######## udp_rx_main_flat ########
==> config.mk <==
export PLATFORM = sky130hd
export DESIGN_NAME = udp_rx_main_flat
export DESIGN_NICKNAME = d
export VERILOG_FILES = /design/src/rtl/udp_rx_pkg.sv /design/src/rtl/udp_rx_main_if.sv /design/src/rtl/udp_rx_main_sfd_detect.sv /design/src/rtl/udp_rx_main.sv /design/src/flat_wrapper.sv
export SDC_FILE = /design/constraint.sdc
export NUM_CORES = 1
export LEC_CHECK = 0
export ABC_CLOCK_PERIOD_IN_PS = 4400
export CAP_MARGIN = 20
export CORE_MARGIN = 1
export CORE_UTILIZATION = 30
export DETAILED_ROUTE_END_ITERATION = 10
export PLACE_DENSITY = 0.56
export SYNTH_ARGS = -nofsm -noshare
export SYNTH_HDL_FRONTEND = slang
export SYNTH_HIERARCHICAL = 1
export SYNTH_SLANG_ARGS = --single-unit
==> constraint.sdc <==
create_clock -name main_clk -period 4.4 [get_ports main_clk]
set_clock_uncertainty 0.05 [all_clocks]
set_input_delay 0.88 -clock main_clk [delete_from_list [all_inputs] [get_ports main_clk]]
set_output_delay 0.88 -clock main_clk [all_outputs]
set_load 0.05 [all_outputs]
==> src/rtl/udp_rx_pkg.sv <==
// Shared types and protocol constants for the byte-serial Ethernet/IPv4/UDP
// receive classifier.
package udp_rx_pkg;

  typedef enum logic [2:0] {
    HUNT    = 3'd0,
    MAC     = 3'd1,
    ETYPE   = 3'd2,
    IP_HDR  = 3'd3,
    UDP_HDR = 3'd4,
    PAYLOAD = 3'd5,
    SKIP    = 3'd6
  } state_t;

  localparam logic [7:0]  PREAMBLE_BYTE  = 8'h55;
  localparam logic [7:0]  SFD_BYTE       = 8'hD5;
  localparam logic [2:0]  PREAMBLE_MIN   = 3'd7;
  localparam logic [15:0] MAC_BYTES      = 16'd12;
  localparam logic [15:0] ETHERTYPE_IPV4 = 16'h0800;
  localparam logic [3:0]  IP_VERSION     = 4'd4;
  localparam logic [3:0]  IP_IHL_MIN     = 4'd5;
  localparam logic [7:0]  IP_PROTO_UDP   = 8'h11;
  localparam logic [15:0] UDP_HDR_BYTES  = 16'd8;

endpackage

==> src/rtl/udp_rx_main_if.sv <==
// Byte interface between the MAC/PHY side and the receive classifier.
// Strobe semantics: eth_byte is consumed on every rising edge where input_ready=1;
// there is no ready/backpressure, so the source may never be stalled.
interface udp_rx_main_if;
  logic [7:0] eth_byte;
  logic       input_ready;
  logic       valid_ip;
  logic       valid_udp;

  modport master (output eth_byte, output input_ready, input valid_ip, input valid_udp);
  modport slave  (input eth_byte, input input_ready, output valid_ip, output valid_udp);
endinterface

==> src/rtl/udp_rx_main_sfd_detect.sv <==
// Preamble/SFD matcher: counts consecutive 0x55 octets (saturating) and flags
// a 0xD5 that follows at least PREAMBLE_MIN of them.
module eth_sfd_detect
  import udp_rx_pkg::*;
(
  input  logic       main_clk,
  input  logic       main_rst,
  input  logic       en,
  input  logic [7:0] data,
  output logic       sfd_hit
);

  logic [2:0] count_q;

  assign sfd_hit = en && (data == SFD_BYTE) && (count_q >= PREAMBLE_MIN);

  // Any non-0x55 byte (including an SFD, hit or not) restarts the count.
  always_ff @(posedge main_clk) begin
    if (!main_rst) begin
      count_q <= 3'd0;
    end else if (en) begin
      if (data == PREAMBLE_BYTE) begin
        count_q <= (count_q == 3'd7) ? 3'd7 : count_q + 3'd1;
      end else begin
        count_q <= 3'd0;
      end
    end
  end

endmodule

==> src/rtl/udp_rx_main.sv <==
// Receive classifier FSM: walks preamble, Ethernet II and IPv4 headers and
// raises valid_ip / valid_udp, holding them until the next accepted SFD.
module udp_rx_main
  import udp_rx_pkg::*;
(
  input  logic         main_clk,
  input  logic         main_rst,
  udp_rx_main_if.slave rx,
  output state_t       state
);

  state_t      state_q, state_d;
  logic [15:0] cnt_q, cnt_d;
  logic [15:0] total_len_q, total_len_d;
  logic [7:0]  proto_q, proto_d;
  logic [3:0]  ihl_q, ihl_d;
  logic [7:0]  etype_hi_q, etype_hi_d;
  logic        valid_ip_q, valid_ip_d;
  logic        valid_udp_q, valid_udp_d;
  logic        sfd_hit;

  logic [5:0]  ihl_x4;
  logic [15:0] hdr_len;
  logic [15:0] ip_body;
  logic [15:0] udp_payload;

  assign ihl_x4      = {ihl_q, 2'b00};
  assign hdr_len     = {10'd0, ihl_x4};
  assign ip_body     = total_len_q - hdr_len;
  assign udp_payload = ip_body - UDP_HDR_BYTES;

  assign state        = state_q;
  assign rx.valid_ip  = valid_ip_q;
  assign rx.valid_udp = valid_udp_q;

  eth_sfd_detect u_sfd (
    .main_clk (main_clk),
    .main_rst (main_rst),
    .en       (rx.input_ready && (state_q == HUNT)),
    .data     (rx.eth_byte),
    .sfd_hit  (sfd_hit)
  );

  always_ff @(posedge main_clk) begin
    if (!main_rst) begin
      state_q     <= HUNT;
      cnt_q       <= 16'd0;
      total_len_q <= 16'd0;
      proto_q     <= 8'd0;
      ihl_q       <= 4'd0;
      etype_hi_q  <= 8'd0;
      valid_ip_q  <= 1'b0;
      valid_udp_q <= 1'b0;
    end else begin
      state_q     <= state_d;
      cnt_q       <= cnt_d;
      total_len_q <= total_len_d;
      proto_q     <= proto_d;
      ihl_q       <= ihl_d;
      etype_hi_q  <= etype_hi_d;
      valid_ip_q  <= valid_ip_d;
      valid_udp_q <= valid_udp_d;
    end
  end

  always_comb begin
    state_d     = state_q;
    cnt_d       = cnt_q;
    total_len_d = total_len_q;
    proto_d     = proto_q;
    ihl_d       = ihl_q;
    etype_hi_d  = etype_hi_q;
    valid_ip_d  = valid_ip_q;
    valid_udp_d = valid_udp_q;

    if (rx.input_ready) begin
      unique case (state_q)
        HUNT: begin
          if (sfd_hit) begin
            valid_ip_d  = 1'b0;
            valid_udp_d = 1'b0;
            state_d     = MAC;
            cnt_d       = 16'd0;
          end
        end
        MAC: begin
          if (cnt_q == MAC_BYTES - 16'd1) begin
            state_d = ETYPE;
            cnt_d   = 16'd0;
          end else begin
            cnt_d = cnt_q + 16'd1;
          end
        end
        ETYPE: begin
          if (cnt_q == 16'd0) begin
            etype_hi_d = rx.eth_byte;
            cnt_d      = 16'd1;
          end else begin
            cnt_d   = 16'd0;
            state_d = ({etype_hi_q, rx.eth_byte} == ETHERTYPE_IPV4) ? IP_HDR : HUNT;
          end
        end
        IP_HDR: begin
          if (cnt_q == 16'd0) begin
            if (rx.eth_byte[7:4] == IP_VERSION && rx.eth_byte[3:0] >= IP_IHL_MIN) begin
              valid_ip_d = 1'b1;
              ihl_d      = rx.eth_byte[3:0];
              cnt_d      = 16'd1;
            end else begin
              state_d = HUNT;
            end
          end else begin
            if (cnt_q == 16'd2) total_len_d[15:8] = rx.eth_byte;
            if (cnt_q == 16'd3) total_len_d[7:0]  = rx.eth_byte;
            if (cnt_q == 16'd9) proto_d           = rx.eth_byte;
            // IHL >= 5 means the last header byte is at least byte 19, so the
            // captured length and protocol are already registered here.
            if (cnt_q == hdr_len - 16'd1) begin
              if (proto_q == IP_PROTO_UDP && total_len_q >= hdr_len + UDP_HDR_BYTES) begin
                state_d = UDP_HDR;
                cnt_d   = 16'd0;
              end else if (total_len_q <= hdr_len) begin
                state_d = HUNT;
                cnt_d   = 16'd0;
              end else begin
                state_d = SKIP;
                cnt_d   = ip_body;
              end
            end else begin
              cnt_d = cnt_q + 16'd1;
            end
          end
        end
        UDP_HDR: begin
          if (cnt_q == UDP_HDR_BYTES - 16'd1) begin
            valid_udp_d = 1'b1;
            state_d     = (udp_payload == 16'd0) ? HUNT : PAYLOAD;
            cnt_d       = udp_payload;
          end else begin
            cnt_d = cnt_q + 16'd1;
          end
        end
        PAYLOAD, SKIP: begin
          if (cnt_q <= 16'd1) begin
            state_d = HUNT;
            cnt_d   = 16'd0;
          end else begin
            cnt_d = cnt_q - 16'd1;
          end
        end
        default: begin
          state_d = HUNT;
          cnt_d   = 16'd0;
        end
      endcase
    end
  end

endmodule

==> src/flat_wrapper.sv <==
// flat-port wrapper written by rule: the top's interface ports become plain ports
module udp_rx_main_flat import udp_rx_pkg::*;
  (main_clk, main_rst, state, rx_eth_byte, rx_input_ready, rx_valid_ip, rx_valid_udp);
  udp_rx_main_if rx_i ();
  input  logic main_clk;
  input  logic main_rst;
  output state_t state;
  input wire logic [$bits(rx_i.eth_byte)-1:0] rx_eth_byte;
  input wire logic [$bits(rx_i.input_ready)-1:0] rx_input_ready;
  output wire logic [$bits(rx_i.valid_ip)-1:0] rx_valid_ip;
  output wire logic [$bits(rx_i.valid_udp)-1:0] rx_valid_udp;
  assign rx_i.eth_byte = rx_eth_byte;
  assign rx_i.input_ready = rx_input_ready;
  assign rx_valid_ip = rx_i.valid_ip;
  assign rx_valid_udp = rx_i.valid_udp;
  udp_rx_main u_core (.main_clk(main_clk), .main_rst(main_rst), .rx(rx_i), .state(state));
endmodule
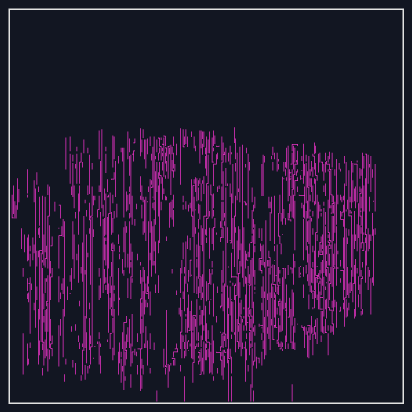
Fig. 1. The metal 2 layer (udp_rx_main_flat).
(3 px per um)
The layer holds 45% of the routed length. The longest straight run is 46.2 um.
Post-Route WL: 14.5 mm
grt met2 use: 28.7%

==> results_slide.txt <==
Physical Implementation Snapshot

Status
  • Status: complete, no violations

Clock tree
  • Root buffer cell: clkbuf_16
  • Post-CTS sizing: 0
  • CTS Hold Bufs: 0

Global route
  • Global-route wire length before repair: 23.8 mm

Cells and area
  • FILL cells: 1661

Critical path
  • Largest delay share family, worst path: AND-OR/OR-AND gates
  • Critical path cell sequence: clkdlybuf4s50_1 > and2_1 > and4bb_1 > and4bb_2 > o41ai_1 > a31o_2 > buf_4 > a211o_1 > nand2_1 > o211a_1
  • Max incr delay on CP: ~700 ps
  • RR Endpoint: u_core/state[2]
  • Crit path buffers/inverters: 2

Yosys
  • Post-synthesis async set-or-reset flop share: 0%
  • Yosys Warn Count: 6
  • Adder Share, Synth: between 5 and 6%
  • Commonest flop: dfxtp_1
  • Yosys aoi share: roughly a quarter

Final timing
  • Post-route minimum period: 3710 ps
  • Fmax: between 0.2 and 0.3 GHz

Placement
  • Total placed instance area: 5320 sq um

Hold path
  • WHS Endpoint: u_core/u_sfd/count_q[0]
  • Worst hold start: u_core/u_sfd/count_q[0]
## cell type report
class,count,area share [%]
Inverter,14,0.934
Multi-Input combinational cell,514,62.8
Clock inverter,7,1.42
Tap cell,216,4.81
Clock buffer,9,4.00
Sequential cell,60,21.4
Timing Repair Buffer,30,4.67
## metrics by stage
step	utilization (%)	worst slack, ps	cells
finish	35.0	686	850
CTS	35.0	711	850
detailed placement	33.1	403	834
global route	35.0	487	850
floorplan	-	989	631
global placement	33.1	471	834
## worst max path at each step
stage                    startpoint                to  slack [ps]  cells past startpoint
finish               rx_input_ready   u_core/cnt_q[8]         690                     10
global route        u_core/ihl_q[0]   u_core/state[2]         490                     11
CTS                  rx_input_ready   u_core/cnt_q[7]         710                     10
detailed placement   rx_input_ready  u_core/cnt_q[13]         400                     11
global placement     rx_input_ready  u_core/cnt_q[13]         470                     11
floorplan           u_core/state[2]   u_core/cnt_q[9]         990                     11
## routing by layer
layer | up-vias | track usage, %
met3 | 15 | 3.58
met4 | 0 | 5.00
met5 | - | 0
met2 | 126 | 28.7
li1 | 2331 | -
met1 | 2311 | 24.9

######## load_buffer_flat ########
Fig. 2: load_buffer_flat, floorplan with the power grid
(1.5 px per um) Pins as bars on the die edge.
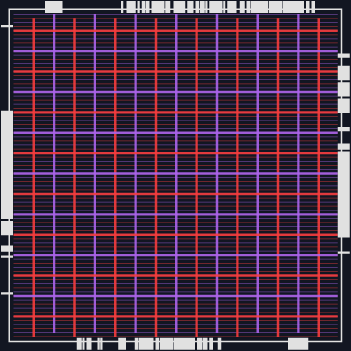
Fig. 3: load_buffer_flat, the metal 2 layer
(1.5 px per um)
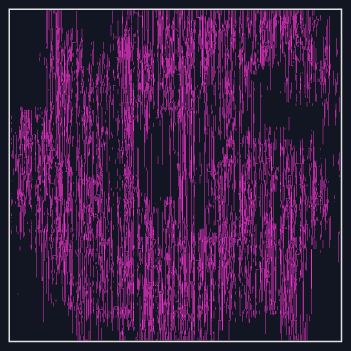
`src/rtl/load_buffer_if.sv`:
```
// Load buffer bus interface: issue, CDB snoop, ROB conflict check, data-memory
// read and CDB result signals grouped in one bundle.
//   slave  : the load buffer side (consumes issue/CDB/memory, drives results)
//   master : the environment side (issue stage, ROB, memory, CDB arbiter)
// Optional macro LOAD_BUFFER_PERF_EN adds the performance counter outputs.
interface load_buffer_if #(
  parameter int unsigned LOAD_BUFFER_DEPTH = 3,
  parameter int unsigned ROB_SIZE          = 8
) ();
  localparam int unsigned ROB_W = $clog2(ROB_SIZE);

  logic                                    valid_in;
  logic [ROB_W-1:0]                        rob_ix_in;
  logic [31:0]                             base_value_in;
  logic                                    base_ready_in;
  logic [ROB_W-1:0]                        base_tag_in;
  logic [31:0]                             offset_in;
  logic [2:0]                              funct3_in;
  logic                                    cdb_valid_in;
  logic [ROB_W-1:0]                        cdb_rob_ix_in;
  logic [31:0]                             cdb_value_in;
  logic                                    flush_in;
  logic [LOAD_BUFFER_DEPTH-1:0]            can_load_in;
  logic [31:0]                             mem_data_in;
  logic                                    result_grant_in;
  logic                                    ready_out;
  logic [LOAD_BUFFER_DEPTH-1:0][ROB_W-1:0] lb_rob_arr_ix_out;
  logic [LOAD_BUFFER_DEPTH-1:0][31:0]      lb_rob_arr_dest_out;
  logic [LOAD_BUFFER_DEPTH-1:0]            lb_valid_out;
  logic                                    mem_req_out;
  logic [31:0]                             mem_addr_out;
  logic                                    result_valid_out;
  logic [ROB_W-1:0]                        result_rob_ix_out;
  logic [31:0]                             result_value_out;
`ifdef LOAD_BUFFER_PERF_EN
  logic [31:0]                             perf_loads_out;
  logic [31:0]                             perf_conflict_stalls_out;
`endif

  modport slave (
    input  valid_in, rob_ix_in, base_value_in, base_ready_in, base_tag_in,
           offset_in, funct3_in, cdb_valid_in, cdb_rob_ix_in, cdb_value_in,
           flush_in, can_load_in, mem_data_in, result_grant_in,
`ifdef LOAD_BUFFER_PERF_EN
    output perf_loads_out, perf_conflict_stalls_out,
`endif
    output ready_out, lb_rob_arr_ix_out, lb_rob_arr_dest_out, lb_valid_out,
           mem_req_out, mem_addr_out, result_valid_out, result_rob_ix_out,
           result_value_out
  );

  modport master (
    output valid_in, rob_ix_in, base_value_in, base_ready_in, base_tag_in,
           offset_in, funct3_in, cdb_valid_in, cdb_rob_ix_in, cdb_value_in,
           flush_in, can_load_in, mem_data_in, result_grant_in,
`ifdef LOAD_BUFFER_PERF_EN
    input  perf_loads_out, perf_conflict_stalls_out,
`endif
    input  ready_out, lb_rob_arr_ix_out, lb_rob_arr_dest_out, lb_valid_out,
           mem_req_out, mem_addr_out, result_valid_out, result_rob_ix_out,
           result_value_out
  );
endinterface

```
`src/rtl/load_buffer.sv`:
```
// Load buffer: holds issued loads until their base operand arrives, exposes
// per-entry ROB index / effective address for store-conflict checks, and runs
// one fixed-latency data-memory read at a time, returning the extended value
// as a CDB result.
// Ports:
//   clk_in  - clock, rising edge
//   rst_in  - asynchronous active-high reset
//   lb      - load_buffer_if.slave (issue, CDB, ROB verdict, memory, result)
// Optional macro LOAD_BUFFER_PERF_EN adds perf_loads_out and
// perf_conflict_stalls_out counters (cleared by reset only).
module load_buffer #(
  parameter int unsigned LOAD_BUFFER_DEPTH = 3,
  parameter int unsigned ROB_SIZE          = 8,
  parameter int unsigned MEM_LATENCY       = 2
) (
  input  logic          clk_in,
  input  logic          rst_in,
  load_buffer_if.slave  lb
);
  localparam int unsigned DEPTH = LOAD_BUFFER_DEPTH;
  localparam int unsigned ROB_W = $clog2(ROB_SIZE);
  localparam int unsigned IX_W  = (DEPTH > 1) ? $clog2(DEPTH) : 1;
  localparam int unsigned CNT_W = (MEM_LATENCY > 1) ? $clog2(MEM_LATENCY) : 1;

  typedef enum logic [1:0] {ST_IDLE, ST_WAIT, ST_RESULT} state_e;

  // Entry storage
  logic [DEPTH-1:0] valid_q, base_ready_q, in_flight_q;
  logic [ROB_W-1:0] rob_ix_q     [DEPTH];
  logic [ROB_W-1:0] base_tag_q   [DEPTH];
  logic [2:0]       funct3_q     [DEPTH];
  logic [31:0]      offset_q     [DEPTH];
  logic [31:0]      base_value_q [DEPTH];

  // Control / registered outputs
  state_e           state_q;
  logic [CNT_W-1:0] cnt_q;
  logic [IX_W-1:0]  issue_ix_q;
  logic             mem_req_q;
  logic [31:0]      mem_addr_q;
  logic             result_valid_q;
  logic [ROB_W-1:0] result_rob_ix_q;
  logic [31:0]      result_value_q;

  // Combinational helpers
  logic [31:0]      addr_c [DEPTH];
  logic [DEPTH-1:0] addr_ok_c, elig_c;
  logic             have_free_c, have_elig_c;
  logic [IX_W-1:0]  free_ix_c, elig_ix_c;
  logic             alloc_c, alloc_ready_c;
  logic [31:0]      alloc_value_c;
  logic [DEPTH-1:0][ROB_W-1:0] ix_arr_c;
  logic [DEPTH-1:0][31:0]      dest_arr_c;

  // Byte/half lane extraction with sign or zero extension
  function automatic logic [31:0] extract(input logic [31:0] w,
                                          input logic [1:0]  lane,
                                          input logic [2:0]  f3);
    logic [7:0]  b;
    logic [15:0] h;
    logic [31:0] r;
    case (lane)
      2'd0:    b = w[7:0];
      2'd1:    b = w[15:8];
      2'd2:    b = w[23:16];
      default: b = w[31:24];
    endcase
    h = lane[1] ? w[31:16] : w[15:0];
    case (f3)
      3'b000:  r = {{24{b[7]}}, b};
      3'b001:  r = {{16{h[15]}}, h};
      3'b100:  r = {24'd0, b};
      3'b101:  r = {16'd0, h};
      default: r = w;
    endcase
    return r;
  endfunction

  // Effective addresses, eligibility and lowest-index free/eligible picks;
  // scanning downward lets the lowest index overwrite the others.
  always_comb begin
    have_free_c = 1'b0;
    have_elig_c = 1'b0;
    free_ix_c   = '0;
    elig_ix_c   = '0;
    addr_ok_c   = '0;
    elig_c      = '0;
    ix_arr_c    = '0;
    dest_arr_c  = '0;
    for (int i = int'(DEPTH) - 1; i >= 0; i--) begin
      addr_c[i]    = base_value_q[i] + offset_q[i];
      addr_ok_c[i] = valid_q[i] & base_ready_q[i];
      elig_c[i]    = addr_ok_c[i] & lb.can_load_in[i] & ~in_flight_q[i];
      if (!valid_q[i]) begin
        have_free_c = 1'b1;
        free_ix_c   = IX_W'(i);
      end
      if (elig_c[i]) begin
        have_elig_c = 1'b1;
        elig_ix_c   = IX_W'(i);
      end
      if (valid_q[i]) begin
        ix_arr_c[i]   = rob_ix_q[i];
        dest_arr_c[i] = addr_c[i];
      end
    end
  end

  // Incoming load: base ready directly or forwarded from the CDB this cycle
  always_comb begin
    alloc_c       = lb.valid_in & have_free_c;
    alloc_ready_c = lb.base_ready_in |
                    (lb.cdb_valid_in && (lb.cdb_rob_ix_in == lb.base_tag_in));
    alloc_value_c = lb.base_ready_in ? lb.base_value_in : lb.cdb_value_in;
  end

  // Entry array, wakeup, allocation and the single-outstanding-load FSM
  always_ff @(posedge clk_in or posedge rst_in) begin
    if (rst_in) begin
      valid_q         <= '0;
      base_ready_q    <= '0;
      in_flight_q     <= '0;
      for (int i = 0; i < int'(DEPTH); i++) begin
        rob_ix_q[i]     <= '0;
        base_tag_q[i]   <= '0;
        funct3_q[i]     <= '0;
        offset_q[i]     <= '0;
        base_value_q[i] <= '0;
      end
      state_q         <= ST_IDLE;
      cnt_q           <= '0;
      issue_ix_q      <= '0;
      mem_req_q       <= 1'b0;
      mem_addr_q      <= '0;
      result_valid_q  <= 1'b0;
      result_rob_ix_q <= '0;
      result_value_q  <= '0;
    end else if (lb.flush_in) begin
      valid_q        <= '0;
      in_flight_q    <= '0;
      state_q        <= ST_IDLE;
      cnt_q          <= '0;
      mem_req_q      <= 1'b0;
      result_valid_q <= 1'b0;
    end else begin
      mem_req_q <= 1'b0;

      for (int i = 0; i < int'(DEPTH); i++) begin
        if (valid_q[i] && !base_ready_q[i] && lb.cdb_valid_in &&
            (lb.cdb_rob_ix_in == base_tag_q[i])) begin
          base_ready_q[i] <= 1'b1;
          base_value_q[i] <= lb.cdb_value_in;
        end
      end

      // Allocated slot is free now, so it never collides with the WAIT free
      if (alloc_c) begin
        valid_q[free_ix_c]      <= 1'b1;
        in_flight_q[free_ix_c]  <= 1'b0;
        rob_ix_q[free_ix_c]     <= lb.rob_ix_in;
        funct3_q[free_ix_c]     <= lb.funct3_in;
        offset_q[free_ix_c]     <= lb.offset_in;
        base_tag_q[free_ix_c]   <= lb.base_tag_in;
        base_ready_q[free_ix_c] <= alloc_ready_c;
        base_value_q[free_ix_c] <= alloc_value_c;
      end

      case (state_q)
        ST_IDLE: begin
          if (have_elig_c) begin
            mem_req_q              <= 1'b1;
            mem_addr_q             <= {addr_c[elig_ix_c][31:2], 2'b00};
            in_flight_q[elig_ix_c] <= 1'b1;
            issue_ix_q             <= elig_ix_c;
            cnt_q                  <= CNT_W'(MEM_LATENCY - 1);
            state_q                <= ST_WAIT;
          end
        end
        ST_WAIT: begin
          if (cnt_q == '0) begin
            result_valid_q          <= 1'b1;
            result_rob_ix_q         <= rob_ix_q[issue_ix_q];
            result_value_q          <= extract(lb.mem_data_in,
                                               addr_c[issue_ix_q][1:0],
                                               funct3_q[issue_ix_q]);
            valid_q[issue_ix_q]     <= 1'b0;
            in_flight_q[issue_ix_q] <= 1'b0;
            state_q                 <= ST_RESULT;
          end else begin
            cnt_q <= cnt_q - CNT_W'(1);
          end
        end
        ST_RESULT: begin
          if (lb.result_grant_in) begin
            result_valid_q <= 1'b0;
            state_q        <= ST_IDLE;
          end
        end
        default: state_q <= ST_IDLE;
      endcase
    end
  end

`ifdef LOAD_BUFFER_PERF_EN
  logic [31:0] perf_loads_q, perf_stalls_q;

  // Issued reads and IDLE cycles blocked only by ROB conflict verdicts
  always_ff @(posedge clk_in or posedge rst_in) begin
    if (rst_in) begin
      perf_loads_q  <= '0;
      perf_stalls_q <= '0;
    end else begin
      if (mem_req_q)
        perf_loads_q <= perf_loads_q + 32'd1;
      if ((state_q == ST_IDLE) && (|addr_ok_c) && !have_elig_c)
        perf_stalls_q <= perf_stalls_q + 32'd1;
    end
  end

  assign lb.perf_loads_out           = perf_loads_q;
  assign lb.perf_conflict_stalls_out = perf_stalls_q;
`endif

  assign lb.ready_out           = have_free_c;
  assign lb.lb_valid_out        = addr_ok_c;
  assign lb.lb_rob_arr_ix_out   = ix_arr_c;
  assign lb.lb_rob_arr_dest_out = dest_arr_c;
  assign lb.mem_req_out         = mem_req_q;
  assign lb.mem_addr_out        = mem_addr_q;
  assign lb.result_valid_out    = result_valid_q;
  assign lb.result_rob_ix_out   = result_rob_ix_q;
  assign lb.result_value_out    = result_value_q;
endmodule

```
`src/flat_wrapper.sv`:
```
// flat-port wrapper written by rule: the top's interface ports become plain ports
module load_buffer_flat 
#(
  parameter int unsigned LOAD_BUFFER_DEPTH = 3,
  parameter int unsigned ROB_SIZE          = 8,
  parameter int unsigned MEM_LATENCY       = 2
)
  (clk_in, rst_in, lb_valid_in, lb_rob_ix_in, lb_base_value_in, lb_base_ready_in, lb_base_tag_in, lb_offset_in, lb_funct3_in, lb_cdb_valid_in, lb_cdb_rob_ix_in, lb_cdb_value_in, lb_flush_in, lb_can_load_in, lb_mem_data_in, lb_result_grant_in, lb_ready_out, lb_lb_rob_arr_ix_out, lb_lb_rob_arr_dest_out, lb_lb_valid_out, lb_mem_req_out, lb_mem_addr_out, lb_result_valid_out, lb_result_rob_ix_out, lb_result_value_out);
  load_buffer_if #(.LOAD_BUFFER_DEPTH(LOAD_BUFFER_DEPTH), .ROB_SIZE(ROB_SIZE)) lb_i ();
  input  logic clk_in;
  input  logic rst_in;
  input wire logic [$bits(lb_i.valid_in)-1:0] lb_valid_in;
  input wire logic [$bits(lb_i.rob_ix_in)-1:0] lb_rob_ix_in;
  input wire logic [$bits(lb_i.base_value_in)-1:0] lb_base_value_in;
  input wire logic [$bits(lb_i.base_ready_in)-1:0] lb_base_ready_in;
  input wire logic [$bits(lb_i.base_tag_in)-1:0] lb_base_tag_in;
  input wire logic [$bits(lb_i.offset_in)-1:0] lb_offset_in;
  input wire logic [$bits(lb_i.funct3_in)-1:0] lb_funct3_in;
  input wire logic [$bits(lb_i.cdb_valid_in)-1:0] lb_cdb_valid_in;
  input wire logic [$bits(lb_i.cdb_rob_ix_in)-1:0] lb_cdb_rob_ix_in;
  input wire logic [$bits(lb_i.cdb_value_in)-1:0] lb_cdb_value_in;
  input wire logic [$bits(lb_i.flush_in)-1:0] lb_flush_in;
  input wire logic [$bits(lb_i.can_load_in)-1:0] lb_can_load_in;
  input wire logic [$bits(lb_i.mem_data_in)-1:0] lb_mem_data_in;
  input wire logic [$bits(lb_i.result_grant_in)-1:0] lb_result_grant_in;
  output wire logic [$bits(lb_i.ready_out)-1:0] lb_ready_out;
  output wire logic [$bits(lb_i.lb_rob_arr_ix_out)-1:0] lb_lb_rob_arr_ix_out;
  output wire logic [$bits(lb_i.lb_rob_arr_dest_out)-1:0] lb_lb_rob_arr_dest_out;
  output wire logic [$bits(lb_i.lb_valid_out)-1:0] lb_lb_valid_out;
  output wire logic [$bits(lb_i.mem_req_out)-1:0] lb_mem_req_out;
  output wire logic [$bits(lb_i.mem_addr_out)-1:0] lb_mem_addr_out;
  output wire logic [$bits(lb_i.result_valid_out)-1:0] lb_result_valid_out;
  output wire logic [$bits(lb_i.result_rob_ix_out)-1:0] lb_result_rob_ix_out;
  output wire logic [$bits(lb_i.result_value_out)-1:0] lb_result_value_out;
  assign lb_i.valid_in = lb_valid_in;
  assign lb_i.rob_ix_in = lb_rob_ix_in;
  assign lb_i.base_value_in = lb_base_value_in;
  assign lb_i.base_ready_in = lb_base_ready_in;
  assign lb_i.base_tag_in = lb_base_tag_in;
  assign lb_i.offset_in = lb_offset_in;
  assign lb_i.funct3_in = lb_funct3_in;
  assign lb_i.cdb_valid_in = lb_cdb_valid_in;
  assign lb_i.cdb_rob_ix_in = lb_cdb_rob_ix_in;
  assign lb_i.cdb_value_in = lb_cdb_value_in;
  assign lb_i.flush_in = lb_flush_in;
  assign lb_i.can_load_in = lb_can_load_in;
  assign lb_i.mem_data_in = lb_mem_data_in;
  assign lb_i.result_grant_in = lb_result_grant_in;
  assign lb_ready_out = lb_i.ready_out;
  assign lb_lb_rob_arr_ix_out = lb_i.lb_rob_arr_ix_out;
  assign lb_lb_rob_arr_dest_out = lb_i.lb_rob_arr_dest_out;
  assign lb_lb_valid_out = lb_i.lb_valid_out;
  assign lb_mem_req_out = lb_i.mem_req_out;
  assign lb_mem_addr_out = lb_i.mem_addr_out;
  assign lb_result_valid_out = lb_i.result_valid_out;
  assign lb_result_rob_ix_out = lb_i.result_rob_ix_out;
  assign lb_result_value_out = lb_i.result_value_out;
  load_buffer #(.LOAD_BUFFER_DEPTH(LOAD_BUFFER_DEPTH), .ROB_SIZE(ROB_SIZE), .MEM_LATENCY(MEM_LATENCY)) u_core (.clk_in(clk_in), .rst_in(rst_in), .lb(lb_i));
endmodule
```
`config.mk`:
```
export PLATFORM = sky130hd
export DESIGN_NAME = load_buffer_flat
export DESIGN_NICKNAME = d
export VERILOG_FILES = /design/src/rtl/load_buffer_if.sv /design/src/rtl/load_buffer.sv /design/src/flat_wrapper.sv
export SDC_FILE = /design/constraint.sdc
export NUM_CORES = 1
export LEC_CHECK = 0
export CAP_MARGIN = 20
export CELL_PAD_IN_SITES_DETAIL_PLACEMENT = 0
export CELL_PAD_IN_SITES_GLOBAL_PLACEMENT = 2
export CORE_MARGIN = 2
export CORE_UTILIZATION = 40
export DETAILED_ROUTE_END_ITERATION = 10
export DONT_BUFFER_PORTS = 1
export PLACE_DENSITY = 0.92
export SLEW_MARGIN = 20
export SYNTH_ARGS = -nofsm -noshare
export SYNTH_HDL_FRONTEND = slang
export SYNTH_SLANG_ARGS = --single-unit
```
`constraint.sdc`:
```
create_clock -name clk_in -period 14.7 [get_ports clk_in]
set_input_delay 2.94 -clock clk_in [delete_from_list [all_inputs] [get_ports clk_in]]
set_output_delay 2.94 -clock clk_in [all_outputs]
set_load 0.01 [all_outputs]
```
==> results_slide.txt <==
Physical Implementation Snapshot

Cells and area
  • Mi-comb count: around 1600
  • Antenna Cells: 1
  • Signal buffers: 24

Power and ir drop
  • Gate power share: 45.1%
  • Sequential power share: a little under a third
  • VDD IR max: about 0.11 mV
  • Internal power: roughly 0.0023 W

Final timing
  • Final setup vio count: 0
  • Setup Skew: 18.0 ps
  • Post-route minimum period: 6950 ps
  • Fin crit share: between 40% and 50%

Yosys
  • Commonest cells post-synth: dfrtp_1, nand2_1, nor2_1, o22a_1, a21oi_1
  • MUX area fraction: 8.05%
  • Cell taking the most area after synthesis: dfrtp_1
  • Synth flops: approximately 300
  • Synthesis area per yosys: 18800 sq um
  • XOR/XNOR Area Share: 4.62%

Hold path
  • WHS Endpoint: u_core.offset_q[36]

Clock tree
  • Clock buffer depth: 3
  • Clock Pin Slew Worst Setup and Hold Paths: approximately 60 ps

Status
  • Status: complete, no violations

Critical path
  • Crit path buffers/inverters: 1
  • Crit path from: u_core.base_value_q[0]

Global route
  • Tot GR Track Use: ~28%
Notes on Fig. 2 above:
Key: VSS = red; VDD = purple
80 met1 rails follow the rows. 15 straps on met5. 328 signal pins sit on the boundary. 15 straps on met4.

Notes on Fig. 3 above:
1915 nets have wire on it. The layer holds 47% of the routed length.
detailed-route via count: 15968
grt met2 use: 45.6%
Post-Route WL: 70.1 mm

[registers in the layout, summed over array words and instances (netlist names)]
name                         count
u_core.base_tag_q                9
u_core.offset_q                 96
u_core.rob_ix_q                  9
u_core.issue_ix_q                2
u_core.lb.mem_req_out            1
u_core.in_flight_q               3
u_core.lb.result_rob_ix_out      3
u_core.lb.result_value_out      32
u_core.cnt_q                     1
u_core.base_value_q             96
u_core.state_q                   2
u_core.lb.mem_addr_out          30
u_core.valid_q                   3
u_core.lb.result_valid_out       1
u_core.funct3_q                  9
u_core.base_ready_q              3
[stage by stage]
stage	utilization, %	total power (W)	cell area, sq um	instances	worst slack [ps]
floorplan	-	0.00254	18800	2019	3470
global placement	41.6	0.00307	19300	2531	8420
detailed placement	41.6	0.00309	19300	2531	8410
CTS	44.2	0.00404	20500	2600	7790
global route	44.3	0.00429	20600	2601	7550
finish	44.3	0.00406	20600	2601	7750
[per-layer routing]
metal / track usage, % / vias to the layer above
met1: 37.6 / 8021
met2: 45.6 / 643
met3: 5.48 / 130
li1: - / 7174
met4: 9.98 / 0
met5: 0 / -
[worst min-delay path: stages (launching register included)]
cell	delay [ps]
dfrtp_1	340
nand2_1	60
nand2_1	50

######## scan_decoder ########
**src/rtl/scan_decoder.sv**
```systemverilog
// Registered one-hot decoder with a valid/ready output stage and an autonomous scan mode.
// Optional thermometer output is enabled by defining SCAN_DECODER_THERMO_EN (adds port therm).
module scan_decoder #(
    parameter int IN_WIDTH    = 3,
    parameter int OUT_WIDTH   = 8,
    parameter int DWELL_WIDTH = 8
) (
    input  logic                   clk,
    input  logic                   rst_n,
    input  logic                   enable,
    input  logic                   mode,
    input  logic                   in_valid,
    output logic                   in_ready,
    input  logic [IN_WIDTH-1:0]    in,
    input  logic [DWELL_WIDTH-1:0] dwell,
`ifdef SCAN_DECODER_THERMO_EN
    input  logic                   therm,
`endif
    output logic [OUT_WIDTH-1:0]   out,
    output logic                   out_valid,
    input  logic                   out_ready,
    output logic                   err,
    output logic [1:0]             dbg_state
);

    // Handshake: a beat moves on any edge where valid & ready are both high.
    // in_ready never depends on in_valid; out_valid/out hold until out_ready.
    typedef enum logic [1:0] {
        IDLE       = 2'd0,
        DIRECT     = 2'd1,
        SCAN_DRIVE = 2'd2,
        SCAN_WAIT  = 2'd3
    } state_t;

    state_t                 state;
    logic [IN_WIDTH-1:0]    idx;
    logic [IN_WIDTH-1:0]    idx_next;
    logic [DWELL_WIDTH-1:0] cnt;
    logic                   therm_s;
    logic                   accept;
    logic                   in_range;

`ifdef SCAN_DECODER_THERMO_EN
    assign therm_s = therm;
`else
    assign therm_s = 1'b0;
`endif

    // Out-of-range index decodes to all zeros (one-hot) or all ones (thermometer).
    function automatic logic [OUT_WIDTH-1:0] decode(input logic [IN_WIDTH-1:0] ix,
                                                    input logic th);
        logic [OUT_WIDTH-1:0] r;
        r = '0;
        for (int i = 0; i < OUT_WIDTH; i++) begin
            r[i] = th ? (IN_WIDTH'(i) <= ix) : (IN_WIDTH'(i) == ix);
        end
        return r;
    endfunction

    assign in_ready  = enable && (state == DIRECT) && (!out_valid || out_ready);
    assign accept    = in_valid && in_ready;
    assign in_range  = ({1'b0, in} < (IN_WIDTH+1)'(OUT_WIDTH));
    assign idx_next  = (idx == IN_WIDTH'(OUT_WIDTH-1)) ? '0 : idx + 1'b1;
    assign dbg_state = state;

    always_ff @(posedge clk or negedge rst_n) begin
        if (!rst_n) begin
            state     <= IDLE;
            out       <= '0;
            out_valid <= 1'b0;
            err       <= 1'b0;
            idx       <= '0;
            cnt       <= '0;
        end else if (!enable) begin
            state     <= IDLE;
            out       <= '0;
            out_valid <= 1'b0;
            err       <= 1'b0;
            idx       <= '0;
            cnt       <= '0;
        end else begin
            case (state)
                IDLE: begin
                    out_valid <= 1'b0;
                    err       <= 1'b0;
                    if (mode) begin
                        state <= SCAN_DRIVE;
                        idx   <= '0;
                    end else begin
                        state <= DIRECT;
                    end
                end
                DIRECT: begin
                    if (accept) begin
                        out       <= decode(in, therm_s);
                        out_valid <= 1'b1;
                        err       <= !in_range;
                    end else begin
                        if (out_ready) begin
                            out_valid <= 1'b0;
                            err       <= 1'b0;
                        end
                        // Leave only once no beat remains held after this edge.
                        if (mode && (!out_valid || out_ready)) begin
                            state <= IDLE;
                        end
                    end
                end
                SCAN_DRIVE: begin
                    err <= 1'b0;
                    if (!out_valid) begin
                        if (!mode) begin
                            state <= IDLE;
                        end else begin
                            out       <= decode(idx, therm_s);
                            out_valid <= 1'b1;
                        end
                    end else if (out_ready) begin
                        if (!mode) begin
                            out_valid <= 1'b0;
                            state     <= IDLE;
                        end else if (dwell == '0) begin
                            idx <= idx_next;
                            out <= decode(idx_next, therm_s);
                        end else begin
                            out_valid <= 1'b0;
                            cnt       <= dwell;
                            state     <= SCAN_WAIT;
                        end
                    end
                end
                SCAN_WAIT: begin
                    if (!mode) begin
                        state <= IDLE;
                    end else if (cnt <= DWELL_WIDTH'(1)) begin
                        idx       <= idx_next;
                        out       <= decode(idx_next, therm_s);
                        out_valid <= 1'b1;
                        state     <= SCAN_DRIVE;
                    end else begin
                        cnt <= cnt - 1'b1;
                    end
                end
                default: state <= IDLE;
            endcase
        end
    end

endmodule

```
**config.mk**
```make
export PLATFORM = sky130hd
export DESIGN_NAME = scan_decoder
export DESIGN_NICKNAME = d
export VERILOG_FILES = /design/src/rtl/scan_decoder.sv
export SDC_FILE = /design/constraint.sdc
export NUM_CORES = 1
export LEC_CHECK = 0
export CAP_MARGIN = 20
export CORE_AREA = 2 2 95 70
export DETAILED_ROUTE_END_ITERATION = 10
export DIE_AREA = 0 0 97 72
export SLEW_MARGIN = 20
export SYNTH_ARGS = -nofsm -noshare
export SYNTH_HDL_FRONTEND = slang
export SYNTH_SLANG_ARGS = --single-unit
export TNS_END_PERCENT = 10
```
**constraint.sdc**
```tcl
create_clock -name clk -period 2.3 [get_ports clk]
set_input_delay 0.46 -clock clk [delete_from_list [all_inputs] [get_ports clk]]
set_output_delay 0.46 -clock clk [all_outputs]
set_load 0.02 [all_outputs]
```
==> results_slide.txt <==
Physical Implementation Snapshot

Status
  • Status: complete, no violations

Hold path
  • WHS Endpoint: out[1]
  • Hold Path Class: flop to flop

Global route
  • Largest net degree at the start of global routing: 23
  • Global-route wire length before repair: between 8 and 9 mm
  • Gr ovfl total: 0

Final timing
  • Post-route minimum period: around 2200 ps
  • Setup TNS: 0 ps
  • RSZ-0062 raised after global routing: false

Cells and area
  • Final net count: ~280
  • Comb area share: around half
  • Signal buffers: 44

Yosys
  • Yosys Warn Count: 0
  • Synthesis area per yosys: 1760 sq um
  • Commonest flop: dfrtp_1
  • Post-synthesis async set-or-reset flop share: 100%

Power and ir drop
  • Sequential power share: between 30% and 40%
  • Power Density: between 400 and 500 nW/um^2
  • Sw power: approximately 0.00033 W

Floorplan
  • Die area: 6980 sq um
  • Floorplan utilization: 29.1%

Clock tree
  • CTS Hold Bufs: 0

Flow run
  • Max-cap check violation count: 0

Critical path
  • Setup CP Type: flop to flop
## metrics by stage
stage               power, W  instance area, sq um  hold WS (ps)
floorplan           0.000616                  1760           164
global placement    0.000755                  2210           494
detailed placement  0.000756                  2210           493
CTS                  0.00113                  2280           517
global route         0.00118                  2290           533
finish               0.00112                  2290           518
## registers in the layout (all words and copies together), names as in the netlist
register,flops
cnt,8
out,8
idx,3
dbg_state,2
out_valid,1
## placed cells by master (no fill, tap or decap), types with 2 or more instances in the layout
cell type	netlist	layout
nand3_1	9	9
a31oi_1	7	7
clkdlybuf4s50_1	0	27
o221a_2	2	2
a21o_1	3	3
a21oi_1	17	17
mux2_2	10	10
nand3b_1	4	4
o211ai_1	3	3
nor3_1	9	8
nor2b_1	2	2
nand2_1	22	22
ha_1	9	9
or4_4	1	2
o21ai_0	11	11
buf_4	2	15
nor4_1	4	4
clkinv_1	2	2
clkbuf_8	0	3
nand2b_1	4	4
dfrtp_1	22	22
inv_1	11	11
nor2_1	21	21
a211oi_1	5	5
o31ai_1	2	2
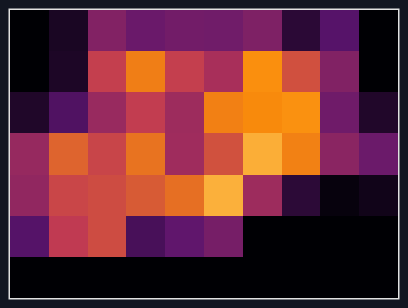
Fig. 4. Cell density map (scan_decoder).
(4 px per um) 10 x 7 tiles, from black (low) to pale yellow (high), 0 to 100% covered.
The densest ninth of the die: centre. 26% of the tiles are nearly empty. The fullest tile reaches 83%. The emptiest ninth of the die: south-east. 5.7% of the tiles are over 75% full. The mean over all tiles is 31%.
Layout Utilization: 38.0%
core area: 6040 sq um


######## if_id_stage ########
[config.mk]
export PLATFORM = sky130hd
export DESIGN_NAME = if_id_stage
export DESIGN_NICKNAME = d
export VERILOG_FILES = /design/src/rtl/if_id_stage_pkg.sv /design/src/rtl/if_id_stage_hazard_detect.sv /design/src/rtl/if_id_stage.sv
export SDC_FILE = /design/constraint.sdc
export NUM_CORES = 1
export LEC_CHECK = 0
export ABC_AREA = 1
export CAP_MARGIN = 5
export CORE_AREA = 5 5 123 125
export DETAILED_ROUTE_END_ITERATION = 8
export DIE_AREA = 0 0 128 130
export GPL_TIMING_DRIVEN = 0
export SLEW_MARGIN = 20
export SYNTH_ARGS = -nofsm -noshare
export SYNTH_HDL_FRONTEND = slang
export SYNTH_HIERARCHICAL = 1
export SYNTH_SLANG_ARGS = --single-unit
[constraint.sdc]
create_clock -name clk -period 5 [get_ports clk]
set_input_delay 0.5 -clock clk [delete_from_list [all_inputs] [get_ports clk]]
set_output_delay 0.5 -clock clk [all_outputs]
set_load 0.01 [all_outputs]
[src/rtl/if_id_stage_pkg.sv]
// Shared constants for the IF/ID stage: NOP word, FSM encoding, MIPS register field positions.
package if_id_stage_pkg;

   localparam logic [31:0] NOP_WORD = 32'h0000_0000;

   localparam int RS_MSB = 25;
   localparam int RS_LSB = 21;
   localparam int RT_MSB = 20;
   localparam int RT_LSB = 16;
   localparam int REG_W  = RS_MSB - RS_LSB + 1;

   typedef enum logic {
      RUN   = 1'b0,
      STALL = 1'b1
   } state_e;

endpackage

[src/rtl/if_id_stage_hazard_detect.sv]
// Load-use compare: the instruction in EX is a load whose destination feeds the one in ID.
module hazard_detect
   import if_id_stage_pkg::*;
(
   input  logic             valid_i,
   input  logic [REG_W-1:0] rs_i,
   input  logic [REG_W-1:0] rt_i,
   input  logic             ex_mem_read_i,
   input  logic [REG_W-1:0] ex_rt_i,
   output logic             load_use_o
);

   // $0 is hard-wired, so a load targeting it never creates a dependency
   assign load_use_o = valid_i & ex_mem_read_i & (ex_rt_i != '0) &
                       ((ex_rt_i == rs_i) | (ex_rt_i == rt_i));

endmodule

[src/rtl/if_id_stage.sv]
// IF/ID pipeline register with load-use stall FSM, branch/jump flush and saturating counters.
module if_id_stage
   import if_id_stage_pkg::*;
#(
   parameter int                 DATA_W    = 32,
   parameter int                 CNT_W     = 16,
   parameter logic [DATA_W-1:0]  NOP_INSTR = DATA_W'(NOP_WORD)
) (
   input  logic              clk,
   input  logic              rst,
   input  logic [DATA_W-1:0] pc_incr,
   input  logic [DATA_W-1:0] instr,
   input  logic              ID_EX_MemRead,
   input  logic [4:0]        ID_EX_rt,
   input  logic              flush,
   output logic [DATA_W-1:0] IF_ID_pc_incr,
   output logic [DATA_W-1:0] IF_ID_instr,
   output logic              IF_ID_valid,
   output logic              PCWrite,
   output logic              ctrl_bubble,
   output logic [CNT_W-1:0]  stall_count,
   output logic [CNT_W-1:0]  flush_count
);

   state_e            state_q, state_d;
   logic [DATA_W-1:0] pc_q, pc_d;
   logic [DATA_W-1:0] instr_q, instr_d;
   logic              valid_q, valid_d;
   logic [CNT_W-1:0]  stall_cnt_q, stall_cnt_d;
   logic [CNT_W-1:0]  flush_cnt_q, flush_cnt_d;
   logic              stall_inc, flush_inc;
   logic              load_use;

   hazard_detect u_hazard (
      .valid_i       (valid_q),
      .rs_i          (instr_q[RS_MSB:RS_LSB]),
      .rt_i          (instr_q[RT_MSB:RT_LSB]),
      .ex_mem_read_i (ID_EX_MemRead),
      .ex_rt_i       (ID_EX_rt),
      .load_use_o    (load_use)
   );

   always_comb begin
      state_d     = RUN;
      pc_d        = pc_q;
      instr_d     = instr_q;
      valid_d     = valid_q;
      PCWrite     = 1'b1;
      ctrl_bubble = 1'b0;
      stall_inc   = 1'b0;
      flush_inc   = 1'b0;
      if (flush) begin
         pc_d        = '0;
         instr_d     = NOP_INSTR;
         valid_d     = 1'b0;
         ctrl_bubble = 1'b1;
         flush_inc   = 1'b1;
      end else if (state_q == RUN && load_use) begin
         // Hold IF/ID and PC for one cycle; the load leaves EX meanwhile
         PCWrite     = 1'b0;
         ctrl_bubble = 1'b1;
         stall_inc   = 1'b1;
         state_d     = STALL;
      end else begin
         pc_d    = pc_incr;
         instr_d = instr;
         valid_d = 1'b1;
      end
      if (rst) begin
         PCWrite     = 1'b1;
         ctrl_bubble = 1'b0;
      end
   end

   always_comb begin
      stall_cnt_d = stall_cnt_q;
      flush_cnt_d = flush_cnt_q;
      if (stall_inc && stall_cnt_q != '1) stall_cnt_d = stall_cnt_q + CNT_W'(1);
      if (flush_inc && flush_cnt_q != '1) flush_cnt_d = flush_cnt_q + CNT_W'(1);
   end

   always_ff @(posedge clk) begin
      if (rst) begin
         state_q     <= RUN;
         pc_q        <= '0;
         instr_q     <= NOP_INSTR;
         valid_q     <= 1'b0;
         stall_cnt_q <= '0;
         flush_cnt_q <= '0;
      end else begin
         state_q     <= state_d;
         pc_q        <= pc_d;
         instr_q     <= instr_d;
         valid_q     <= valid_d;
         stall_cnt_q <= stall_cnt_d;
         flush_cnt_q <= flush_cnt_d;
      end
   end

   assign IF_ID_pc_incr = pc_q;
   assign IF_ID_instr   = instr_q;
   assign IF_ID_valid   = valid_q;
   assign stall_count   = stall_cnt_q;
   assign flush_count   = flush_cnt_q;

endmodule

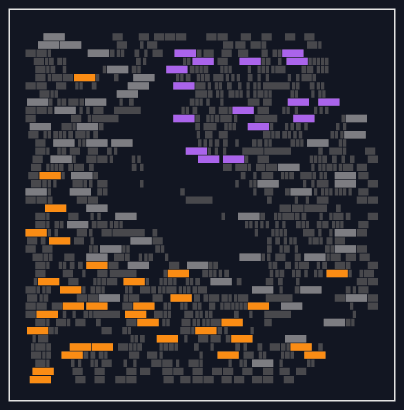
Fig. 5. Sequential cells coloured by netlist name (if_id_stage).
(3 px per um)
Key: `IF_ID_instr` = orange [flops 32]; `stall_count` = purple [flops 16]

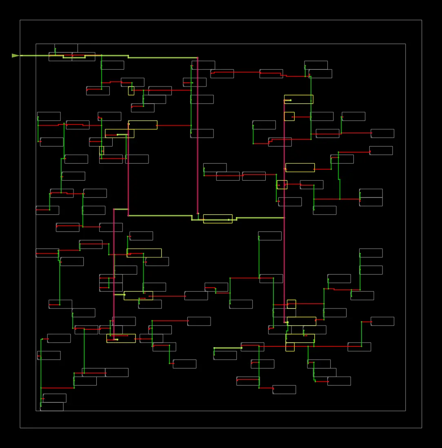
Fig. 6. Clock nets (if_id_stage).
Clock buffer cells: 10
Clk power: 0.000692 W
Setup Skew: 6.10 ps

==> results_slide.txt <==
Physical Implementation Snapshot

Cells and area
  • Non-Filler Instances: about 1000
  • Signal buffers: 198
  • Seq Cell Count: just under 100

Global route
  • Gr ovfl total: 0

Yosys
  • Commonest cells post-synth: nor2_1, nand2_1, dfxtp_1, o21ai_0, inv_1
  • Yosys Warn Count: 6

Placement
  • GP Congestion: 0.858
  • Placed instance count: 994
  • Total placed instance area: approximately 6400 sq um

Floorplan
  • Well Taps: approximately 180
  • FP Rows: around 43
  • Die Height: between 100 and 150 um
  • Die width: around 130 um

Final timing
  • Final Slew Violations: 0

Critical path
  • Critical path cell sequence: clkdlybuf4s50_1 > nor2_1 > nor2_1 > nor2_1 > nand3_1 > a21oi_2 > nand2_2 > buf_1 > nor2_1 > inv_1 > clkdlybuf4s50_1
  • Crit path max fanout: 10

Power and ir drop
  • Lkg Pwr: approximately 2.7 nW

Hold path
  • WHS Endpoint: IF_ID_pc_incr[2]
  • Worst hold start: IF_ID_pc_incr[2]

Status
  • Status: complete, no violations
cells in the final DEF (no fill, tap or decap), drive strengths merged, types with 3 or more instances in the layout:
master / Yosys / routed
a21oi: 23 / 23
buf: 20 / 20
clkbuf: 7 / 17
clkdlybuf4s50: 0 / 171
clkinv: 1 / 4
dfxtp: 98 / 98
inv: 41 / 41
nand2: 113 / 113
nand3: 34 / 34
nand4: 5 / 5
nor2: 222 / 222
o21ai: 69 / 69
xnor2: 3 / 3
per-stage QoR:
step | worst slack [ps] | hold WS, ps
after floorplan | 3030 | 521
after global placement | 1630 | 482
after detailed placement | 1600 | 495
after CTS | 1600 | 512
after global routing | 1430 | 533
final | 1650 | 508
kinds of logic after synthesis:
| group | count (synthesis) | synth area share [%] |
|---|---|---|
| simple gates | 376 | 37.0 |
| compound gates | 93 | 10.7 |
| fa+ha+maj | 2 | 0.558 |
| xor+xnor | 5 | 0.977 |
| flops | 98 | 43.8 |
| buf+inv | 69 | 7.04 |
flip-flops by register name (all words and copies together) (netlist names):
signal         cells
flush_count       16
stall_count       16
state_q            1
IF_ID_instr       32
IF_ID_pc_incr     32
IF_ID_valid        1

######## microwave_timer_core ########
**src/rtl/microwave_pkg.sv**
```systemverilog
// Shared types and constants for the microwave timer front end.
package microwave_pkg;
    localparam int BCD_W        = 4;
    localparam int DIGIT_MAX    = 9;
    localparam int SEC_TENS_MAX = 5;

    typedef enum logic [1:0] {
        IDLE  = 2'd0,
        RUN   = 2'd1,
        PAUSE = 2'd2
    } timer_state_t;
endpackage

```
**src/rtl/bcd_digit_down.sv**
```systemverilog
// One BCD digit of the countdown chain: decrement with wrap-and-borrow at zero.
import microwave_pkg::*;

module bcd_digit_down (
    input  logic [BCD_W-1:0] digit,
    input  logic             dec_en,
    input  logic [BCD_W-1:0] wrap_val,
    output logic [BCD_W-1:0] digit_nxt,
    output logic             borrow
);
    always_comb begin
        digit_nxt = digit;
        borrow    = 1'b0;
        if (dec_en) begin
            if (digit == '0) begin
                digit_nxt = wrap_val;
                borrow    = 1'b1;
            end else begin
                digit_nxt = digit - 1'b1;
            end
        end
    end
endmodule

```
**src/rtl/microwave_timer_core.sv**
```systemverilog
// M:SS keypad entry register and 1 Hz countdown feeding the seven-segment decoder.
import microwave_pkg::*;

module microwave_timer_core #(
    parameter int MIN_MAX  = DIGIT_MAX,
    parameter int TENS_MAX = SEC_TENS_MAX,
    parameter int ONES_MAX = DIGIT_MAX
) (
    input  logic             clk,
    input  logic             rst_n,
    input  logic             tick,
    input  logic             key_valid,
    input  logic [BCD_W-1:0] key_digit,
    input  logic             start,
    input  logic             stop,
    input  logic             clear,
    output logic [BCD_W-1:0] bmin,
    output logic [BCD_W-1:0] bsec_tens,
    output logic [BCD_W-1:0] bsec_ones,
    output logic             running,
    output logic             done
);
    timer_state_t     state_q, state_d;
    logic [BCD_W-1:0] min_d, tens_d, ones_d;
    logic [BCD_W-1:0] min_dec, tens_dec, ones_dec;
    logic             ones_borrow, tens_borrow, min_borrow;
    logic             done_d, time_zero, dec_zero, key_ok;

    // The chain always computes the decremented value; the FSM decides whether to use it.
    bcd_digit_down u_ones (
        .digit(bsec_ones), .dec_en(1'b1), .wrap_val(BCD_W'(ONES_MAX)),
        .digit_nxt(ones_dec), .borrow(ones_borrow)
    );
    bcd_digit_down u_tens (
        .digit(bsec_tens), .dec_en(ones_borrow), .wrap_val(BCD_W'(TENS_MAX)),
        .digit_nxt(tens_dec), .borrow(tens_borrow)
    );
    bcd_digit_down u_min (
        .digit(bmin), .dec_en(tens_borrow), .wrap_val(BCD_W'(MIN_MAX)),
        .digit_nxt(min_dec), .borrow(min_borrow)
    );

    assign time_zero = (bmin == '0) && (bsec_tens == '0) && (bsec_ones == '0);
    assign dec_zero  = (min_dec == '0) && (tens_dec == '0) && (ones_dec == '0);
    // A ones digit above the tens max would shift into an illegal tens digit.
    assign key_ok    = (key_digit <= BCD_W'(DIGIT_MAX)) && (bsec_ones <= BCD_W'(TENS_MAX));

    always_comb begin
        state_d = state_q;
        min_d   = bmin;
        tens_d  = bsec_tens;
        ones_d  = bsec_ones;
        done_d  = 1'b0;
        if (clear) begin
            state_d = IDLE;
            min_d   = '0;
            tens_d  = '0;
            ones_d  = '0;
        end else if (stop) begin
            if (state_q == RUN) state_d = PAUSE;
        end else if (start && state_q != RUN) begin
            if (!time_zero) state_d = RUN;
        end else if (tick && state_q == RUN && !time_zero) begin
            min_d  = min_dec;
            tens_d = tens_dec;
            ones_d = ones_dec;
            if (dec_zero) begin
                done_d  = 1'b1;
                state_d = IDLE;
            end
        end else if (key_valid && state_q != RUN && key_ok) begin
            min_d  = bsec_tens;
            tens_d = bsec_ones;
            ones_d = key_digit;
        end
    end

    always_ff @(posedge clk or negedge rst_n) begin
        if (!rst_n) begin
            state_q   <= IDLE;
            bmin      <= '0;
            bsec_tens <= '0;
            bsec_ones <= '0;
            running   <= 1'b0;
            done      <= 1'b0;
        end else begin
            state_q   <= state_d;
            bmin      <= min_d;
            bsec_tens <= tens_d;
            bsec_ones <= ones_d;
            running   <= (state_d == RUN);
            done      <= done_d;
        end
    end

    logic unused_borrow;
    assign unused_borrow = min_borrow;
endmodule
```
**config.mk**
```make
export PLATFORM = sky130hd
export DESIGN_NAME = microwave_timer_core
export DESIGN_NICKNAME = d
export VERILOG_FILES = /design/src/rtl/microwave_pkg.sv /design/src/rtl/bcd_digit_down.sv /design/src/rtl/microwave_timer_core.sv
export SDC_FILE = /design/constraint.sdc
export NUM_CORES = 1
export LEC_CHECK = 0
export CORE_MARGIN = 2
export CORE_UTILIZATION = 41
export DETAILED_ROUTE_END_ITERATION = 10
export PLACE_DENSITY_LB_ADDON = 0.25
export SYNTH_ARGS = -nofsm -noshare
export SYNTH_HDL_FRONTEND = slang
export SYNTH_SLANG_ARGS = --single-unit
```
**constraint.sdc**
```tcl
create_clock -name clk -period 1.9 [get_ports clk]
set_input_delay 0.57 -clock clk [delete_from_list [all_inputs] [get_ports clk]]
set_output_delay 0.57 -clock clk [all_outputs]
set_load 0.03 [all_outputs]
```
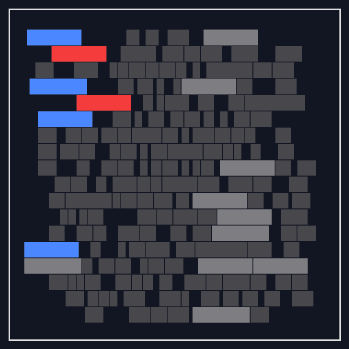
Fig. 7. Sequential cells coloured by netlist name (microwave_timer_core).
(6 px per um)
Key: `bsec_tens` = blue [flops 4]; `state_q` = red [flops 2]

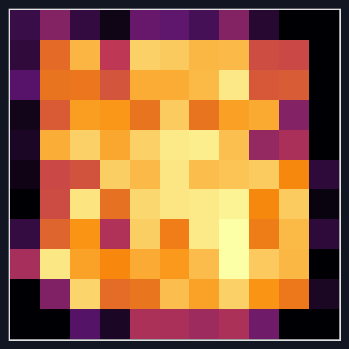
Fig. 8. Cell density map (microwave_timer_core).
(6 px per um) 11 x 11 tiles, from black (low) to pale yellow (high), 0 to 100% covered.
11% of the tiles are nearly empty. The densest ninth of the die: centre. 42% of the tiles are over 75% full. The emptiest ninth of the die: north-east. The fullest tile reaches 100%. The mean over all tiles is 56%.
Layout Utilization: 70.3%
core area: 2480 sq um
floorplan utilization: 42.9%

==> results_slide.txt <==
Physical Implementation Snapshot

Power and ir drop
  • Sw power: 0.000206 W
  • Seq power: between 0.0003 and 0.0004 W
  • Internal power: between 0.0005 and 0.0006 W

Route
  • Post-Route WL: ~3.4 mm
  • Remaining antenna violation count: 0

Status
  • Failing checks: negative setup slack
  • Status: finished, violations left

Floorplan
  • I/O Pins: 25

Critical path
  • Critical path required time: about 2100 ps
  • Setup CP Type: flop to flop
  • Reg2reg start: bsec_ones[2]
  • Crit path from: bsec_ones[2]

Cells and area
  • Mi-comb count: around 94
  • Gate Area: 716 sq um
  • Top cell excl fill/tap: buf_4

Yosys
  • Commonest cells post-synth: dfrtp_1, nand2_1, nor2_1, o21ai_0
  • Mapped Area: 1060 sq um
  • Yosys aoi share: between 20% and 30%

Clock tree
  • CTS tree: built

Final timing
  • Worst slew margin relative to its limit: between 70% and 80%
  • Setup WS post-layout: -14.1 ps
  • Final setup vio count: 1

Global route
  • Global-route wire length before repair: 5.53 mm
  • Gr ovfl total: 0

Placement
  • Dpl hpwl: 2.53 mm
## metrics by stage
step                power, W  instance area, sq um  TNS (ps)
finish              0.000756                  1740     -14.1
global route        0.000793                  1740      -440
CTS                 0.000746                  1640     -24.1
detailed placement  0.000509                  1580     -3130
global placement    0.000507                  1580     -2790
floorplan           0.000428                  1070     -1940
## cell families (layout without fill, tap and decap cells)
logic type / after synthesis / in the layout
and+or+nand+nor: 52 / 52
buffers and inverters: 9 / 70
muxes: 1 / 1
xor gates and xnor gates: 1 / 1
DFF: 16 / 16
AOI/OAI and AO/OA: 40 / 40
## worst max-delay path, cell delays in order, from the launching register on
cell and delay (ps):
dfrtp_2 440, or4_4 600, o41ai_4 250, nand3_2 130, buf_4 180, a32o_1 210
## what timing repair did
action                     CTS  global route
gates resized               19            17
hold endpoints to repair     0             0
pin swaps                    4             6
hold buffers                 0             0
setup buffers                1             2
setup endpoints to repair   20            18
## worst paths after layout
path	cells after the start	endpoint	slack [ps]
max	5	bmin[2]	-10
min	2	bmin[3]	600
max reg2reg	5	bmin[2]	-10
min reg2reg	2	state_q[1]	600
max in group asynchronous	2	bsec_ones[1]	1100
min in group clk	2	state_q[1]	600

######## axi_s_inline_inserter ########
File: src/rtl/axi_s_inline_inserter_pkg.sv
// Shared definitions for the AXI-Stream inline inserter.
// Holds the FSM state encoding and the beat width constants used by the
// top level and by the registered output stage.
package axi_s_inline_inserter_pkg;

  localparam int unsigned AXIS_DATA_W = 64;  // default tdata width
  localparam int unsigned AXIS_BYTE_W = 8;   // bits covered by one tkeep bit
  localparam int unsigned CNT_W_DEF   = 32;  // default packet counter width

  typedef enum logic [1:0] {
    ST_IDLE = 2'd0,
    ST_PASS = 2'd1,
    ST_INJ  = 2'd2
  } state_t;

endpackage

File: src/rtl/axi_s_inline_inserter_out.sv
// One-deep registered AXI-Stream output stage.
// Ports:
//   clk, rst       clock, synchronous active-low reset
//   in_valid/in_*  beat offered by the arbiter (only meaningful when load_ok_c)
//   out_*          registered master-side stream
//   out_ready      downstream tready
//   load_ok_c      register may take a new beat this cycle
module axi_s_out_reg
  import axi_s_inline_inserter_pkg::*;
#(
  parameter  int unsigned DATA_W = AXIS_DATA_W,
  localparam int unsigned KEEP_W = DATA_W / AXIS_BYTE_W
) (
  input  logic              clk,
  input  logic              rst,
  input  logic              in_valid,
  input  logic [DATA_W-1:0] in_data,
  input  logic              in_last,
  input  logic [KEEP_W-1:0] in_keep,
  output logic              out_valid,
  output logic [DATA_W-1:0] out_data,
  output logic              out_last,
  output logic [KEEP_W-1:0] out_keep,
  input  logic              out_ready,
  output logic              load_ok_c
);

  assign load_ok_c = !out_valid || out_ready;

  // Payload only changes on a real load, so it stays put while stalled.
  always_ff @(posedge clk) begin
    if (!rst) begin
      out_valid <= 1'b0;
      out_data  <= '0;
      out_last  <= 1'b0;
      out_keep  <= '0;
    end else if (load_ok_c) begin
      out_valid <= in_valid;
      if (in_valid) begin
        out_data <= in_data;
        out_last <= in_last;
        out_keep <= in_keep;
      end
    end
  end

endmodule

File: src/rtl/axi_s_inline_inserter.sv
// AXI-Stream packet inserter: merges whole packets from an inject port into
// the main packet stream, switching source only on packet boundaries.
// Ports:
//   clk, rst                 clock, synchronous active-low reset
//   insert_en                allow the inject port to be granted
//   s_packet_axis_*          main stream slave port
//   s_inject_axis_*          inject stream slave port
//   m_packet_axis_*          merged stream master port (registered)
//   pass_cnt, inj_cnt        saturating counts of forwarded main/inject packets
module axi_s_inline_inserter
  import axi_s_inline_inserter_pkg::*;
#(
  parameter  int unsigned DATA_W   = AXIS_DATA_W,
  parameter  int unsigned CNT_W    = CNT_W_DEF,
  parameter  bit          INJ_PRIO = 1'b1,
  localparam int unsigned KEEP_W   = DATA_W / AXIS_BYTE_W
) (
  input  logic              clk,
  input  logic              rst,
  input  logic              insert_en,
  input  logic [DATA_W-1:0] s_packet_axis_tdata,
  input  logic              s_packet_axis_tvalid,
  input  logic              s_packet_axis_tlast,
  input  logic [KEEP_W-1:0] s_packet_axis_tkeep,
  output logic              s_packet_axis_tready,
  input  logic [DATA_W-1:0] s_inject_axis_tdata,
  input  logic              s_inject_axis_tvalid,
  input  logic              s_inject_axis_tlast,
  input  logic [KEEP_W-1:0] s_inject_axis_tkeep,
  output logic              s_inject_axis_tready,
  output logic [DATA_W-1:0] m_packet_axis_tdata,
  output logic              m_packet_axis_tvalid,
  output logic              m_packet_axis_tlast,
  output logic [KEEP_W-1:0] m_packet_axis_tkeep,
  input  logic              m_packet_axis_tready,
  output logic [CNT_W-1:0]  pass_cnt,
  output logic [CNT_W-1:0]  inj_cnt
);

  state_t              state_q, state_d;
  logic                load_ok_c;
  logic                pkt_tready_c, inj_tready_c;
  logic                beat_valid_c, beat_last_c;
  logic [DATA_W-1:0]   beat_data_c;
  logic [KEEP_W-1:0]   beat_keep_c;
  logic                pass_done_c, inj_done_c;

  // State register.
  always_ff @(posedge clk) begin
    if (!rst) state_q <= ST_IDLE;
    else      state_q <= state_d;
  end

  // Arbitration, grant-gated tready and source mux. IDLE grants nothing so
  // every arbitration costs one dead cycle; tready is forced low in reset.
  always_comb begin
    state_d      = state_q;
    pkt_tready_c = 1'b0;
    inj_tready_c = 1'b0;
    beat_valid_c = 1'b0;
    beat_data_c  = s_packet_axis_tdata;
    beat_last_c  = s_packet_axis_tlast;
    beat_keep_c  = s_packet_axis_tkeep;
    pass_done_c  = 1'b0;
    inj_done_c   = 1'b0;
    case (state_q)
      ST_IDLE: begin
        if (s_inject_axis_tvalid && insert_en && (INJ_PRIO || !s_packet_axis_tvalid))
          state_d = ST_INJ;
        else if (s_packet_axis_tvalid)
          state_d = ST_PASS;
      end
      ST_PASS: begin
        pkt_tready_c = rst && load_ok_c;
        beat_valid_c = s_packet_axis_tvalid && pkt_tready_c;
        if (beat_valid_c && s_packet_axis_tlast) begin
          pass_done_c = 1'b1;
          state_d     = ST_IDLE;
        end
      end
      ST_INJ: begin
        inj_tready_c = rst && load_ok_c;
        beat_valid_c = s_inject_axis_tvalid && inj_tready_c;
        beat_data_c  = s_inject_axis_tdata;
        beat_last_c  = s_inject_axis_tlast;
        beat_keep_c  = s_inject_axis_tkeep;
        if (beat_valid_c && s_inject_axis_tlast) begin
          inj_done_c = 1'b1;
          state_d    = ST_IDLE;
        end
      end
      default: state_d = ST_IDLE;
    endcase
  end

  assign s_packet_axis_tready = pkt_tready_c;
  assign s_inject_axis_tready = inj_tready_c;

  // Saturating packet counters.
  always_ff @(posedge clk) begin
    if (!rst) begin
      pass_cnt <= '0;
      inj_cnt  <= '0;
    end else begin
      if (pass_done_c && (pass_cnt != '1)) pass_cnt <= pass_cnt + CNT_W'(1);
      if (inj_done_c  && (inj_cnt  != '1)) inj_cnt  <= inj_cnt  + CNT_W'(1);
    end
  end

  axi_s_out_reg #(
    .DATA_W (DATA_W)
  ) u_out_reg (
    .clk       (clk),
    .rst       (rst),
    .in_valid  (beat_valid_c),
    .in_data   (beat_data_c),
    .in_last   (beat_last_c),
    .in_keep   (beat_keep_c),
    .out_valid (m_packet_axis_tvalid),
    .out_data  (m_packet_axis_tdata),
    .out_last  (m_packet_axis_tlast),
    .out_keep  (m_packet_axis_tkeep),
    .out_ready (m_packet_axis_tready),
    .load_ok_c (load_ok_c)
  );

endmodule

File: config.mk
export PLATFORM = sky130hd
export DESIGN_NAME = axi_s_inline_inserter
export DESIGN_NICKNAME = d
export VERILOG_FILES = /design/src/rtl/axi_s_inline_inserter_pkg.sv /design/src/rtl/axi_s_inline_inserter_out.sv /design/src/rtl/axi_s_inline_inserter.sv
export SDC_FILE = /design/constraint.sdc
export NUM_CORES = 1
export LEC_CHECK = 0
export ABC_AREA = 1
export CAP_MARGIN = 25
export CORE_MARGIN = 1
export CORE_UTILIZATION = 45
export DETAILED_ROUTE_END_ITERATION = 16
export PLACE_DENSITY = 0.81
export REMOVE_ABC_BUFFERS = 1
export SYNTH_ARGS = -nofsm -noshare
export SYNTH_HDL_FRONTEND = slang
export SYNTH_SLANG_ARGS = --single-unit
File: constraint.sdc
create_clock -name clk -period 2.45 [get_ports clk]
set_clock_uncertainty 0.05 [all_clocks]
set_input_delay 0.735 -clock clk [delete_from_list [all_inputs] [get_ports clk]]
set_output_delay 0.735 -clock clk [all_outputs]
set_load 0.005 [all_outputs]
==> results_slide.txt <==
Physical Implementation Snapshot

Status
  • Status: complete, no violations

Clock tree
  • Inserted Clock Buffers: 17
  • Clock buffer depth: 2

Yosys
  • Top-count cell post-synth: nand2_1
  • Top-area cell share: between 30% and 40%
  • Post-synth area hogs: dfxtp_1, nand2_1, nor2_1

Power and ir drop
  • Total power: about 0.0060 W
  • Comb pwr: between 0.0009 and 0.001 W

Final timing
  • Fmax: between 0.4 and 0.5 GHz
  • Final setup vio count: 0
  • Setup TNS: 0 ps

Route
  • Vias per std cell: roughly 5.2
  • Post-route DRC: 0

Critical path
  • Crit path DAT: about 1500 ps
  • Setup CP Type: flop to primary output

Global route
  • Antenna violations before repair: 4
  • Tot GR Track Use: between 20% and 30%
  • Gr ovfl total: 0

Flow run
  • Max-cap check violation count: 0

Cells and area
  • Comb area share: a little under two fifths
  • Area grow syn2layout: 50.7%
  • Antenna Cells: 4
  • Non-clk buf share: 28.0%
  • Non-Filler Instances: ~1700
  • Top cell excl fill/tap: clkdlybuf4s50_1

Floorplan
  • Die area: about 18000 sq um
  • Well Taps: 220

Placement
  • Number of buffers added on ports: ~290
  • Dpl hpwl: ~18 mm

Hold path
  • Hold Path Class: flop to flop
final timing paths:
| kind | startpoint | end | slack (ps) | depth (start not counted) |
|---|---|---|---|---|
| worst max-delay path | state_q[1] | s_packet_axis_tready | 170 | 5 |
| worst min-delay path | u_out_reg.out_data[43] | u_out_reg.out_data[43] | 430 | 2 |
| worst max register to register | state_q[0] | inj_cnt[31] | 240 | 11 |
| worst min register to register | u_out_reg.out_data[43] | u_out_reg.out_data[43] | 430 | 2 |
metal layers:
layer	vias to the layer above	global-route usage [%]	wire length, um
met5	-	0	10
met4	2	13.3	830
met3	53	7.95	1810
met2	293	48.8	12700
met1	4011	32.1	10100
li1	4378	-	-
cell families after synthesis:
kind of cell	synth area share, %
adders and majority gates	0.807
buffers and inverters	7.33
DFF	36.2
xor gates and xnor gates	0.791
AOI/OAI and AO/OA	9.41
and+or+nand+nor	36.2
muxes	9.30
critical path, cell delays in order (launching register included):
cell and delay [ps]:
dfxtp_1 390, inv_1 100, ha_1 240, nand3_2 110
inv_2 50, clkdlybuf4s15_1 190
timing repair:
item                       4_1_cts  5_1_grt
setup endpoints to repair        2        1
buffers inserted                 2        0
pin swaps                        1        0
resized                         14        1
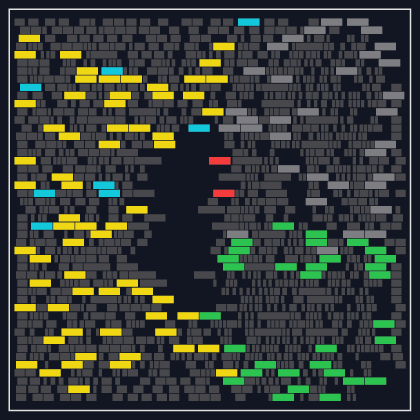
Fig. 9. Sequential cells coloured by netlist name (axi_s_inline_inserter).
(3 px per um)
Key: `pass_cnt` = green [flops 32]; `u_out_reg.out_data` = yellow [flops 64]; `state_q` = red [flops 2]; `u_out_reg.out_keep` = cyan [flops 8]
Another 34 sequential cells are not coloured.
Flop area: 2800 sq um
fraction of area in registers: 24.0%
Seq power: 0.00233 W
Layout Utilization: 69.9%

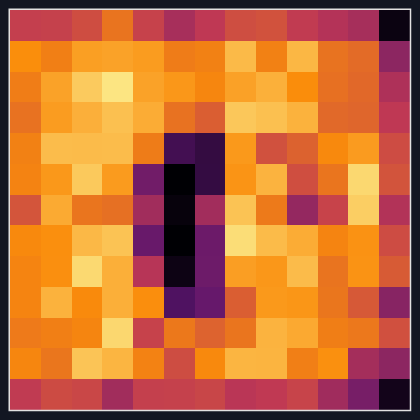
Fig. 10. Cell density map (axi_s_inline_inserter).
(3 px per um) 13 x 13 tiles, from black (low) to pale yellow (high), 0 to 100% covered.
The fullest tile reaches 94%. The mean over all tiles is 64%. 37% of the tiles are over 75% full.
core area: 16700 sq um
floorplan utilization: 46.4%

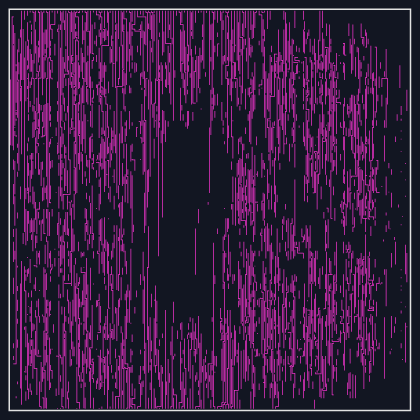
Fig. 11. The metal 2 layer (axi_s_inline_inserter).
(3 px per um)
The layer holds 50% of the routed length. 1299 nets have wire on it. The longest straight run is 58.5 um. The wires run mostly vertical.


######## uart_tx_arb ########
Fig. 12: uart_tx_arb, sequential cells coloured by netlist name
(6 px per um)
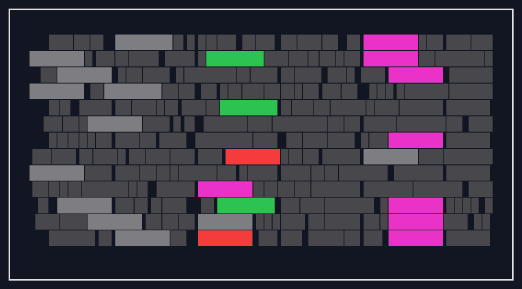
Fig. 13: uart_tx_arb, clock distribution
(4 px per um)
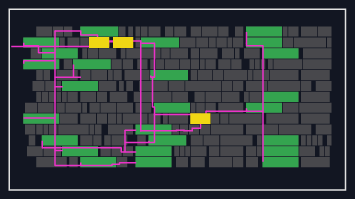
$ cat src/rtl/uart_tx_arb.sv
// Round-robin share of one uart_tx FIFO-read port among NUM_REQ latency-1 byte FIFOs; grant held per burst.
// Grant 1 cycle after IDLE sees a source; read forwarded combinationally, byte out next cycle; uart_tx paces via rd_en/tx_done.
module uart_tx_arb #(
  parameter int unsigned D_WIDTH   = 8,
  parameter int unsigned NUM_REQ   = 4,
  parameter int unsigned BURST_MAX = 16
) (
  input  logic                         sys_clk,
  input  logic                         sys_rst_n,
  input  logic [NUM_REQ-1:0]           req_empty,
  input  logic [NUM_REQ*D_WIDTH-1:0]   req_rd_data,
  input  logic [NUM_REQ-1:0]           req_mask,
  output logic [NUM_REQ-1:0]           req_rd_en,
  input  logic                         uart_rd_en,
  input  logic                         uart_tx_done,
  output logic                         uart_empty,
  output logic [D_WIDTH-1:0]           uart_tx_data,
  output logic [2:0]                   grant_id,
  output logic                         busy
);

  typedef enum logic [1:0] {IDLE, ARM, SEND} state_t;

  state_t               state_q, state_d;
  logic [2:0]           grant_q, grant_d;
  logic [2:0]           last_q, last_d;
  logic [7:0]           cnt_q, cnt_d, cnt_inc;
  logic                 hold_vld_q, hold_vld_d;
  logic                 busy_q, busy_d;
  logic [D_WIDTH-1:0]   hold_q, hold_d;
  logic [D_WIDTH-1:0]   src_data;
  logic                 src_empty, src_mask, rd_fwd, found;
  logic [NUM_REQ-1:0]   elig;
  logic [2:0]           pick;

  always_comb begin : src_sel
    src_empty = 1'b1;
    src_mask  = 1'b0;
    src_data  = '0;
    for (int i = 0; i < int'(NUM_REQ); i++) begin
      if (grant_q == 3'(i)) begin
        src_empty = req_empty[i];
        src_mask  = req_mask[i];
        src_data  = req_rd_data[i*D_WIDTH +: D_WIDTH];
      end
    end
  end

  // First eligible requester scanning circularly from last_grant+1.
  always_comb begin : rr_pick
    elig  = req_mask & ~req_empty;
    found = 1'b0;
    pick  = last_q;
    for (int k = 1; k <= int'(NUM_REQ); k++) begin
      for (int j = 0; j < int'(NUM_REQ); j++) begin
        if (!found && elig[j] && (j == (int'(last_q) + k) % int'(NUM_REQ))) begin
          found = 1'b1;
          pick  = 3'(j);
        end
      end
    end
  end

  always_comb begin : fsm_next
    state_d = state_q;
    grant_d = grant_q;
    last_d  = last_q;
    cnt_d   = cnt_q;
    cnt_inc = cnt_q + 8'd1;
    rd_fwd  = (state_q == ARM) && uart_rd_en && !src_empty;
    case (state_q)
      IDLE: begin
        if (found) begin
          grant_d = pick;
          cnt_d   = '0;
          state_d = ARM;
        end
      end
      ARM: begin
        if (rd_fwd) begin
          state_d = SEND;
        end else if (src_empty || !src_mask) begin
          state_d = IDLE;
          last_d  = grant_q;
        end
      end
      SEND: begin
        if (uart_tx_done) begin
          cnt_d = cnt_inc;
          if ((cnt_inc == 8'(BURST_MAX)) || src_empty || !src_mask) begin
            state_d = IDLE;
            last_d  = grant_q;
          end else begin
            state_d = ARM;
          end
        end
      end
      default: state_d = IDLE;
    endcase
    hold_vld_d = rd_fwd;
    // The byte lands one cycle after the read; freeze it for the rest of the frame.
    hold_d     = hold_vld_q ? src_data : hold_q;
    busy_d     = (state_d != IDLE);
  end

  always_comb begin : outs
    uart_empty = (state_q == ARM) ? src_empty : 1'b1;
    req_rd_en  = '0;
    for (int i = 0; i < int'(NUM_REQ); i++) begin
      req_rd_en[i] = rd_fwd && (grant_q == 3'(i));
    end
    uart_tx_data = hold_vld_q ? src_data : hold_q;
  end

  always_ff @(posedge sys_clk or negedge sys_rst_n) begin
    if (!sys_rst_n) begin
      state_q    <= IDLE;
      grant_q    <= '0;
      last_q     <= 3'(NUM_REQ - 1);
      cnt_q      <= '0;
      hold_vld_q <= 1'b0;
      hold_q     <= '0;
      busy_q     <= 1'b0;
    end else begin
      state_q    <= state_d;
      grant_q    <= grant_d;
      last_q     <= last_d;
      cnt_q      <= cnt_d;
      hold_vld_q <= hold_vld_d;
      hold_q     <= hold_d;
      busy_q     <= busy_d;
    end
  end

  assign grant_id = grant_q;
  assign busy     = busy_q;

endmodule

$ cat config.mk
export PLATFORM = sky130hd
export DESIGN_NAME = uart_tx_arb
export DESIGN_NICKNAME = d
export VERILOG_FILES = /design/src/rtl/uart_tx_arb.sv
export SDC_FILE = /design/constraint.sdc
export NUM_CORES = 1
export LEC_CHECK = 0
export CORE_ASPECT_RATIO = 0.5
export CORE_MARGIN = 3
export CORE_UTILIZATION = 56
export CTS_CLUSTER_SIZE = 16
export DETAILED_ROUTE_END_ITERATION = 7
export DONT_BUFFER_PORTS = 1
export PLACE_DENSITY_LB_ADDON = 0.3
export SETUP_SLACK_MARGIN = 0.15
export SLEW_MARGIN = 20
export SYNTH_ARGS = -nofsm -noshare
export SYNTH_HDL_FRONTEND = slang
export SYNTH_SLANG_ARGS = --single-unit
$ cat constraint.sdc
create_clock -name sys_clk -period 1.5 [get_ports sys_clk]
set_input_delay 0.3 -clock sys_clk [delete_from_list [all_inputs] [get_ports sys_clk]]
set_output_delay 0.3 -clock sys_clk [all_outputs]
set_load 0.01 [all_outputs]
==> results_slide.txt <==
Physical Implementation Snapshot

Status
  • Status: finished, violations left
  • Failing checks: negative setup slack

Final timing
  • Final Slew Violations: 0
  • Final setup vio count: 25
  • Fin Hold WS: 298 ps
  • Setup WS post-layout: -609 ps
  • Worst slew margin relative to its limit: approximately 65%

Critical path
  • Crit path from: grant_id[2]
  • Critical Path End: hold_vld_q
  • R2r setup slk: -610 ps
  • Critical path cell sequence: nor4b_4 > a211oi_2 > nor2_2 > nand2_4 > buf_4 > buf_6 > buf_6 > buf_6 > buf_6 > buf_4 > inv_1

Global route
  • Tot GR Track Use: between 30% and 40%
  • Global-route wire length before repair: 9.01 mm

Placement
  • Pre-CTS WS: -288 ps
  • GP Congestion: slightly above 0.8

Power and ir drop
  • Comb pwr: between 0.003 and 0.004 W
  • Power Density: between 1500 and 2000 nW/um^2

Cells and area
  • Fraction of area in registers: 24.7%
  • Finished Cell Area: 2560 sq um
  • Antenna Cells: 0
  • Mi-comb count: approximately 120
  • Most frequent cells in the layout: buf_4, dfrtp_1, buf_6, inv_1, nand2_1
  • Non-Filler Instances: 263

Route
  • Detailed-route via count: 1931
  • DRT Pass-1 Iters: 5

Flow run
  • Max-cap check violation count: 0

Floorplan
  • Core area: 2730 sq um

Yosys
  • Floorplan Nets: approximately 220
  • Synthesis area per yosys: roughly 1700 sq um
Notes on Fig. 12 above:
Key: `hold_q` = magenta [flops 8]; `grant_id` = green [flops 3]; `state_q` = red [flops 2]
Another 12 sequential cells are not coloured.

Notes on Fig. 13 above:
Key: clock wires = magenta [length 331 um]; flip-flops = green [count 25]; clock drivers = yellow [count 3]
There are 4 routed clock nets.
Setup Skew: 9.92 ps
Clk network pwr share: 8.9%
Clk power: 0.000446 W

==> cell usage after synthesis (all sizes together) (4+ instances only) <==
master | instances | share of area, %
nand2 | 11 | 2.4
nor2 | 12 | 2.7
inv | 24 | 5.3
o31ai | 4 | 1.8
nand3 | 5 | 1.5
nor2b | 4 | 1.5
o21ai | 11 | 3.3
buf | 6 | 2.4
mux4 | 8 | 11
o22ai | 13 | 5.2
dfrtp | 23 | 34
nand2b | 8 | 3.0
==> how the worst min path moves through the flow <==
stage | startpoint | slack [ps] | cells past startpoint | end
2_1_floorplan | sys_rst_n | 4 | 0 | busy
3_3_place_gp | sys_rst_n | 5 | 0 | hold_q[7]
3_5_place_dp | sys_rst_n | 5 | 0 | hold_q[6]
4_1_cts | uart_rd_en | 260 | 3 | state_q[0]
5_1_grt | uart_rd_en | 320 | 3 | state_q[0]
6_report | uart_rd_en | 300 | 3 | state_q[0]
==> metal layers <==
metal / global-route usage, % / wire, um / vias to the layer above / part of all wire (%)
li1: - / - / 736 / -
met1: 34.3 / 2580 / 917 / 35
met2: 58.6 / 3260 / 207 / 44
met3: 8.38 / 938 / 71 / 13
met4: 16.7 / 630 / 0 / 8.5
met5: 0 / 0 / - / 0

######## disp_vram_rdctrl ########
Fig. 14: disp_vram_rdctrl, the metal 2 layer
(3 px per um)
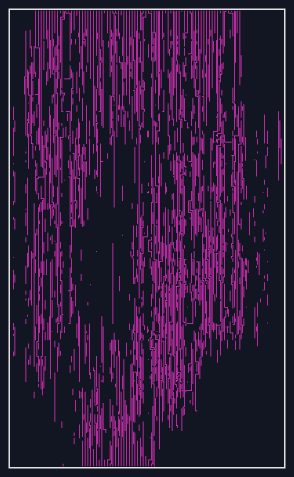
Fig. 15: disp_vram_rdctrl, sequential cells coloured by netlist name
(3 px per um)
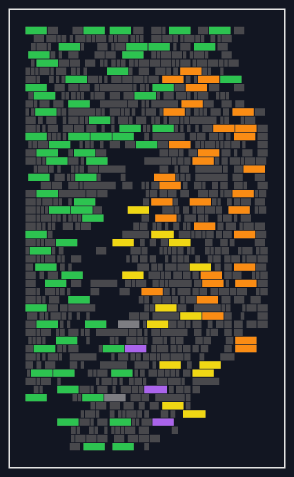
Fig. 16: disp_vram_rdctrl, clock nets
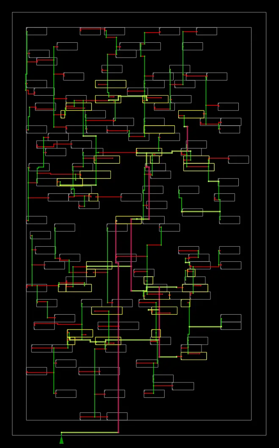
[src/rtl/disp_pkg.sv]
// Shared types and constants for the display VRAM read controller.
// The FRST state exists only when DISP_FIFORST_EN is defined.
package disp_pkg;

`ifdef DISP_FIFORST_EN
    typedef enum logic [2:0] {
        IDLE    = 3'd0,
        FRST    = 3'd1,
        WAITBUF = 3'd2,
        ADDR    = 3'd3,
        DATA    = 3'd4
    } disp_state_e;
`else
    typedef enum logic [2:0] {
        IDLE    = 3'd0,
        WAITBUF = 3'd2,
        ADDR    = 3'd3,
        DATA    = 3'd4
    } disp_state_e;
`endif

    localparam int DEF_H_PIX     = 640;
    localparam int DEF_V_PIX     = 480;
    localparam int DEF_BURST_LEN = 16;
    localparam int BURST_BYTES   = DEF_BURST_LEN * 8;
    localparam int FRST_CYCLES   = 8;

    // Two 32-bit pixels per 64-bit beat.
    function automatic int calc_nburst(input int h_pix, input int v_pix, input int burst_len);
        return (h_pix * v_pix) / (2 * burst_len);
    endfunction

endpackage

[src/rtl/disp_rdaddr_gen.sv]
// Burst address register and remaining-burst counter for one frame.
module disp_rdaddr_gen
    import disp_pkg::*;
#(
    parameter int NBURST = 2,
    parameter int STEP   = BURST_BYTES,
    parameter int CNT_W  = 2
)(
    input  logic        clk,
    input  logic        srst,
    input  logic        load,
    input  logic [28:0] base,
    input  logic        advance,
    output logic [31:0] addr,
    output logic        last_burst
);

    logic [31:0]      addr_reg;
    logic [CNT_W-1:0] cnt_reg;

    always_ff @(posedge clk) begin
        if (srst) begin
            addr_reg <= '0;
            cnt_reg  <= '0;
        end else if (load) begin
            addr_reg <= {3'b000, base};
            cnt_reg  <= CNT_W'(NBURST);
        end else if (advance) begin
            addr_reg <= addr_reg + 32'(STEP);
            if (cnt_reg != '0) begin
                cnt_reg <= cnt_reg - CNT_W'(1);
            end
        end
    end

    assign addr       = addr_reg;
    assign last_burst = (cnt_reg == CNT_W'(1));

endmodule

[src/rtl/disp_vram_rdctrl.sv]
// Frame-driven AXI burst reader feeding the display FIFO, one read outstanding.
// Optional FIFO reset sequence at frame start: define DISP_FIFORST_EN.
module disp_vram_rdctrl
    import disp_pkg::*;
#(
    parameter int H_PIX     = DEF_H_PIX,
    parameter int V_PIX     = DEF_V_PIX,
    parameter int BURST_LEN = DEF_BURST_LEN
)(
    input  logic        ACLK,
    input  logic        ARST,
    input  logic        VRSTART,
    input  logic        DISPON,
    input  logic [28:0] DISPADDR,
    input  logic        BUF_WREADY,
    output logic [31:0] ARADDR,
    output logic [7:0]  ARLEN,
    output logic        ARVALID,
    input  logic        ARREADY,
    input  logic [63:0] RDATA,
    input  logic        RLAST,
    input  logic        RVALID,
    output logic        RREADY,
    output logic [63:0] FIFOIN,
    output logic        FIFOWR,
    output logic        FIFORST,
    output logic        OVERRUN
);

    localparam int NBURST        = calc_nburst(H_PIX, V_PIX, BURST_LEN);
    localparam int BURST_BYTES_P = BURST_LEN * 8;
    localparam int CNT_W         = $clog2(NBURST + 1);

    disp_state_e state_reg, state_next;
    logic        fifowr_reg;
    logic [63:0] fifoin_reg;
    logic        overrun_reg;
    logic        addr_load;
    logic        addr_adv;
    logic        last_burst;
    logic        beat_fire;

    assign beat_fire = (state_reg == DATA) && RVALID;

    disp_rdaddr_gen #(
        .NBURST (NBURST),
        .STEP   (BURST_BYTES_P),
        .CNT_W  (CNT_W)
    ) u_addr (
        .clk        (ACLK),
        .srst       (ARST),
        .load       (addr_load),
        .base       (DISPADDR),
        .advance    (addr_adv),
        .addr       (ARADDR),
        .last_burst (last_burst)
    );

`ifdef DISP_FIFORST_EN
    logic [3:0] frst_cnt_reg;

    always_ff @(posedge ACLK) begin
        if (ARST) begin
            frst_cnt_reg <= '0;
        end else if (state_reg == FRST) begin
            frst_cnt_reg <= frst_cnt_reg + 4'd1;
        end else begin
            frst_cnt_reg <= '0;
        end
    end

    // First half of FRST pulses the FIFO reset, second half lets it settle.
    assign FIFORST = (state_reg == FRST) && (frst_cnt_reg < 4'(FRST_CYCLES));
`else
    assign FIFORST = 1'b0;
`endif

    always_ff @(posedge ACLK) begin
        if (ARST) begin
            state_reg <= IDLE;
        end else begin
            state_reg <= state_next;
        end
    end

    always_comb begin
        state_next = state_reg;
        addr_load  = 1'b0;
        addr_adv   = 1'b0;
        case (state_reg)
            IDLE: begin
                if (VRSTART && DISPON) begin
                    addr_load = 1'b1;
`ifdef DISP_FIFORST_EN
                    state_next = FRST;
`else
                    state_next = WAITBUF;
`endif
                end
            end
`ifdef DISP_FIFORST_EN
            FRST: begin
                if (!DISPON) begin
                    state_next = IDLE;
                end else if (frst_cnt_reg == 4'(2 * FRST_CYCLES - 1)) begin
                    state_next = WAITBUF;
                end
            end
`endif
            WAITBUF: begin
                if (!DISPON) begin
                    state_next = IDLE;
                end else if (BUF_WREADY) begin
                    state_next = ADDR;
                end
            end
            // An address already presented must stay until accepted.
            ADDR: begin
                if (ARREADY) begin
                    state_next = DATA;
                end
            end
            DATA: begin
                if (RVALID && RLAST) begin
                    addr_adv = 1'b1;
                    if (last_burst || !DISPON) begin
                        state_next = IDLE;
                    end else begin
                        state_next = WAITBUF;
                    end
                end
            end
            default: state_next = IDLE;
        endcase
    end

    always_ff @(posedge ACLK) begin
        if (ARST) begin
            fifowr_reg  <= 1'b0;
            fifoin_reg  <= '0;
            overrun_reg <= 1'b0;
        end else begin
            fifowr_reg <= beat_fire;
            if (beat_fire) begin
                fifoin_reg <= RDATA;
            end
            if (!DISPON) begin
                overrun_reg <= 1'b0;
            end else if (VRSTART && (state_reg != IDLE)) begin
                overrun_reg <= 1'b1;
            end
        end
    end

    assign ARLEN   = 8'(BURST_LEN - 1);
    assign ARVALID = (state_reg == ADDR);
    assign RREADY  = (state_reg == DATA);
    assign FIFOWR  = fifowr_reg;
    assign FIFOIN  = fifoin_reg;
    assign OVERRUN = overrun_reg;

endmodule

[config.mk]
export PLATFORM = sky130hd
export DESIGN_NAME = disp_vram_rdctrl
export DESIGN_NICKNAME = d
export VERILOG_FILES = /design/src/rtl/disp_pkg.sv /design/src/rtl/disp_rdaddr_gen.sv /design/src/rtl/disp_vram_rdctrl.sv
export SDC_FILE = /design/constraint.sdc
export NUM_CORES = 1
export LEC_CHECK = 0
export CAP_MARGIN = 10
export CORE_ASPECT_RATIO = 1.75
export CORE_MARGIN = 5
export CORE_UTILIZATION = 42
export CTS_CLUSTER_DIAMETER = 50
export CTS_CLUSTER_SIZE = 40
export DETAILED_ROUTE_END_ITERATION = 8
export GPL_ROUTABILITY_DRIVEN = 0
export GPL_TIMING_DRIVEN = 0
export PLACE_DENSITY = 0.89
export SETUP_SLACK_MARGIN = 0.2
export SKIP_LAST_GASP = 1
export SYNTH_ARGS = -nofsm -noshare
export SYNTH_HDL_FRONTEND = slang
export SYNTH_SLANG_ARGS = --single-unit
[constraint.sdc]
create_clock -name ACLK -period 2.7 [get_ports ACLK]
set_clock_uncertainty 0.2 [all_clocks]
set_input_delay 0.54 -clock ACLK [delete_from_list [all_inputs] [get_ports ACLK]]
set_output_delay 0.54 -clock ACLK [all_outputs]
set_load 0.01 [all_outputs]
==> results_slide.txt <==
Physical Implementation Snapshot

Status
  • Status: complete, no violations

Clock tree
  • Number of setup buffers added after CTS: 1
  • Clock buffer depth: 2
  • Post-CTS sizing: 14
  • CTS Hold Bufs: 0

Route
  • Metal1 wirelength: ~5.7 mm

Hold path
  • Hold Path Cell Cnt: 2

Global route
  • Met1 Use GR: 21.9%
  • Gr ovfl total: 0

Final timing
  • Fin Hold WS: 253 ps
  • RSZ-0062 raised after global routing: false
  • Final Slew Violations: 0

Yosys
  • Yosys Warn Count: 0
  • Simple-Gate Fraction of Synth Area: 27.1%
  • Yosys aoi share: roughly 18%
  • MUX area fraction: less than 1%
  • Ys cells: between 600 and 700

Critical path
  • Critical path cell sequence: clkbuf_4 > nor2_4 > and2_1 > clkdlybuf4s50_1
  • Startpoint class of the critical path: flop

Power and ir drop
  • Power Density: ~650 nW/um^2
About Fig. 14:
The wires run mostly vertical. The layer holds 53% of the routed length.
grt met2 use: 41.2%
Post-Route WL: 16.4 mm
detailed-route via count: 5302

About Fig. 15:
Key: `state_reg` = purple [flops 3]; `u_addr.cnt_reg` = yellow [flops 14]; `u_addr.addr` = orange [flops 32]; `FIFOIN` = green [flops 64]
Seq power: 0.00186 W
Flop area: 2310 sq um
fraction of area in registers: 29.5%
Layout Utilization: 68.2%

About Fig. 16:
Seq Cell Count: 115
worst skew pair latency: 410 ps
Clock buffer cells: 18
Inserted Clock Buffers: 17

-- report_power, final --
group	switching (W)	internal [W]	total (W)	leakage, nW
combinational	0.000350	0.000398	0.000748	1.47
clock	0.000845	0.00165	0.00249	0.308
sequential	0.0000746	0.00179	0.00186	0.936
total	0.00127	0.00383	0.00510	2.71
-- metrics by stage --
step / power (W) / TNS (ps) / util, %
2_1_floorplan: 0.00221 / 0 / -
3_3_place_gp: 0.00259 / -23720 / 61.5
3_5_place_dp: 0.00260 / -24060 / 61.5
4_1_cts: 0.00509 / 0 / 67.6
5_1_grt: 0.00528 / 0 / 68.2
6_report: 0.00510 / 0 / 68.2
-- layout by cell type, fill, tap and decap left out, drive strengths merged, types with 5 or more instances in the layout --
master | netlist | layout
or3 | 15 | 15
conb | 2 | 9
or4 | 21 | 21
bufinv | 0 | 5
nor3 | 9 | 9
o31ai | 12 | 12
buf | 16 | 21
nand3 | 7 | 7
inv | 8 | 11
a211oi | 6 | 6
dfxtp | 115 | 115
nor2 | 29 | 29
a21oi | 89 | 89
clkbuf | 35 | 51
a311oi | 13 | 13
nand2 | 158 | 158
or2 | 5 | 5
o21ai | 17 | 17
clkdlybuf4s50 | 0 | 197
nor4 | 8 | 8
nand4 | 6 | 6

######## ula_seq ########
Fig. 17: ula_seq, the metal 2 layer
(3 px per um)
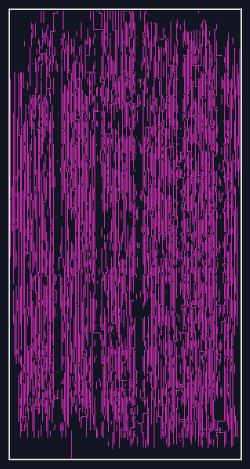
Fig. 18: ula_seq, clock nets
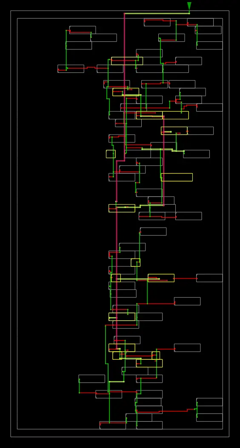
## config.mk

```make
export PLATFORM = sky130hd
export DESIGN_NAME = ula_seq
export DESIGN_NICKNAME = d
export VERILOG_FILES = /design/src/rtl/ula_seq.sv
export SDC_FILE = /design/constraint.sdc
export NUM_CORES = 1
export LEC_CHECK = 0
export ABC_AREA = 1
export CORE_ASPECT_RATIO = 2
export CORE_MARGIN = 2
export CORE_UTILIZATION = 60
export DETAILED_ROUTE_END_ITERATION = 8
export PLACE_DENSITY = 0.79
export SYNTH_ARGS = -nofsm -noshare
export SYNTH_HDL_FRONTEND = slang
export SYNTH_SLANG_ARGS = --single-unit
```

## constraint.sdc

```tcl
create_clock -name clk -period 3 [get_ports clk]
set_input_delay 0.6 -clock clk [delete_from_list [all_inputs] [get_ports clk]]
set_output_delay 0.6 -clock clk [all_outputs]
set_load 0.05 [all_outputs]
```

## src/rtl/ula_seq.sv

```systemverilog
// Sequential ALU: single-cycle arithmetic/logic ops plus an iterative shift-add multiplier,
// with a valid/ready request side and a valid/ready result side.
module ula_seq #(
    parameter int unsigned WIDTH = 8
) (
    input  logic             clk,
    input  logic             rst,
    input  logic             in_valid,
    output logic             in_ready,
    input  logic [3:0]       op,
    input  logic [WIDTH-1:0] a,
    input  logic [WIDTH-1:0] b,
    output logic             out_valid,
    input  logic             out_ready,
    output logic [WIDTH-1:0] outp,
    output logic [7:0]       flags
);

    localparam int unsigned SW = $clog2(WIDTH);

    localparam logic [3:0] OP_ADD  = 4'b0000;
    localparam logic [3:0] OP_SUB  = 4'b0001;
    localparam logic [3:0] OP_NEG  = 4'b0010;
    localparam logic [3:0] OP_CMP  = 4'b0011;
    localparam logic [3:0] OP_AND  = 4'b0100;
    localparam logic [3:0] OP_XOR  = 4'b0101;
    localparam logic [3:0] OP_OR   = 4'b0110;
    localparam logic [3:0] OP_PASS = 4'b0111;
    localparam logic [3:0] OP_MUL  = 4'b1000;
    localparam logic [3:0] OP_SHL  = 4'b1001;
    localparam logic [3:0] OP_SRA  = 4'b1010;

    typedef enum logic [1:0] {
        IDLE,
        MUL,
        HOLD
    } state_t;

    state_t                 state_q, state_d;
    logic [SW-1:0]          cnt_q, cnt_d;
    logic [2*WIDTH-1:0]     acc_q, acc_d;
    logic [2*WIDTH-1:0]     mcand_q, mcand_d;
    logic [WIDTH-1:0]       mplier_q, mplier_d;
    logic                   sign_q, sign_d;
    logic [WIDTH-1:0]       outp_q, outp_d;
    logic [7:0]             flags_q, flags_d;
    logic                   valid_q, valid_d;

    logic                   accept;
    logic                   complete;

    // Single-cycle datapath
    logic [WIDTH:0]         add_full;
    logic [WIDTH:0]         sub_full;
    logic [SW-1:0]          shamt;
    logic [WIDTH-1:0]       alu_res;
    logic [7:0]             alu_flags;
    logic                   c_err, c_lt, c_gt, c_eq, c_ovf, c_carry;

    // Multiplier datapath
    logic [WIDTH-1:0]       mag_a, mag_b;
    logic [2*WIDTH-1:0]     acc_step;
    logic [2*WIDTH-1:0]     prod;
    logic [WIDTH:0]         prod_hi;
    logic                   mul_ovf;
    logic [WIDTH-1:0]       mul_res;
    logic [7:0]             mul_flags;

    assign complete  = valid_q && out_ready;
    assign in_ready  = !rst && (state_q == IDLE) && (!valid_q || out_ready);
    assign accept    = in_valid && in_ready;
    assign out_valid = valid_q;
    assign outp      = outp_q;
    assign flags     = flags_q;

    always_comb begin
        add_full = {1'b0, a} + {1'b0, b};
        // Top bit of the widened difference is the unsigned borrow (a < b).
        sub_full = {1'b0, a} - {1'b0, b};
        shamt    = b[SW-1:0];
        alu_res  = '0;
        c_err    = 1'b0;
        c_lt     = 1'b0;
        c_gt     = 1'b0;
        c_eq     = 1'b0;
        c_ovf    = 1'b0;
        c_carry  = 1'b0;
        case (op)
            OP_ADD: begin
                alu_res = add_full[WIDTH-1:0];
                c_carry = add_full[WIDTH];
                c_ovf   = (a[WIDTH-1] == b[WIDTH-1]) && (alu_res[WIDTH-1] != a[WIDTH-1]);
            end
            OP_SUB, OP_CMP: begin
                alu_res = sub_full[WIDTH-1:0];
                c_carry = sub_full[WIDTH];
                c_ovf   = (a[WIDTH-1] != b[WIDTH-1]) && (alu_res[WIDTH-1] != a[WIDTH-1]);
                if (op == OP_CMP) begin
                    c_eq = (a == b);
                    c_lt = ($signed(a) < $signed(b));
                    c_gt = !c_eq && !c_lt;
                end
            end
            OP_NEG: begin
                alu_res = '0 - b;
                c_carry = |b;
                // Only the most-negative value negates to itself.
                c_ovf   = b[WIDTH-1] && alu_res[WIDTH-1];
            end
            OP_AND:  alu_res = a & b;
            OP_XOR:  alu_res = a ^ b;
            OP_OR:   alu_res = a | b;
            OP_PASS: alu_res = b;
            OP_MUL:  alu_res = '0;
            OP_SHL:  alu_res = a << shamt;
            OP_SRA:  alu_res = $signed(a) >>> shamt;
            default: c_err = 1'b1;
        endcase
        alu_flags = {c_err, c_lt, c_gt, c_eq, c_ovf, c_carry,
                     alu_res[WIDTH-1] & ~c_err, (alu_res == '0) & ~c_err};
    end

    always_comb begin
        mag_a    = a[WIDTH-1] ? ('0 - a) : a;
        mag_b    = b[WIDTH-1] ? ('0 - b) : b;
        acc_step = acc_q + (mplier_q[0] ? mcand_q : '0);
        // The last iteration's sum feeds the sign fix-up directly so the result lands on that edge.
        prod     = sign_q ? ('0 - acc_step) : acc_step;
        prod_hi  = prod[2*WIDTH-1:WIDTH-1];
        mul_ovf  = !((&prod_hi) || !(|prod_hi));
        mul_res  = prod[WIDTH-1:0];
        mul_flags = {4'b0000, mul_ovf, 1'b0, mul_res[WIDTH-1], (mul_res == '0)};
    end

    always_comb begin
        state_d  = state_q;
        cnt_d    = cnt_q;
        acc_d    = acc_q;
        mcand_d  = mcand_q;
        mplier_d = mplier_q;
        sign_d   = sign_q;
        outp_d   = outp_q;
        flags_d  = flags_q;
        valid_d  = valid_q;

        if (complete) begin
            valid_d = 1'b0;
        end

        case (state_q)
            IDLE: begin
                if (accept) begin
                    if (op == OP_MUL) begin
                        state_d  = MUL;
                        cnt_d    = '0;
                        acc_d    = '0;
                        mcand_d  = {{WIDTH{1'b0}}, mag_a};
                        mplier_d = mag_b;
                        sign_d   = a[WIDTH-1] ^ b[WIDTH-1];
                        valid_d  = 1'b0;
                    end else begin
                        outp_d  = alu_res;
                        flags_d = alu_flags;
                        valid_d = 1'b1;
                    end
                end
            end
            MUL: begin
                acc_d    = acc_step;
                mcand_d  = mcand_q << 1;
                mplier_d = mplier_q >> 1;
                cnt_d    = cnt_q + 1'b1;
                if (cnt_q == SW'(WIDTH - 1)) begin
                    state_d = HOLD;
                    cnt_d   = '0;
                    outp_d  = mul_res;
                    flags_d = mul_flags;
                    valid_d = 1'b1;
                end
            end
            HOLD: begin
                if (complete) begin
                    state_d = IDLE;
                end
            end
            default: state_d = IDLE;
        endcase
    end

    always_ff @(posedge clk or posedge rst) begin
        if (rst) begin
            state_q  <= IDLE;
            cnt_q    <= '0;
            acc_q    <= '0;
            mcand_q  <= '0;
            mplier_q <= '0;
            sign_q   <= 1'b0;
            outp_q   <= '0;
            flags_q  <= '0;
            valid_q  <= 1'b0;
        end else begin
            state_q  <= state_d;
            cnt_q    <= cnt_d;
            acc_q    <= acc_d;
            mcand_q  <= mcand_d;
            mplier_q <= mplier_d;
            sign_q   <= sign_d;
            outp_q   <= outp_d;
            flags_q  <= flags_d;
            valid_q  <= valid_d;
        end
    end

endmodule
```

==> results_slide.txt <==
Physical Implementation Snapshot

Yosys
  • Floorplan Nets: between 1000 and 1500
  • Top-area cell share: between 20 and 25%
  • Yosys cell types: ~50
  • Cell taking the most area after synthesis: dfrtp_1
  • XOR/XNOR Area Share: about 1.5%
  • Flip-flops with a built-in enable: 0

Cells and area
  • Flop area: ~1600 sq um
  • Finished Cell Area: between 8000 and 9000 sq um
  • Top cell excl fill/tap: nand2_1

Status
  • Failing checks: negative setup slack
  • Status: finished, violations left

Critical path
  • Crit path buffers/inverters: 2
  • Setup CP Type: flop to flop
  • Crit end category: flop
  • Max incr delay on CP: approximately 390 ps

Clock tree
  • Root buffer cell: clkbuf_16
  • CTS H-tree lvls: 3
  • Inserted Clock Buffers: 9
  • CTS tree: built

Placement
  • GP Congestion: 1.08

Floorplan
  • Die area: approximately 11000 sq um

Route
  • DR top layer: met4
  • DRT Pass-1 Iters: 6
  • Routed length per instance: roughly 20 um

Final timing
  • Final setup vio count: 1
  • Fmax: about 0.32 GHz
  • Setup WS post-layout: -132 ps
About Fig. 17:
The wires run mostly vertical. The layer holds 51% of the routed length. The layer carries 13200 um of wire. 1039 nets have wire on it.

About Fig. 18:
Clock buffer cells: 9
worst skew pair latency: 340 ps

cells in the mapped netlist (3+ instances only):
library cell	count
o221ai_1	4
nor2_1	78
o211ai_1	13
nand2_2	20
nand4_1	13
nand3b_1	3
nand2_1	323
inv_1	140
o21ai_0	90
nor4_1	3
o2111ai_1	3
clkbuf_1	16
a31oi_1	3
a22oi_1	3
buf_2	6
inv_2	5
nand3_1	66
nor2_2	5
o22ai_1	15
nor3_1	14
fa_1	3
ha_1	46
xor2_1	10
o21a_1	4
a21oi_1	33
and2_1	3
clkinv_1	3
nand3_2	3
dfrtp_1	63
worst paths after layout:
path	from	end	slack [ps]	cells after the start
worst max-delay path	mplier_q[0]	flags[3]	-130	18
worst min-delay path	flags[6]	flags[6]	490	2
worst max register to register	mplier_q[0]	flags[3]	-130	18
worst min register to register	flags[6]	flags[6]	490	2
max in group asynchronous	rst	mplier_q[0]	1850	3
min in group asynchronous	rst	out_valid	550	2
report_power, final:
part	total (W)	switching, W	internal (W)
Combinational	0.00705	0.00477	0.00229
Clock	0.00118	0.000440	0.000739
Sequential	0.00155	0.000312	0.00123
tightest hold or removal path: stages, from the launching register on:
cell	delay [ps]
dfrtp_1	340
nand2_1	50
o21ai_0	60

######## imem_arbiter ########
--- src/rtl/imem_arbiter.sv ---
// imem_arbiter: shares one single-port, 1-cycle-latency synchronous memory
// between an instruction-fetch port (A, read-only) and a loader/debug port
// (B, read/write). Grants are combinational from valid + arbiter state, and
// each accepted request is answered exactly one cycle later on its own port.
`timescale 1ns/1ps

module imem_arbiter #(
  parameter int unsigned DP        = 1024,
  parameter int unsigned DW        = 16,
  parameter int unsigned AW        = 16,
  parameter int unsigned PRIO_MODE = 0,
  parameter int unsigned MAX_WAIT  = 4
) (
  input  logic          clk,
  input  logic          rst,
  input  logic          a_valid,
  output logic          a_ready,
  input  logic [AW-1:0] a_addr,
  output logic          a_rvalid,
  output logic [DW-1:0] a_rdata,
  output logic          a_err,
  input  logic          b_valid,
  output logic          b_ready,
  input  logic          b_we,
  input  logic [AW-1:0] b_addr,
  input  logic [DW-1:0] b_wdata,
  output logic          b_rvalid,
  output logic [DW-1:0] b_rdata,
  output logic          b_err,
  output logic [DW-1:0] mem_din,
  output logic [AW-1:0] mem_addr,
  output logic          mem_we,
  input  logic [DW-1:0] mem_dout
);

  typedef enum logic {
    PORT_A = 1'b0,
    PORT_B = 1'b1
  } port_e;

  // One extra bit so a depth equal to 2**AW still compares correctly.
  localparam logic [AW:0] DEPTH    = (AW+1)'(DP);
  localparam logic [7:0]  WAIT_MAX = 8'(MAX_WAIT);

  logic       a_in_range;
  logic       b_in_range;
  logic       grant_a;
  logic       grant_b;
  logic [7:0] b_wait;
  port_e      last_grant_q;
  port_e      last_grant_d;

  // Response pipeline: one registered slot describing last cycle's acceptance.
  logic       rsp_valid;
  port_e      rsp_port;
  logic       rsp_rd;
  logic       rsp_err;
  logic       rsp_live;

  assign a_in_range = ({1'b0, a_addr} < DEPTH);
  assign b_in_range = ({1'b0, b_addr} < DEPTH);

  // Arbitration: pick at most one winner and compute the next conflict owner.
  always_comb begin
    grant_a      = 1'b0;
    grant_b      = 1'b0;
    last_grant_d = last_grant_q;
    if (!rst) begin
      if (a_valid && b_valid) begin
        if (PRIO_MODE == 0) begin
          grant_b = (b_wait == WAIT_MAX);
        end else begin
          grant_b = (last_grant_q == PORT_A);
        end
        grant_a      = !grant_b;
        last_grant_d = grant_b ? PORT_B : PORT_A;
      end else begin
        grant_a = a_valid;
        grant_b = b_valid;
      end
    end
  end

  assign a_ready = grant_a;
  assign b_ready = grant_b;

  // Memory drive: only an in-range granted request reaches the memory.
  always_comb begin
    mem_we   = 1'b0;
    mem_addr = '0;
    mem_din  = '0;
    if (grant_a && a_in_range) begin
      mem_addr = a_addr;
    end else if (grant_b && b_in_range) begin
      mem_addr = b_addr;
      mem_we   = b_we;
      mem_din  = b_we ? b_wdata : '0;
    end
  end

  // B starvation counter: counts stalled B cycles, saturating at MAX_WAIT.
  always_ff @(posedge clk) begin
    if (rst || !b_valid || grant_b) begin
      b_wait <= '0;
    end else if (b_wait != WAIT_MAX) begin
      b_wait <= b_wait + 8'd1;
    end
  end

  // Round-robin memory: remembers which port won the most recent conflict.
  always_ff @(posedge clk) begin
    if (rst) begin
      last_grant_q <= PORT_B;
    end else begin
      last_grant_q <= last_grant_d;
    end
  end

  // Response slot: capture who was accepted, whether it reads, and range error.
  always_ff @(posedge clk) begin
    if (rst) begin
      rsp_valid <= 1'b0;
      rsp_port  <= PORT_A;
      rsp_rd    <= 1'b0;
      rsp_err   <= 1'b0;
    end else begin
      rsp_valid <= grant_a || grant_b;
      rsp_port  <= grant_b ? PORT_B : PORT_A;
      rsp_rd    <= grant_a || (grant_b && !b_we);
      if (grant_a) begin
        rsp_err <= !a_in_range;
      end else if (grant_b) begin
        rsp_err <= !b_in_range;
      end else begin
        rsp_err <= 1'b0;
      end
    end
  end

  // Response outputs: steered by the registered port id, forced low during rst
  // so a response pending from the pre-reset cycle never appears.
  always_comb begin
    rsp_live = rsp_valid && !rst;
    a_rvalid = rsp_live && (rsp_port == PORT_A);
    b_rvalid = rsp_live && (rsp_port == PORT_B);
    a_err    = a_rvalid && rsp_err;
    b_err    = b_rvalid && rsp_err;
    a_rdata  = (a_rvalid && rsp_rd && !rsp_err) ? mem_dout : '0;
    b_rdata  = (b_rvalid && rsp_rd && !rsp_err) ? mem_dout : '0;
  end

endmodule

--- config.mk ---
export PLATFORM = sky130hd
export DESIGN_NAME = imem_arbiter
export DESIGN_NICKNAME = d
export VERILOG_FILES = /design/src/rtl/imem_arbiter.sv
export SDC_FILE = /design/constraint.sdc
export NUM_CORES = 1
export LEC_CHECK = 0
export CORE_ASPECT_RATIO = 0.9
export CORE_UTILIZATION = 26
export DETAILED_ROUTE_END_ITERATION = 10
export GPL_TIMING_DRIVEN = 1
export HOLD_SLACK_MARGIN = 0.12
export PLACE_DENSITY = 0.85
export SLEW_MARGIN = 20
export SYNTH_ARGS = -nofsm -noshare
export SYNTH_HDL_FRONTEND = slang
export SYNTH_SLANG_ARGS = --single-unit
--- constraint.sdc ---
create_clock -name clk -period 3.15 [get_ports clk]
set_input_delay 0.945 -clock clk [delete_from_list [all_inputs] [get_ports clk]]
set_output_delay 0.945 -clock clk [all_outputs]
set_load 0.01 [all_outputs]
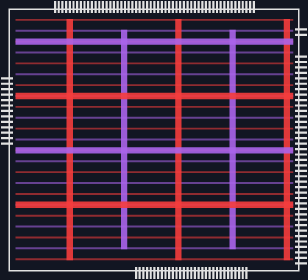
Fig. 19. Floorplan with the power grid (imem_arbiter).
(4 px per um) Pins as bars on the die edge.
Key: VDD = purple; VSS = red
23 met1 rails follow the rows. 4 straps on met5. 140 signal pins sit on the boundary. The core has 22 rows. 5 straps on met4.
core area: 4160 sq um
VDD IR max: 0.342 mV
Die Height: 65.0 um
die width: 72.0 um

==> results_slide.txt <==
Physical Implementation Snapshot

Status
  • Status: complete, no violations

Cells and area
  • Most frequent cells in the layout: clkdlybuf4s50_1, dlygate4sd2_1, and2_1, buf_2, and4_1
  • Top cell excl fill/tap: clkdlybuf4s50_1

Yosys
  • XOR/XNOR Area Share: under 10%
  • MUX area fraction: 0%
  • Post-Syn Area per Cell: 7.91 sq um
  • Cell taking the most area after synthesis: dfxtp_1
  • Flip-flops with a built-in enable: 0

Final timing
  • Setup TNS: 0 ps
  • Setup WS post-layout: roughly 32 ps

Route
  • WL met2: about 2.8 mm
  • DRT Pass-1 Iters: 4
  • DR top layer: met4

Power and ir drop
  • Power Density: around 180 nW/um^2
  • Sw power: between 0.0001 and 0.00015 W

Placement
  • GP Congestion: 0.739

Critical path
  • CP max-delay cell: nor4_4
  • RR Endpoint: rsp_err
  • Crit path from: b_addr[14]
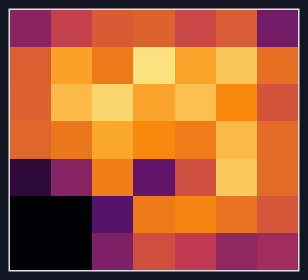
Fig. 20. Cell density map (imem_arbiter).
(4 px per um) 7 x 7 tiles, from black (low) to pale yellow (high), 0 to 100% covered.
The emptiest ninth of the die: south-west. The mean over all tiles is 57%. 22% of the tiles are over 75% full. The fullest tile reaches 94%. 8.2% of the tiles are nearly empty.
floorplan utilization: 27.6%
Layout Utilization: 66.6%

-- registers in the layout, indices dropped and copies added (netlist names) --
name and count:
rsp_port 1, rsp_valid 1, rsp_err 1, rsp_rd 1, b_wait 8
-- final cells by class --
class | instances | area (sq um) | area share [%]
Multi-Input combinational cell | 121 | 925 | 33.4
Tap cell | 60 | 75.1 | 2.71
Clock buffer | 4 | 55.1 | 1.99
Sequential cell | 12 | 241 | 8.72
Timing Repair Buffer | 157 | 1460 | 52.6
Inverter | 4 | 15.0 | 0.542
-- power groups by stage --
| stage | Sequential (W) | Clock (W) | Combinational, W |
|---|---|---|---|
| 3_5_place_dp | 0.000161 | 0 | 0.000146 |
| 3_3_place_gp | 0.000161 | 0 | 0.000143 |
| 5_1_grt | 0.000158 | 0.000183 | 0.000165 |
| 2_1_floorplan | 0.000161 | 0 | 0.0000346 |
| 6_report | 0.000158 | 0.000173 | 0.000154 |
| 4_1_cts | 0.000158 | 0.000175 | 0.000147 |
-- through the flow --
stage | cells | area (sq um)
6_report | 358 | 2770
5_1_grt | 358 | 2770
4_1_cts | 357 | 2700
3_5_place_dp | 344 | 2650
3_3_place_gp | 344 | 2650
2_1_floorplan | 150 | 1170

######## dsa_avalon_master_flat ########
## src/rtl/dsa_avalon_master_if.sv

```systemverilog
// Avalon-MM bus bundle between the DSA initiator and a 32-bit slave.
// Ports (signals):
//   avm_address     master->slave  word address (ADDR_WIDTH)
//   avm_read        master->slave  read request
//   avm_write       master->slave  write request
//   avm_byteenable  master->slave  byte lanes (4'hF while a request is up)
//   avm_writedata   master->slave  write data
//   avm_readdata    slave->master  read data
//   avm_waitrequest slave->master  stall, request held while 1
`timescale 1ns/1ps
interface dsa_avalon_master_if #(
  parameter int ADDR_WIDTH = 16
);
  logic [ADDR_WIDTH-1:0] avm_address;
  logic                  avm_read;
  logic                  avm_write;
  logic [3:0]            avm_byteenable;
  logic [31:0]           avm_writedata;
  logic [31:0]           avm_readdata;
  logic                  avm_waitrequest;

  modport master (
    output avm_address, avm_read, avm_write, avm_byteenable, avm_writedata,
    input  avm_readdata, avm_waitrequest
  );

  modport slave (
    input  avm_address, avm_read, avm_write, avm_byteenable, avm_writedata,
    output avm_readdata, avm_waitrequest
  );
endinterface

```

## src/rtl/dsa_avalon_master.sv

```systemverilog
// Avalon-MM initiator for the DSA register/memory window.
// Executes block writes (payload stream -> bus), block reads (bus -> result
// stream) and status polls (repeated read of one word until masked match or
// timeout). One bus transaction outstanding at a time.
// Ports:
//   clk, reset                 clock, synchronous active-high reset
//   cmd_valid/cmd_ready        command handshake (ready only in IDLE)
//   cmd_op/addr/len/mask/value 0=WRITE 1=READ 2=POLL 3=reserved
//   wr_data/wr_valid/wr_ready  write payload stream
//   rd_data/rd_valid/rd_ready  read result stream (POLL: matching word)
//   busy, done, err            status; done pulses once per command
//   avm                        Avalon-MM master bundle
`timescale 1ns/1ps
module dsa_avalon_master #(
  parameter int ADDR_WIDTH = 16,
  parameter int LEN_WIDTH  = 16,
  parameter int RD_LATENCY = 1,
  parameter int TMO_WIDTH  = 20
) (
  input  logic                  clk,
  input  logic                  reset,
  input  logic                  cmd_valid,
  output logic                  cmd_ready,
  input  logic [1:0]            cmd_op,
  input  logic [ADDR_WIDTH-1:0] cmd_addr,
  input  logic [LEN_WIDTH-1:0]  cmd_len,
  input  logic [31:0]           cmd_mask,
  input  logic [31:0]           cmd_value,
  input  logic [31:0]           wr_data,
  input  logic                  wr_valid,
  output logic                  wr_ready,
  output logic [31:0]           rd_data,
  output logic                  rd_valid,
  input  logic                  rd_ready,
  output logic                  busy,
  output logic                  done,
  output logic                  err,
  dsa_avalon_master_if.master   avm
);

  typedef enum logic [2:0] {
    IDLE      = 3'd0,
    WR_REQ    = 3'd1,
    RD_REQ    = 3'd2,
    RD_WAIT   = 3'd3,
    RD_OUT    = 3'd4,
    POLL_REQ  = 3'd5,
    POLL_WAIT = 3'd6,
    DONE      = 3'd7
  } state_t;

  // Wait counter is loaded with latency-1 so readdata is sampled exactly
  // RD_LATENCY cycles after the accepting edge.
  localparam logic [2:0] LAT_INIT = 3'(RD_LATENCY - 1);

  state_t                state_r;
  logic [ADDR_WIDTH-1:0] addr_r;
  logic [LEN_WIDTH-1:0]  rem_r;
  logic [31:0]           mask_r;
  logic [31:0]           value_r;
  logic [2:0]            lat_r;
  logic [TMO_WIDTH-1:0]  tmo_r;
  logic                  poll_r;

  logic                  bus_accept_s;
  logic                  poll_hit_s;
  logic                  last_beat_s;
  logic                  tmo_last_s;
  logic [ADDR_WIDTH-1:0] addr_inc_s;

  assign bus_accept_s = (avm.avm_read | avm.avm_write) & ~avm.avm_waitrequest;
  assign poll_hit_s   = ((avm.avm_readdata & mask_r) == (value_r & mask_r));
  assign last_beat_s  = (rem_r == LEN_WIDTH'(1));
  // Miss on this read would bring the counter to all-ones: give up now.
  assign tmo_last_s   = (tmo_r == {{(TMO_WIDTH-1){1'b1}}, 1'b0});
  assign addr_inc_s   = addr_r + ADDR_WIDTH'(1);

  // Command FSM with all outputs registered.
  always_ff @(posedge clk) begin
    if (reset) begin
      state_r            <= IDLE;
      addr_r             <= {ADDR_WIDTH{1'b0}};
      rem_r              <= {LEN_WIDTH{1'b0}};
      mask_r             <= 32'h0000_0000;
      value_r            <= 32'h0000_0000;
      lat_r              <= 3'd0;
      tmo_r              <= {TMO_WIDTH{1'b0}};
      poll_r             <= 1'b0;
      cmd_ready          <= 1'b1;
      wr_ready           <= 1'b0;
      rd_data            <= 32'h0000_0000;
      rd_valid           <= 1'b0;
      busy               <= 1'b0;
      done               <= 1'b0;
      err                <= 1'b0;
      avm.avm_address    <= {ADDR_WIDTH{1'b0}};
      avm.avm_read       <= 1'b0;
      avm.avm_write      <= 1'b0;
      avm.avm_byteenable <= 4'h0;
      avm.avm_writedata  <= 32'h0000_0000;
    end else begin
      done <= 1'b0;
      err  <= 1'b0;
      case (state_r)
        IDLE: begin
          if (cmd_valid && cmd_ready) begin
            addr_r          <= cmd_addr;
            rem_r           <= cmd_len;
            mask_r          <= cmd_mask;
            value_r         <= cmd_value;
            tmo_r           <= {TMO_WIDTH{1'b0}};
            poll_r          <= (cmd_op == 2'd2);
            avm.avm_address <= cmd_addr;
            cmd_ready       <= 1'b0;
            busy            <= 1'b1;
            // Reserved op and empty block transfers finish without bus access.
            if ((cmd_op == 2'd3) || ((cmd_op != 2'd2) && (cmd_len == {LEN_WIDTH{1'b0}}))) begin
              state_r <= DONE;
              done    <= 1'b1;
              err     <= (cmd_op == 2'd3);
            end else if (cmd_op == 2'd0) begin
              state_r  <= WR_REQ;
              wr_ready <= 1'b1;
            end else begin
              state_r            <= (cmd_op == 2'd1) ? RD_REQ : POLL_REQ;
              avm.avm_read       <= 1'b1;
              avm.avm_byteenable <= 4'hF;
            end
          end
        end
        WR_REQ: begin
          if (avm.avm_write) begin
            if (bus_accept_s) begin
              avm.avm_write      <= 1'b0;
              avm.avm_byteenable <= 4'h0;
              if (last_beat_s) begin
                state_r <= DONE;
                done    <= 1'b1;
              end else begin
                addr_r          <= addr_inc_s;
                avm.avm_address <= addr_inc_s;
                rem_r           <= rem_r - LEN_WIDTH'(1);
                wr_ready        <= 1'b1;
              end
            end
          end else if (wr_valid && wr_ready) begin
            avm.avm_writedata  <= wr_data;
            avm.avm_write      <= 1'b1;
            avm.avm_byteenable <= 4'hF;
            wr_ready           <= 1'b0;
          end
        end
        RD_REQ, POLL_REQ: begin
          if (bus_accept_s) begin
            avm.avm_read       <= 1'b0;
            avm.avm_byteenable <= 4'h0;
            lat_r              <= LAT_INIT;
            state_r            <= (state_r == RD_REQ) ? RD_WAIT : POLL_WAIT;
          end
        end
        RD_WAIT: begin
          if (lat_r == 3'd0) begin
            rd_data  <= avm.avm_readdata;
            rd_valid <= 1'b1;
            state_r  <= RD_OUT;
          end else begin
            lat_r <= lat_r - 3'd1;
          end
        end
        POLL_WAIT: begin
          if (lat_r != 3'd0) begin
            lat_r <= lat_r - 3'd1;
          end else if (poll_hit_s) begin
            rd_data  <= avm.avm_readdata;
            rd_valid <= 1'b1;
            state_r  <= RD_OUT;
          end else if (tmo_last_s) begin
            state_r <= DONE;
            done    <= 1'b1;
            err     <= 1'b1;
          end else begin
            tmo_r              <= tmo_r + TMO_WIDTH'(1);
            avm.avm_read       <= 1'b1;
            avm.avm_byteenable <= 4'hF;
            state_r            <= POLL_REQ;
          end
        end
        RD_OUT: begin
          if (rd_ready) begin
            rd_valid <= 1'b0;
            if (poll_r || last_beat_s) begin
              state_r <= DONE;
              done    <= 1'b1;
            end else begin
              addr_r             <= addr_inc_s;
              avm.avm_address    <= addr_inc_s;
              rem_r              <= rem_r - LEN_WIDTH'(1);
              avm.avm_read       <= 1'b1;
              avm.avm_byteenable <= 4'hF;
              state_r            <= RD_REQ;
            end
          end
        end
        DONE: begin
          state_r   <= IDLE;
          cmd_ready <= 1'b1;
          busy      <= 1'b0;
        end
        default: begin
          state_r            <= IDLE;
          cmd_ready          <= 1'b1;
          busy               <= 1'b0;
          wr_ready           <= 1'b0;
          rd_valid           <= 1'b0;
          avm.avm_read       <= 1'b0;
          avm.avm_write      <= 1'b0;
          avm.avm_byteenable <= 4'h0;
        end
      endcase
    end
  end

endmodule

```

## src/flat_wrapper.sv

```systemverilog
// flat-port wrapper written by rule: the top's interface ports become plain ports
module dsa_avalon_master_flat 
#(
  parameter int ADDR_WIDTH = 16,
  parameter int LEN_WIDTH  = 16,
  parameter int RD_LATENCY = 1,
  parameter int TMO_WIDTH  = 20
)
  (clk, reset, cmd_valid, cmd_ready, cmd_op, cmd_addr, cmd_len, cmd_mask, cmd_value, wr_data, wr_valid, wr_ready, rd_data, rd_valid, rd_ready, busy, done, err, avm_avm_address, avm_avm_read, avm_avm_write, avm_avm_byteenable, avm_avm_writedata, avm_avm_readdata, avm_avm_waitrequest);
  dsa_avalon_master_if #(.ADDR_WIDTH(ADDR_WIDTH)) avm_i ();
  input  logic clk;
  input  logic reset;
  input  logic cmd_valid;
  output logic cmd_ready;
  input  logic [1:0] cmd_op;
  input  logic [ADDR_WIDTH-1:0] cmd_addr;
  input  logic [LEN_WIDTH-1:0] cmd_len;
  input  logic [31:0] cmd_mask;
  input  logic [31:0] cmd_value;
  input  logic [31:0] wr_data;
  input  logic wr_valid;
  output logic wr_ready;
  output logic [31:0] rd_data;
  output logic rd_valid;
  input  logic rd_ready;
  output logic busy;
  output logic done;
  output logic err;
  output wire logic [$bits(avm_i.avm_address)-1:0] avm_avm_address;
  output wire logic [$bits(avm_i.avm_read)-1:0] avm_avm_read;
  output wire logic [$bits(avm_i.avm_write)-1:0] avm_avm_write;
  output wire logic [$bits(avm_i.avm_byteenable)-1:0] avm_avm_byteenable;
  output wire logic [$bits(avm_i.avm_writedata)-1:0] avm_avm_writedata;
  input wire logic [$bits(avm_i.avm_readdata)-1:0] avm_avm_readdata;
  input wire logic [$bits(avm_i.avm_waitrequest)-1:0] avm_avm_waitrequest;
  assign avm_avm_address = avm_i.avm_address;
  assign avm_avm_read = avm_i.avm_read;
  assign avm_avm_write = avm_i.avm_write;
  assign avm_avm_byteenable = avm_i.avm_byteenable;
  assign avm_avm_writedata = avm_i.avm_writedata;
  assign avm_i.avm_readdata = avm_avm_readdata;
  assign avm_i.avm_waitrequest = avm_avm_waitrequest;
  dsa_avalon_master #(.ADDR_WIDTH(ADDR_WIDTH), .LEN_WIDTH(LEN_WIDTH), .RD_LATENCY(RD_LATENCY), .TMO_WIDTH(TMO_WIDTH)) u_core (.clk(clk), .reset(reset), .cmd_valid(cmd_valid), .cmd_ready(cmd_ready), .cmd_op(cmd_op), .cmd_addr(cmd_addr), .cmd_len(cmd_len), .cmd_mask(cmd_mask), .cmd_value(cmd_value), .wr_data(wr_data), .wr_valid(wr_valid), .wr_ready(wr_ready), .rd_data(rd_data), .rd_valid(rd_valid), .rd_ready(rd_ready), .busy(busy), .done(done), .err(err), .avm(avm_i));
endmodule
```

## config.mk

```make
export PLATFORM = sky130hd
export DESIGN_NAME = dsa_avalon_master_flat
export DESIGN_NICKNAME = d
export VERILOG_FILES = /design/src/rtl/dsa_avalon_master_if.sv /design/src/rtl/dsa_avalon_master.sv /design/src/flat_wrapper.sv
export SDC_FILE = /design/constraint.sdc
export NUM_CORES = 1
export LEC_CHECK = 0
export CORE_MARGIN = 10
export CORE_UTILIZATION = 40
export CTS_CLUSTER_DIAMETER = 200
export DETAILED_ROUTE_END_ITERATION = 8
export PLACE_DENSITY = 0.73
export SYNTH_ARGS = -nofsm -noshare
export SYNTH_HDL_FRONTEND = slang
export SYNTH_SLANG_ARGS = --single-unit
```

## constraint.sdc

```tcl
create_clock -name clk -period 2.8 [get_ports clk]
set_input_delay 0.28 -clock clk [delete_from_list [all_inputs] [get_ports clk]]
set_output_delay 0.28 -clock clk [all_outputs]
set_load 0.05 [all_outputs]
```

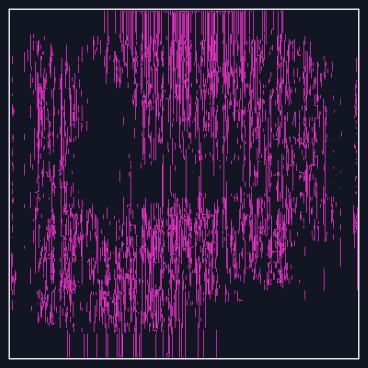
Fig. 21. The metal 2 layer (dsa_avalon_master_flat).
(2 px per um)
The layer holds 46% of the routed length. 1292 nets have wire on it.
detailed-route via count: 9031
grt met2 use: 30.2%
Post-Route WL: 29.7 mm

==> results_slide.txt <==
Physical Implementation Snapshot

Status
  • Status: complete, no violations

Yosys
  • Commonest flop: dfxtp_1
  • Yosys Warn Count: 0
  • Top-area cell share: about two fifths
  • Flip-flops with a built-in enable: 0
  • Post-synthesis async set-or-reset flop share: 0%
  • Synth flops: between 150 and 200
  • Yosys cell types: approximately 70

Critical path
  • Critical path required time: 3160 ps
  • Crit path max fanout: 34
  • Critical Path End: u_core.tmo_r[18]
  • Reg2reg path depth: 8
  • RR Endpoint: u_core.tmo_r[18]

Cells and area
  • Top cell category: logic gates
  • Antenna Cells: 5
  • Signal buffers: approximately 280
  • Flop area: about 4000 sq um

Clock tree
  • CTS Hold Bufs: 0
  • Inserted Clock Buffers: 17
  • Worst skew pair latency: around 440 ps
  • Clock buffer depth: 2

Floorplan
  • Floorplan utilization: 40.6%

Placement
  • GP Congestion: roughly 0.87
  • Total placed instance area: between 10000 and 15000 sq um
  • Dpl hpwl: between 20 and 25 mm

Final timing
  • Final setup vio count: 0
  • Post-route minimum period: 2500 ps
  • Final Slew Violations: 0

Route
  • Vias per std cell: 5.22
[metrics by stage]
step | std cells | power (W) | worst slack (ps) | util [%] | setup TNS, ps
floorplan | 1170 | 0.00869 | 553 | - | 0
global placement | 1694 | 0.0105 | -36.8 | 53.0 | -962
detailed placement | 1694 | 0.0106 | -78.0 | 53.0 | -1630
CTS | 1726 | 0.0133 | 318 | 55.7 | 0
global route | 1730 | 0.0141 | 203 | 55.7 | 0
finish | 1731 | 0.0132 | 303 | 55.7 | 0
[layer usage]
metal  GRT usage (%)  share of wire, %  vias up
met3            6.37               7.9       31
met4            5.34               1.6        4
met2            30.2                46      272
li1                -                 -     4520
met5               0             0.050        -
met1            23.5                44     4204
[how the worst min path moves through the flow]
| stage | startpoint | to |
|---|---|---|
| floorplan | cmd_mask[0] | u_core.mask_r[0] |
| global placement | u_core.avm.avm_writedata[18] | u_core.avm.avm_writedata[18] |
| detailed placement | u_core.avm.avm_writedata[6] | u_core.avm.avm_writedata[6] |
| CTS | reset | u_core.rem_r[1] |
| global route | reset | u_core.rem_r[5] |
| finish | reset | u_core.busy |


==> notes/layouts.md <==
Pictures saved along the way, in no particular order.

Clock nets.
Plate I
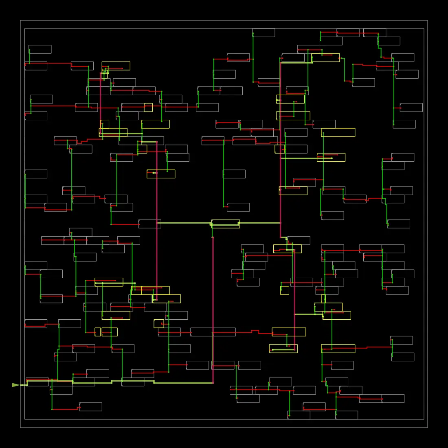
Plate II
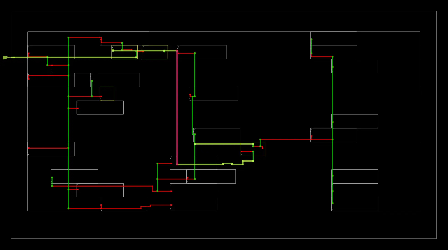
Plate III
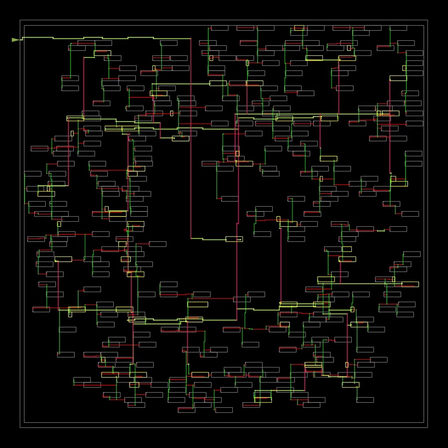
Plate IV
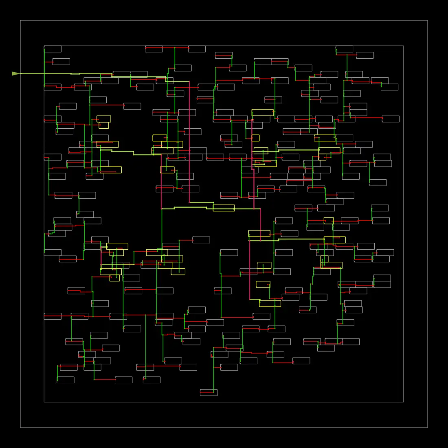
Plate V
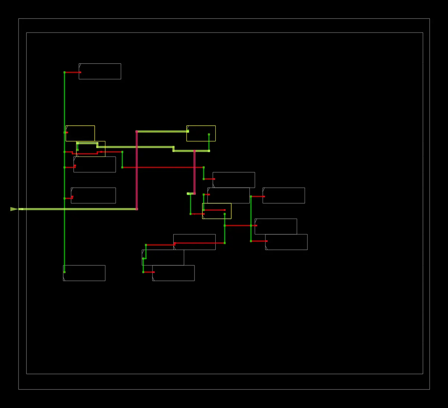
Plate VI
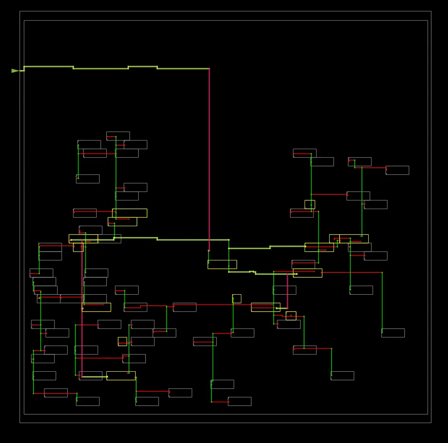
Plate VI: udp_rx_main_flat
Plate I: axi_s_inline_inserter
Plate V: imem_arbiter
Plate II: uart_tx_arb
Plate IV: dsa_avalon_master_flat
Plate III: load_buffer_flat
Of these, fewest sequential cells: Plate V
Of these, most sequential cells: Plate III


==> screenshots <==
The metal 2 layer.
picture 1
(3 px per um)
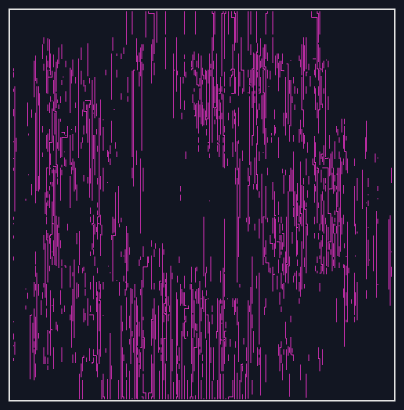
picture 2
(4 px per um)
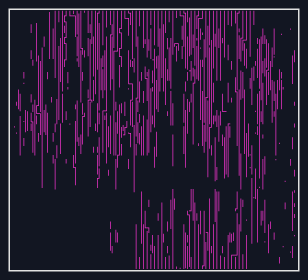
picture 3
(6 px per um)
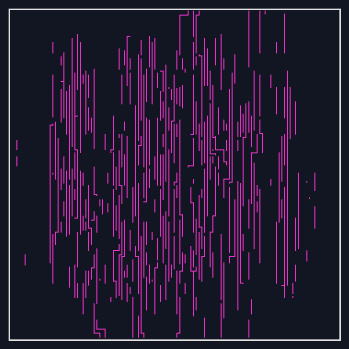
picture 4
(4 px per um)
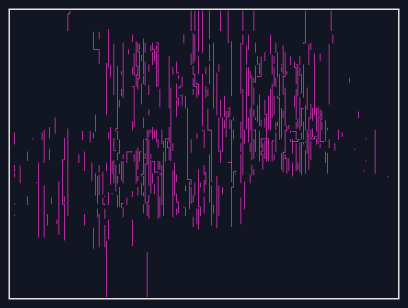
picture 5
(6 px per um)
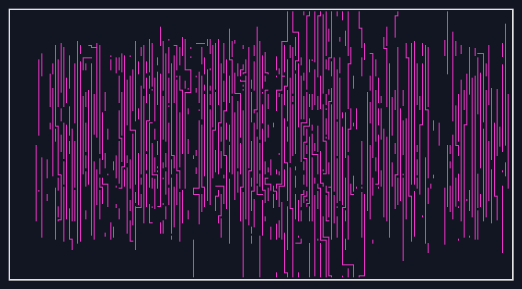
picture 4: scan_decoder
picture 5: uart_tx_arb
picture 3: microwave_timer_core
picture 1: if_id_stage
picture 2: imem_arbiter
The one with the smallest die is picture 3.
The one with the largest die is picture 1.

Power figures rest on the tool's default switching activity, not on a simulated workload.
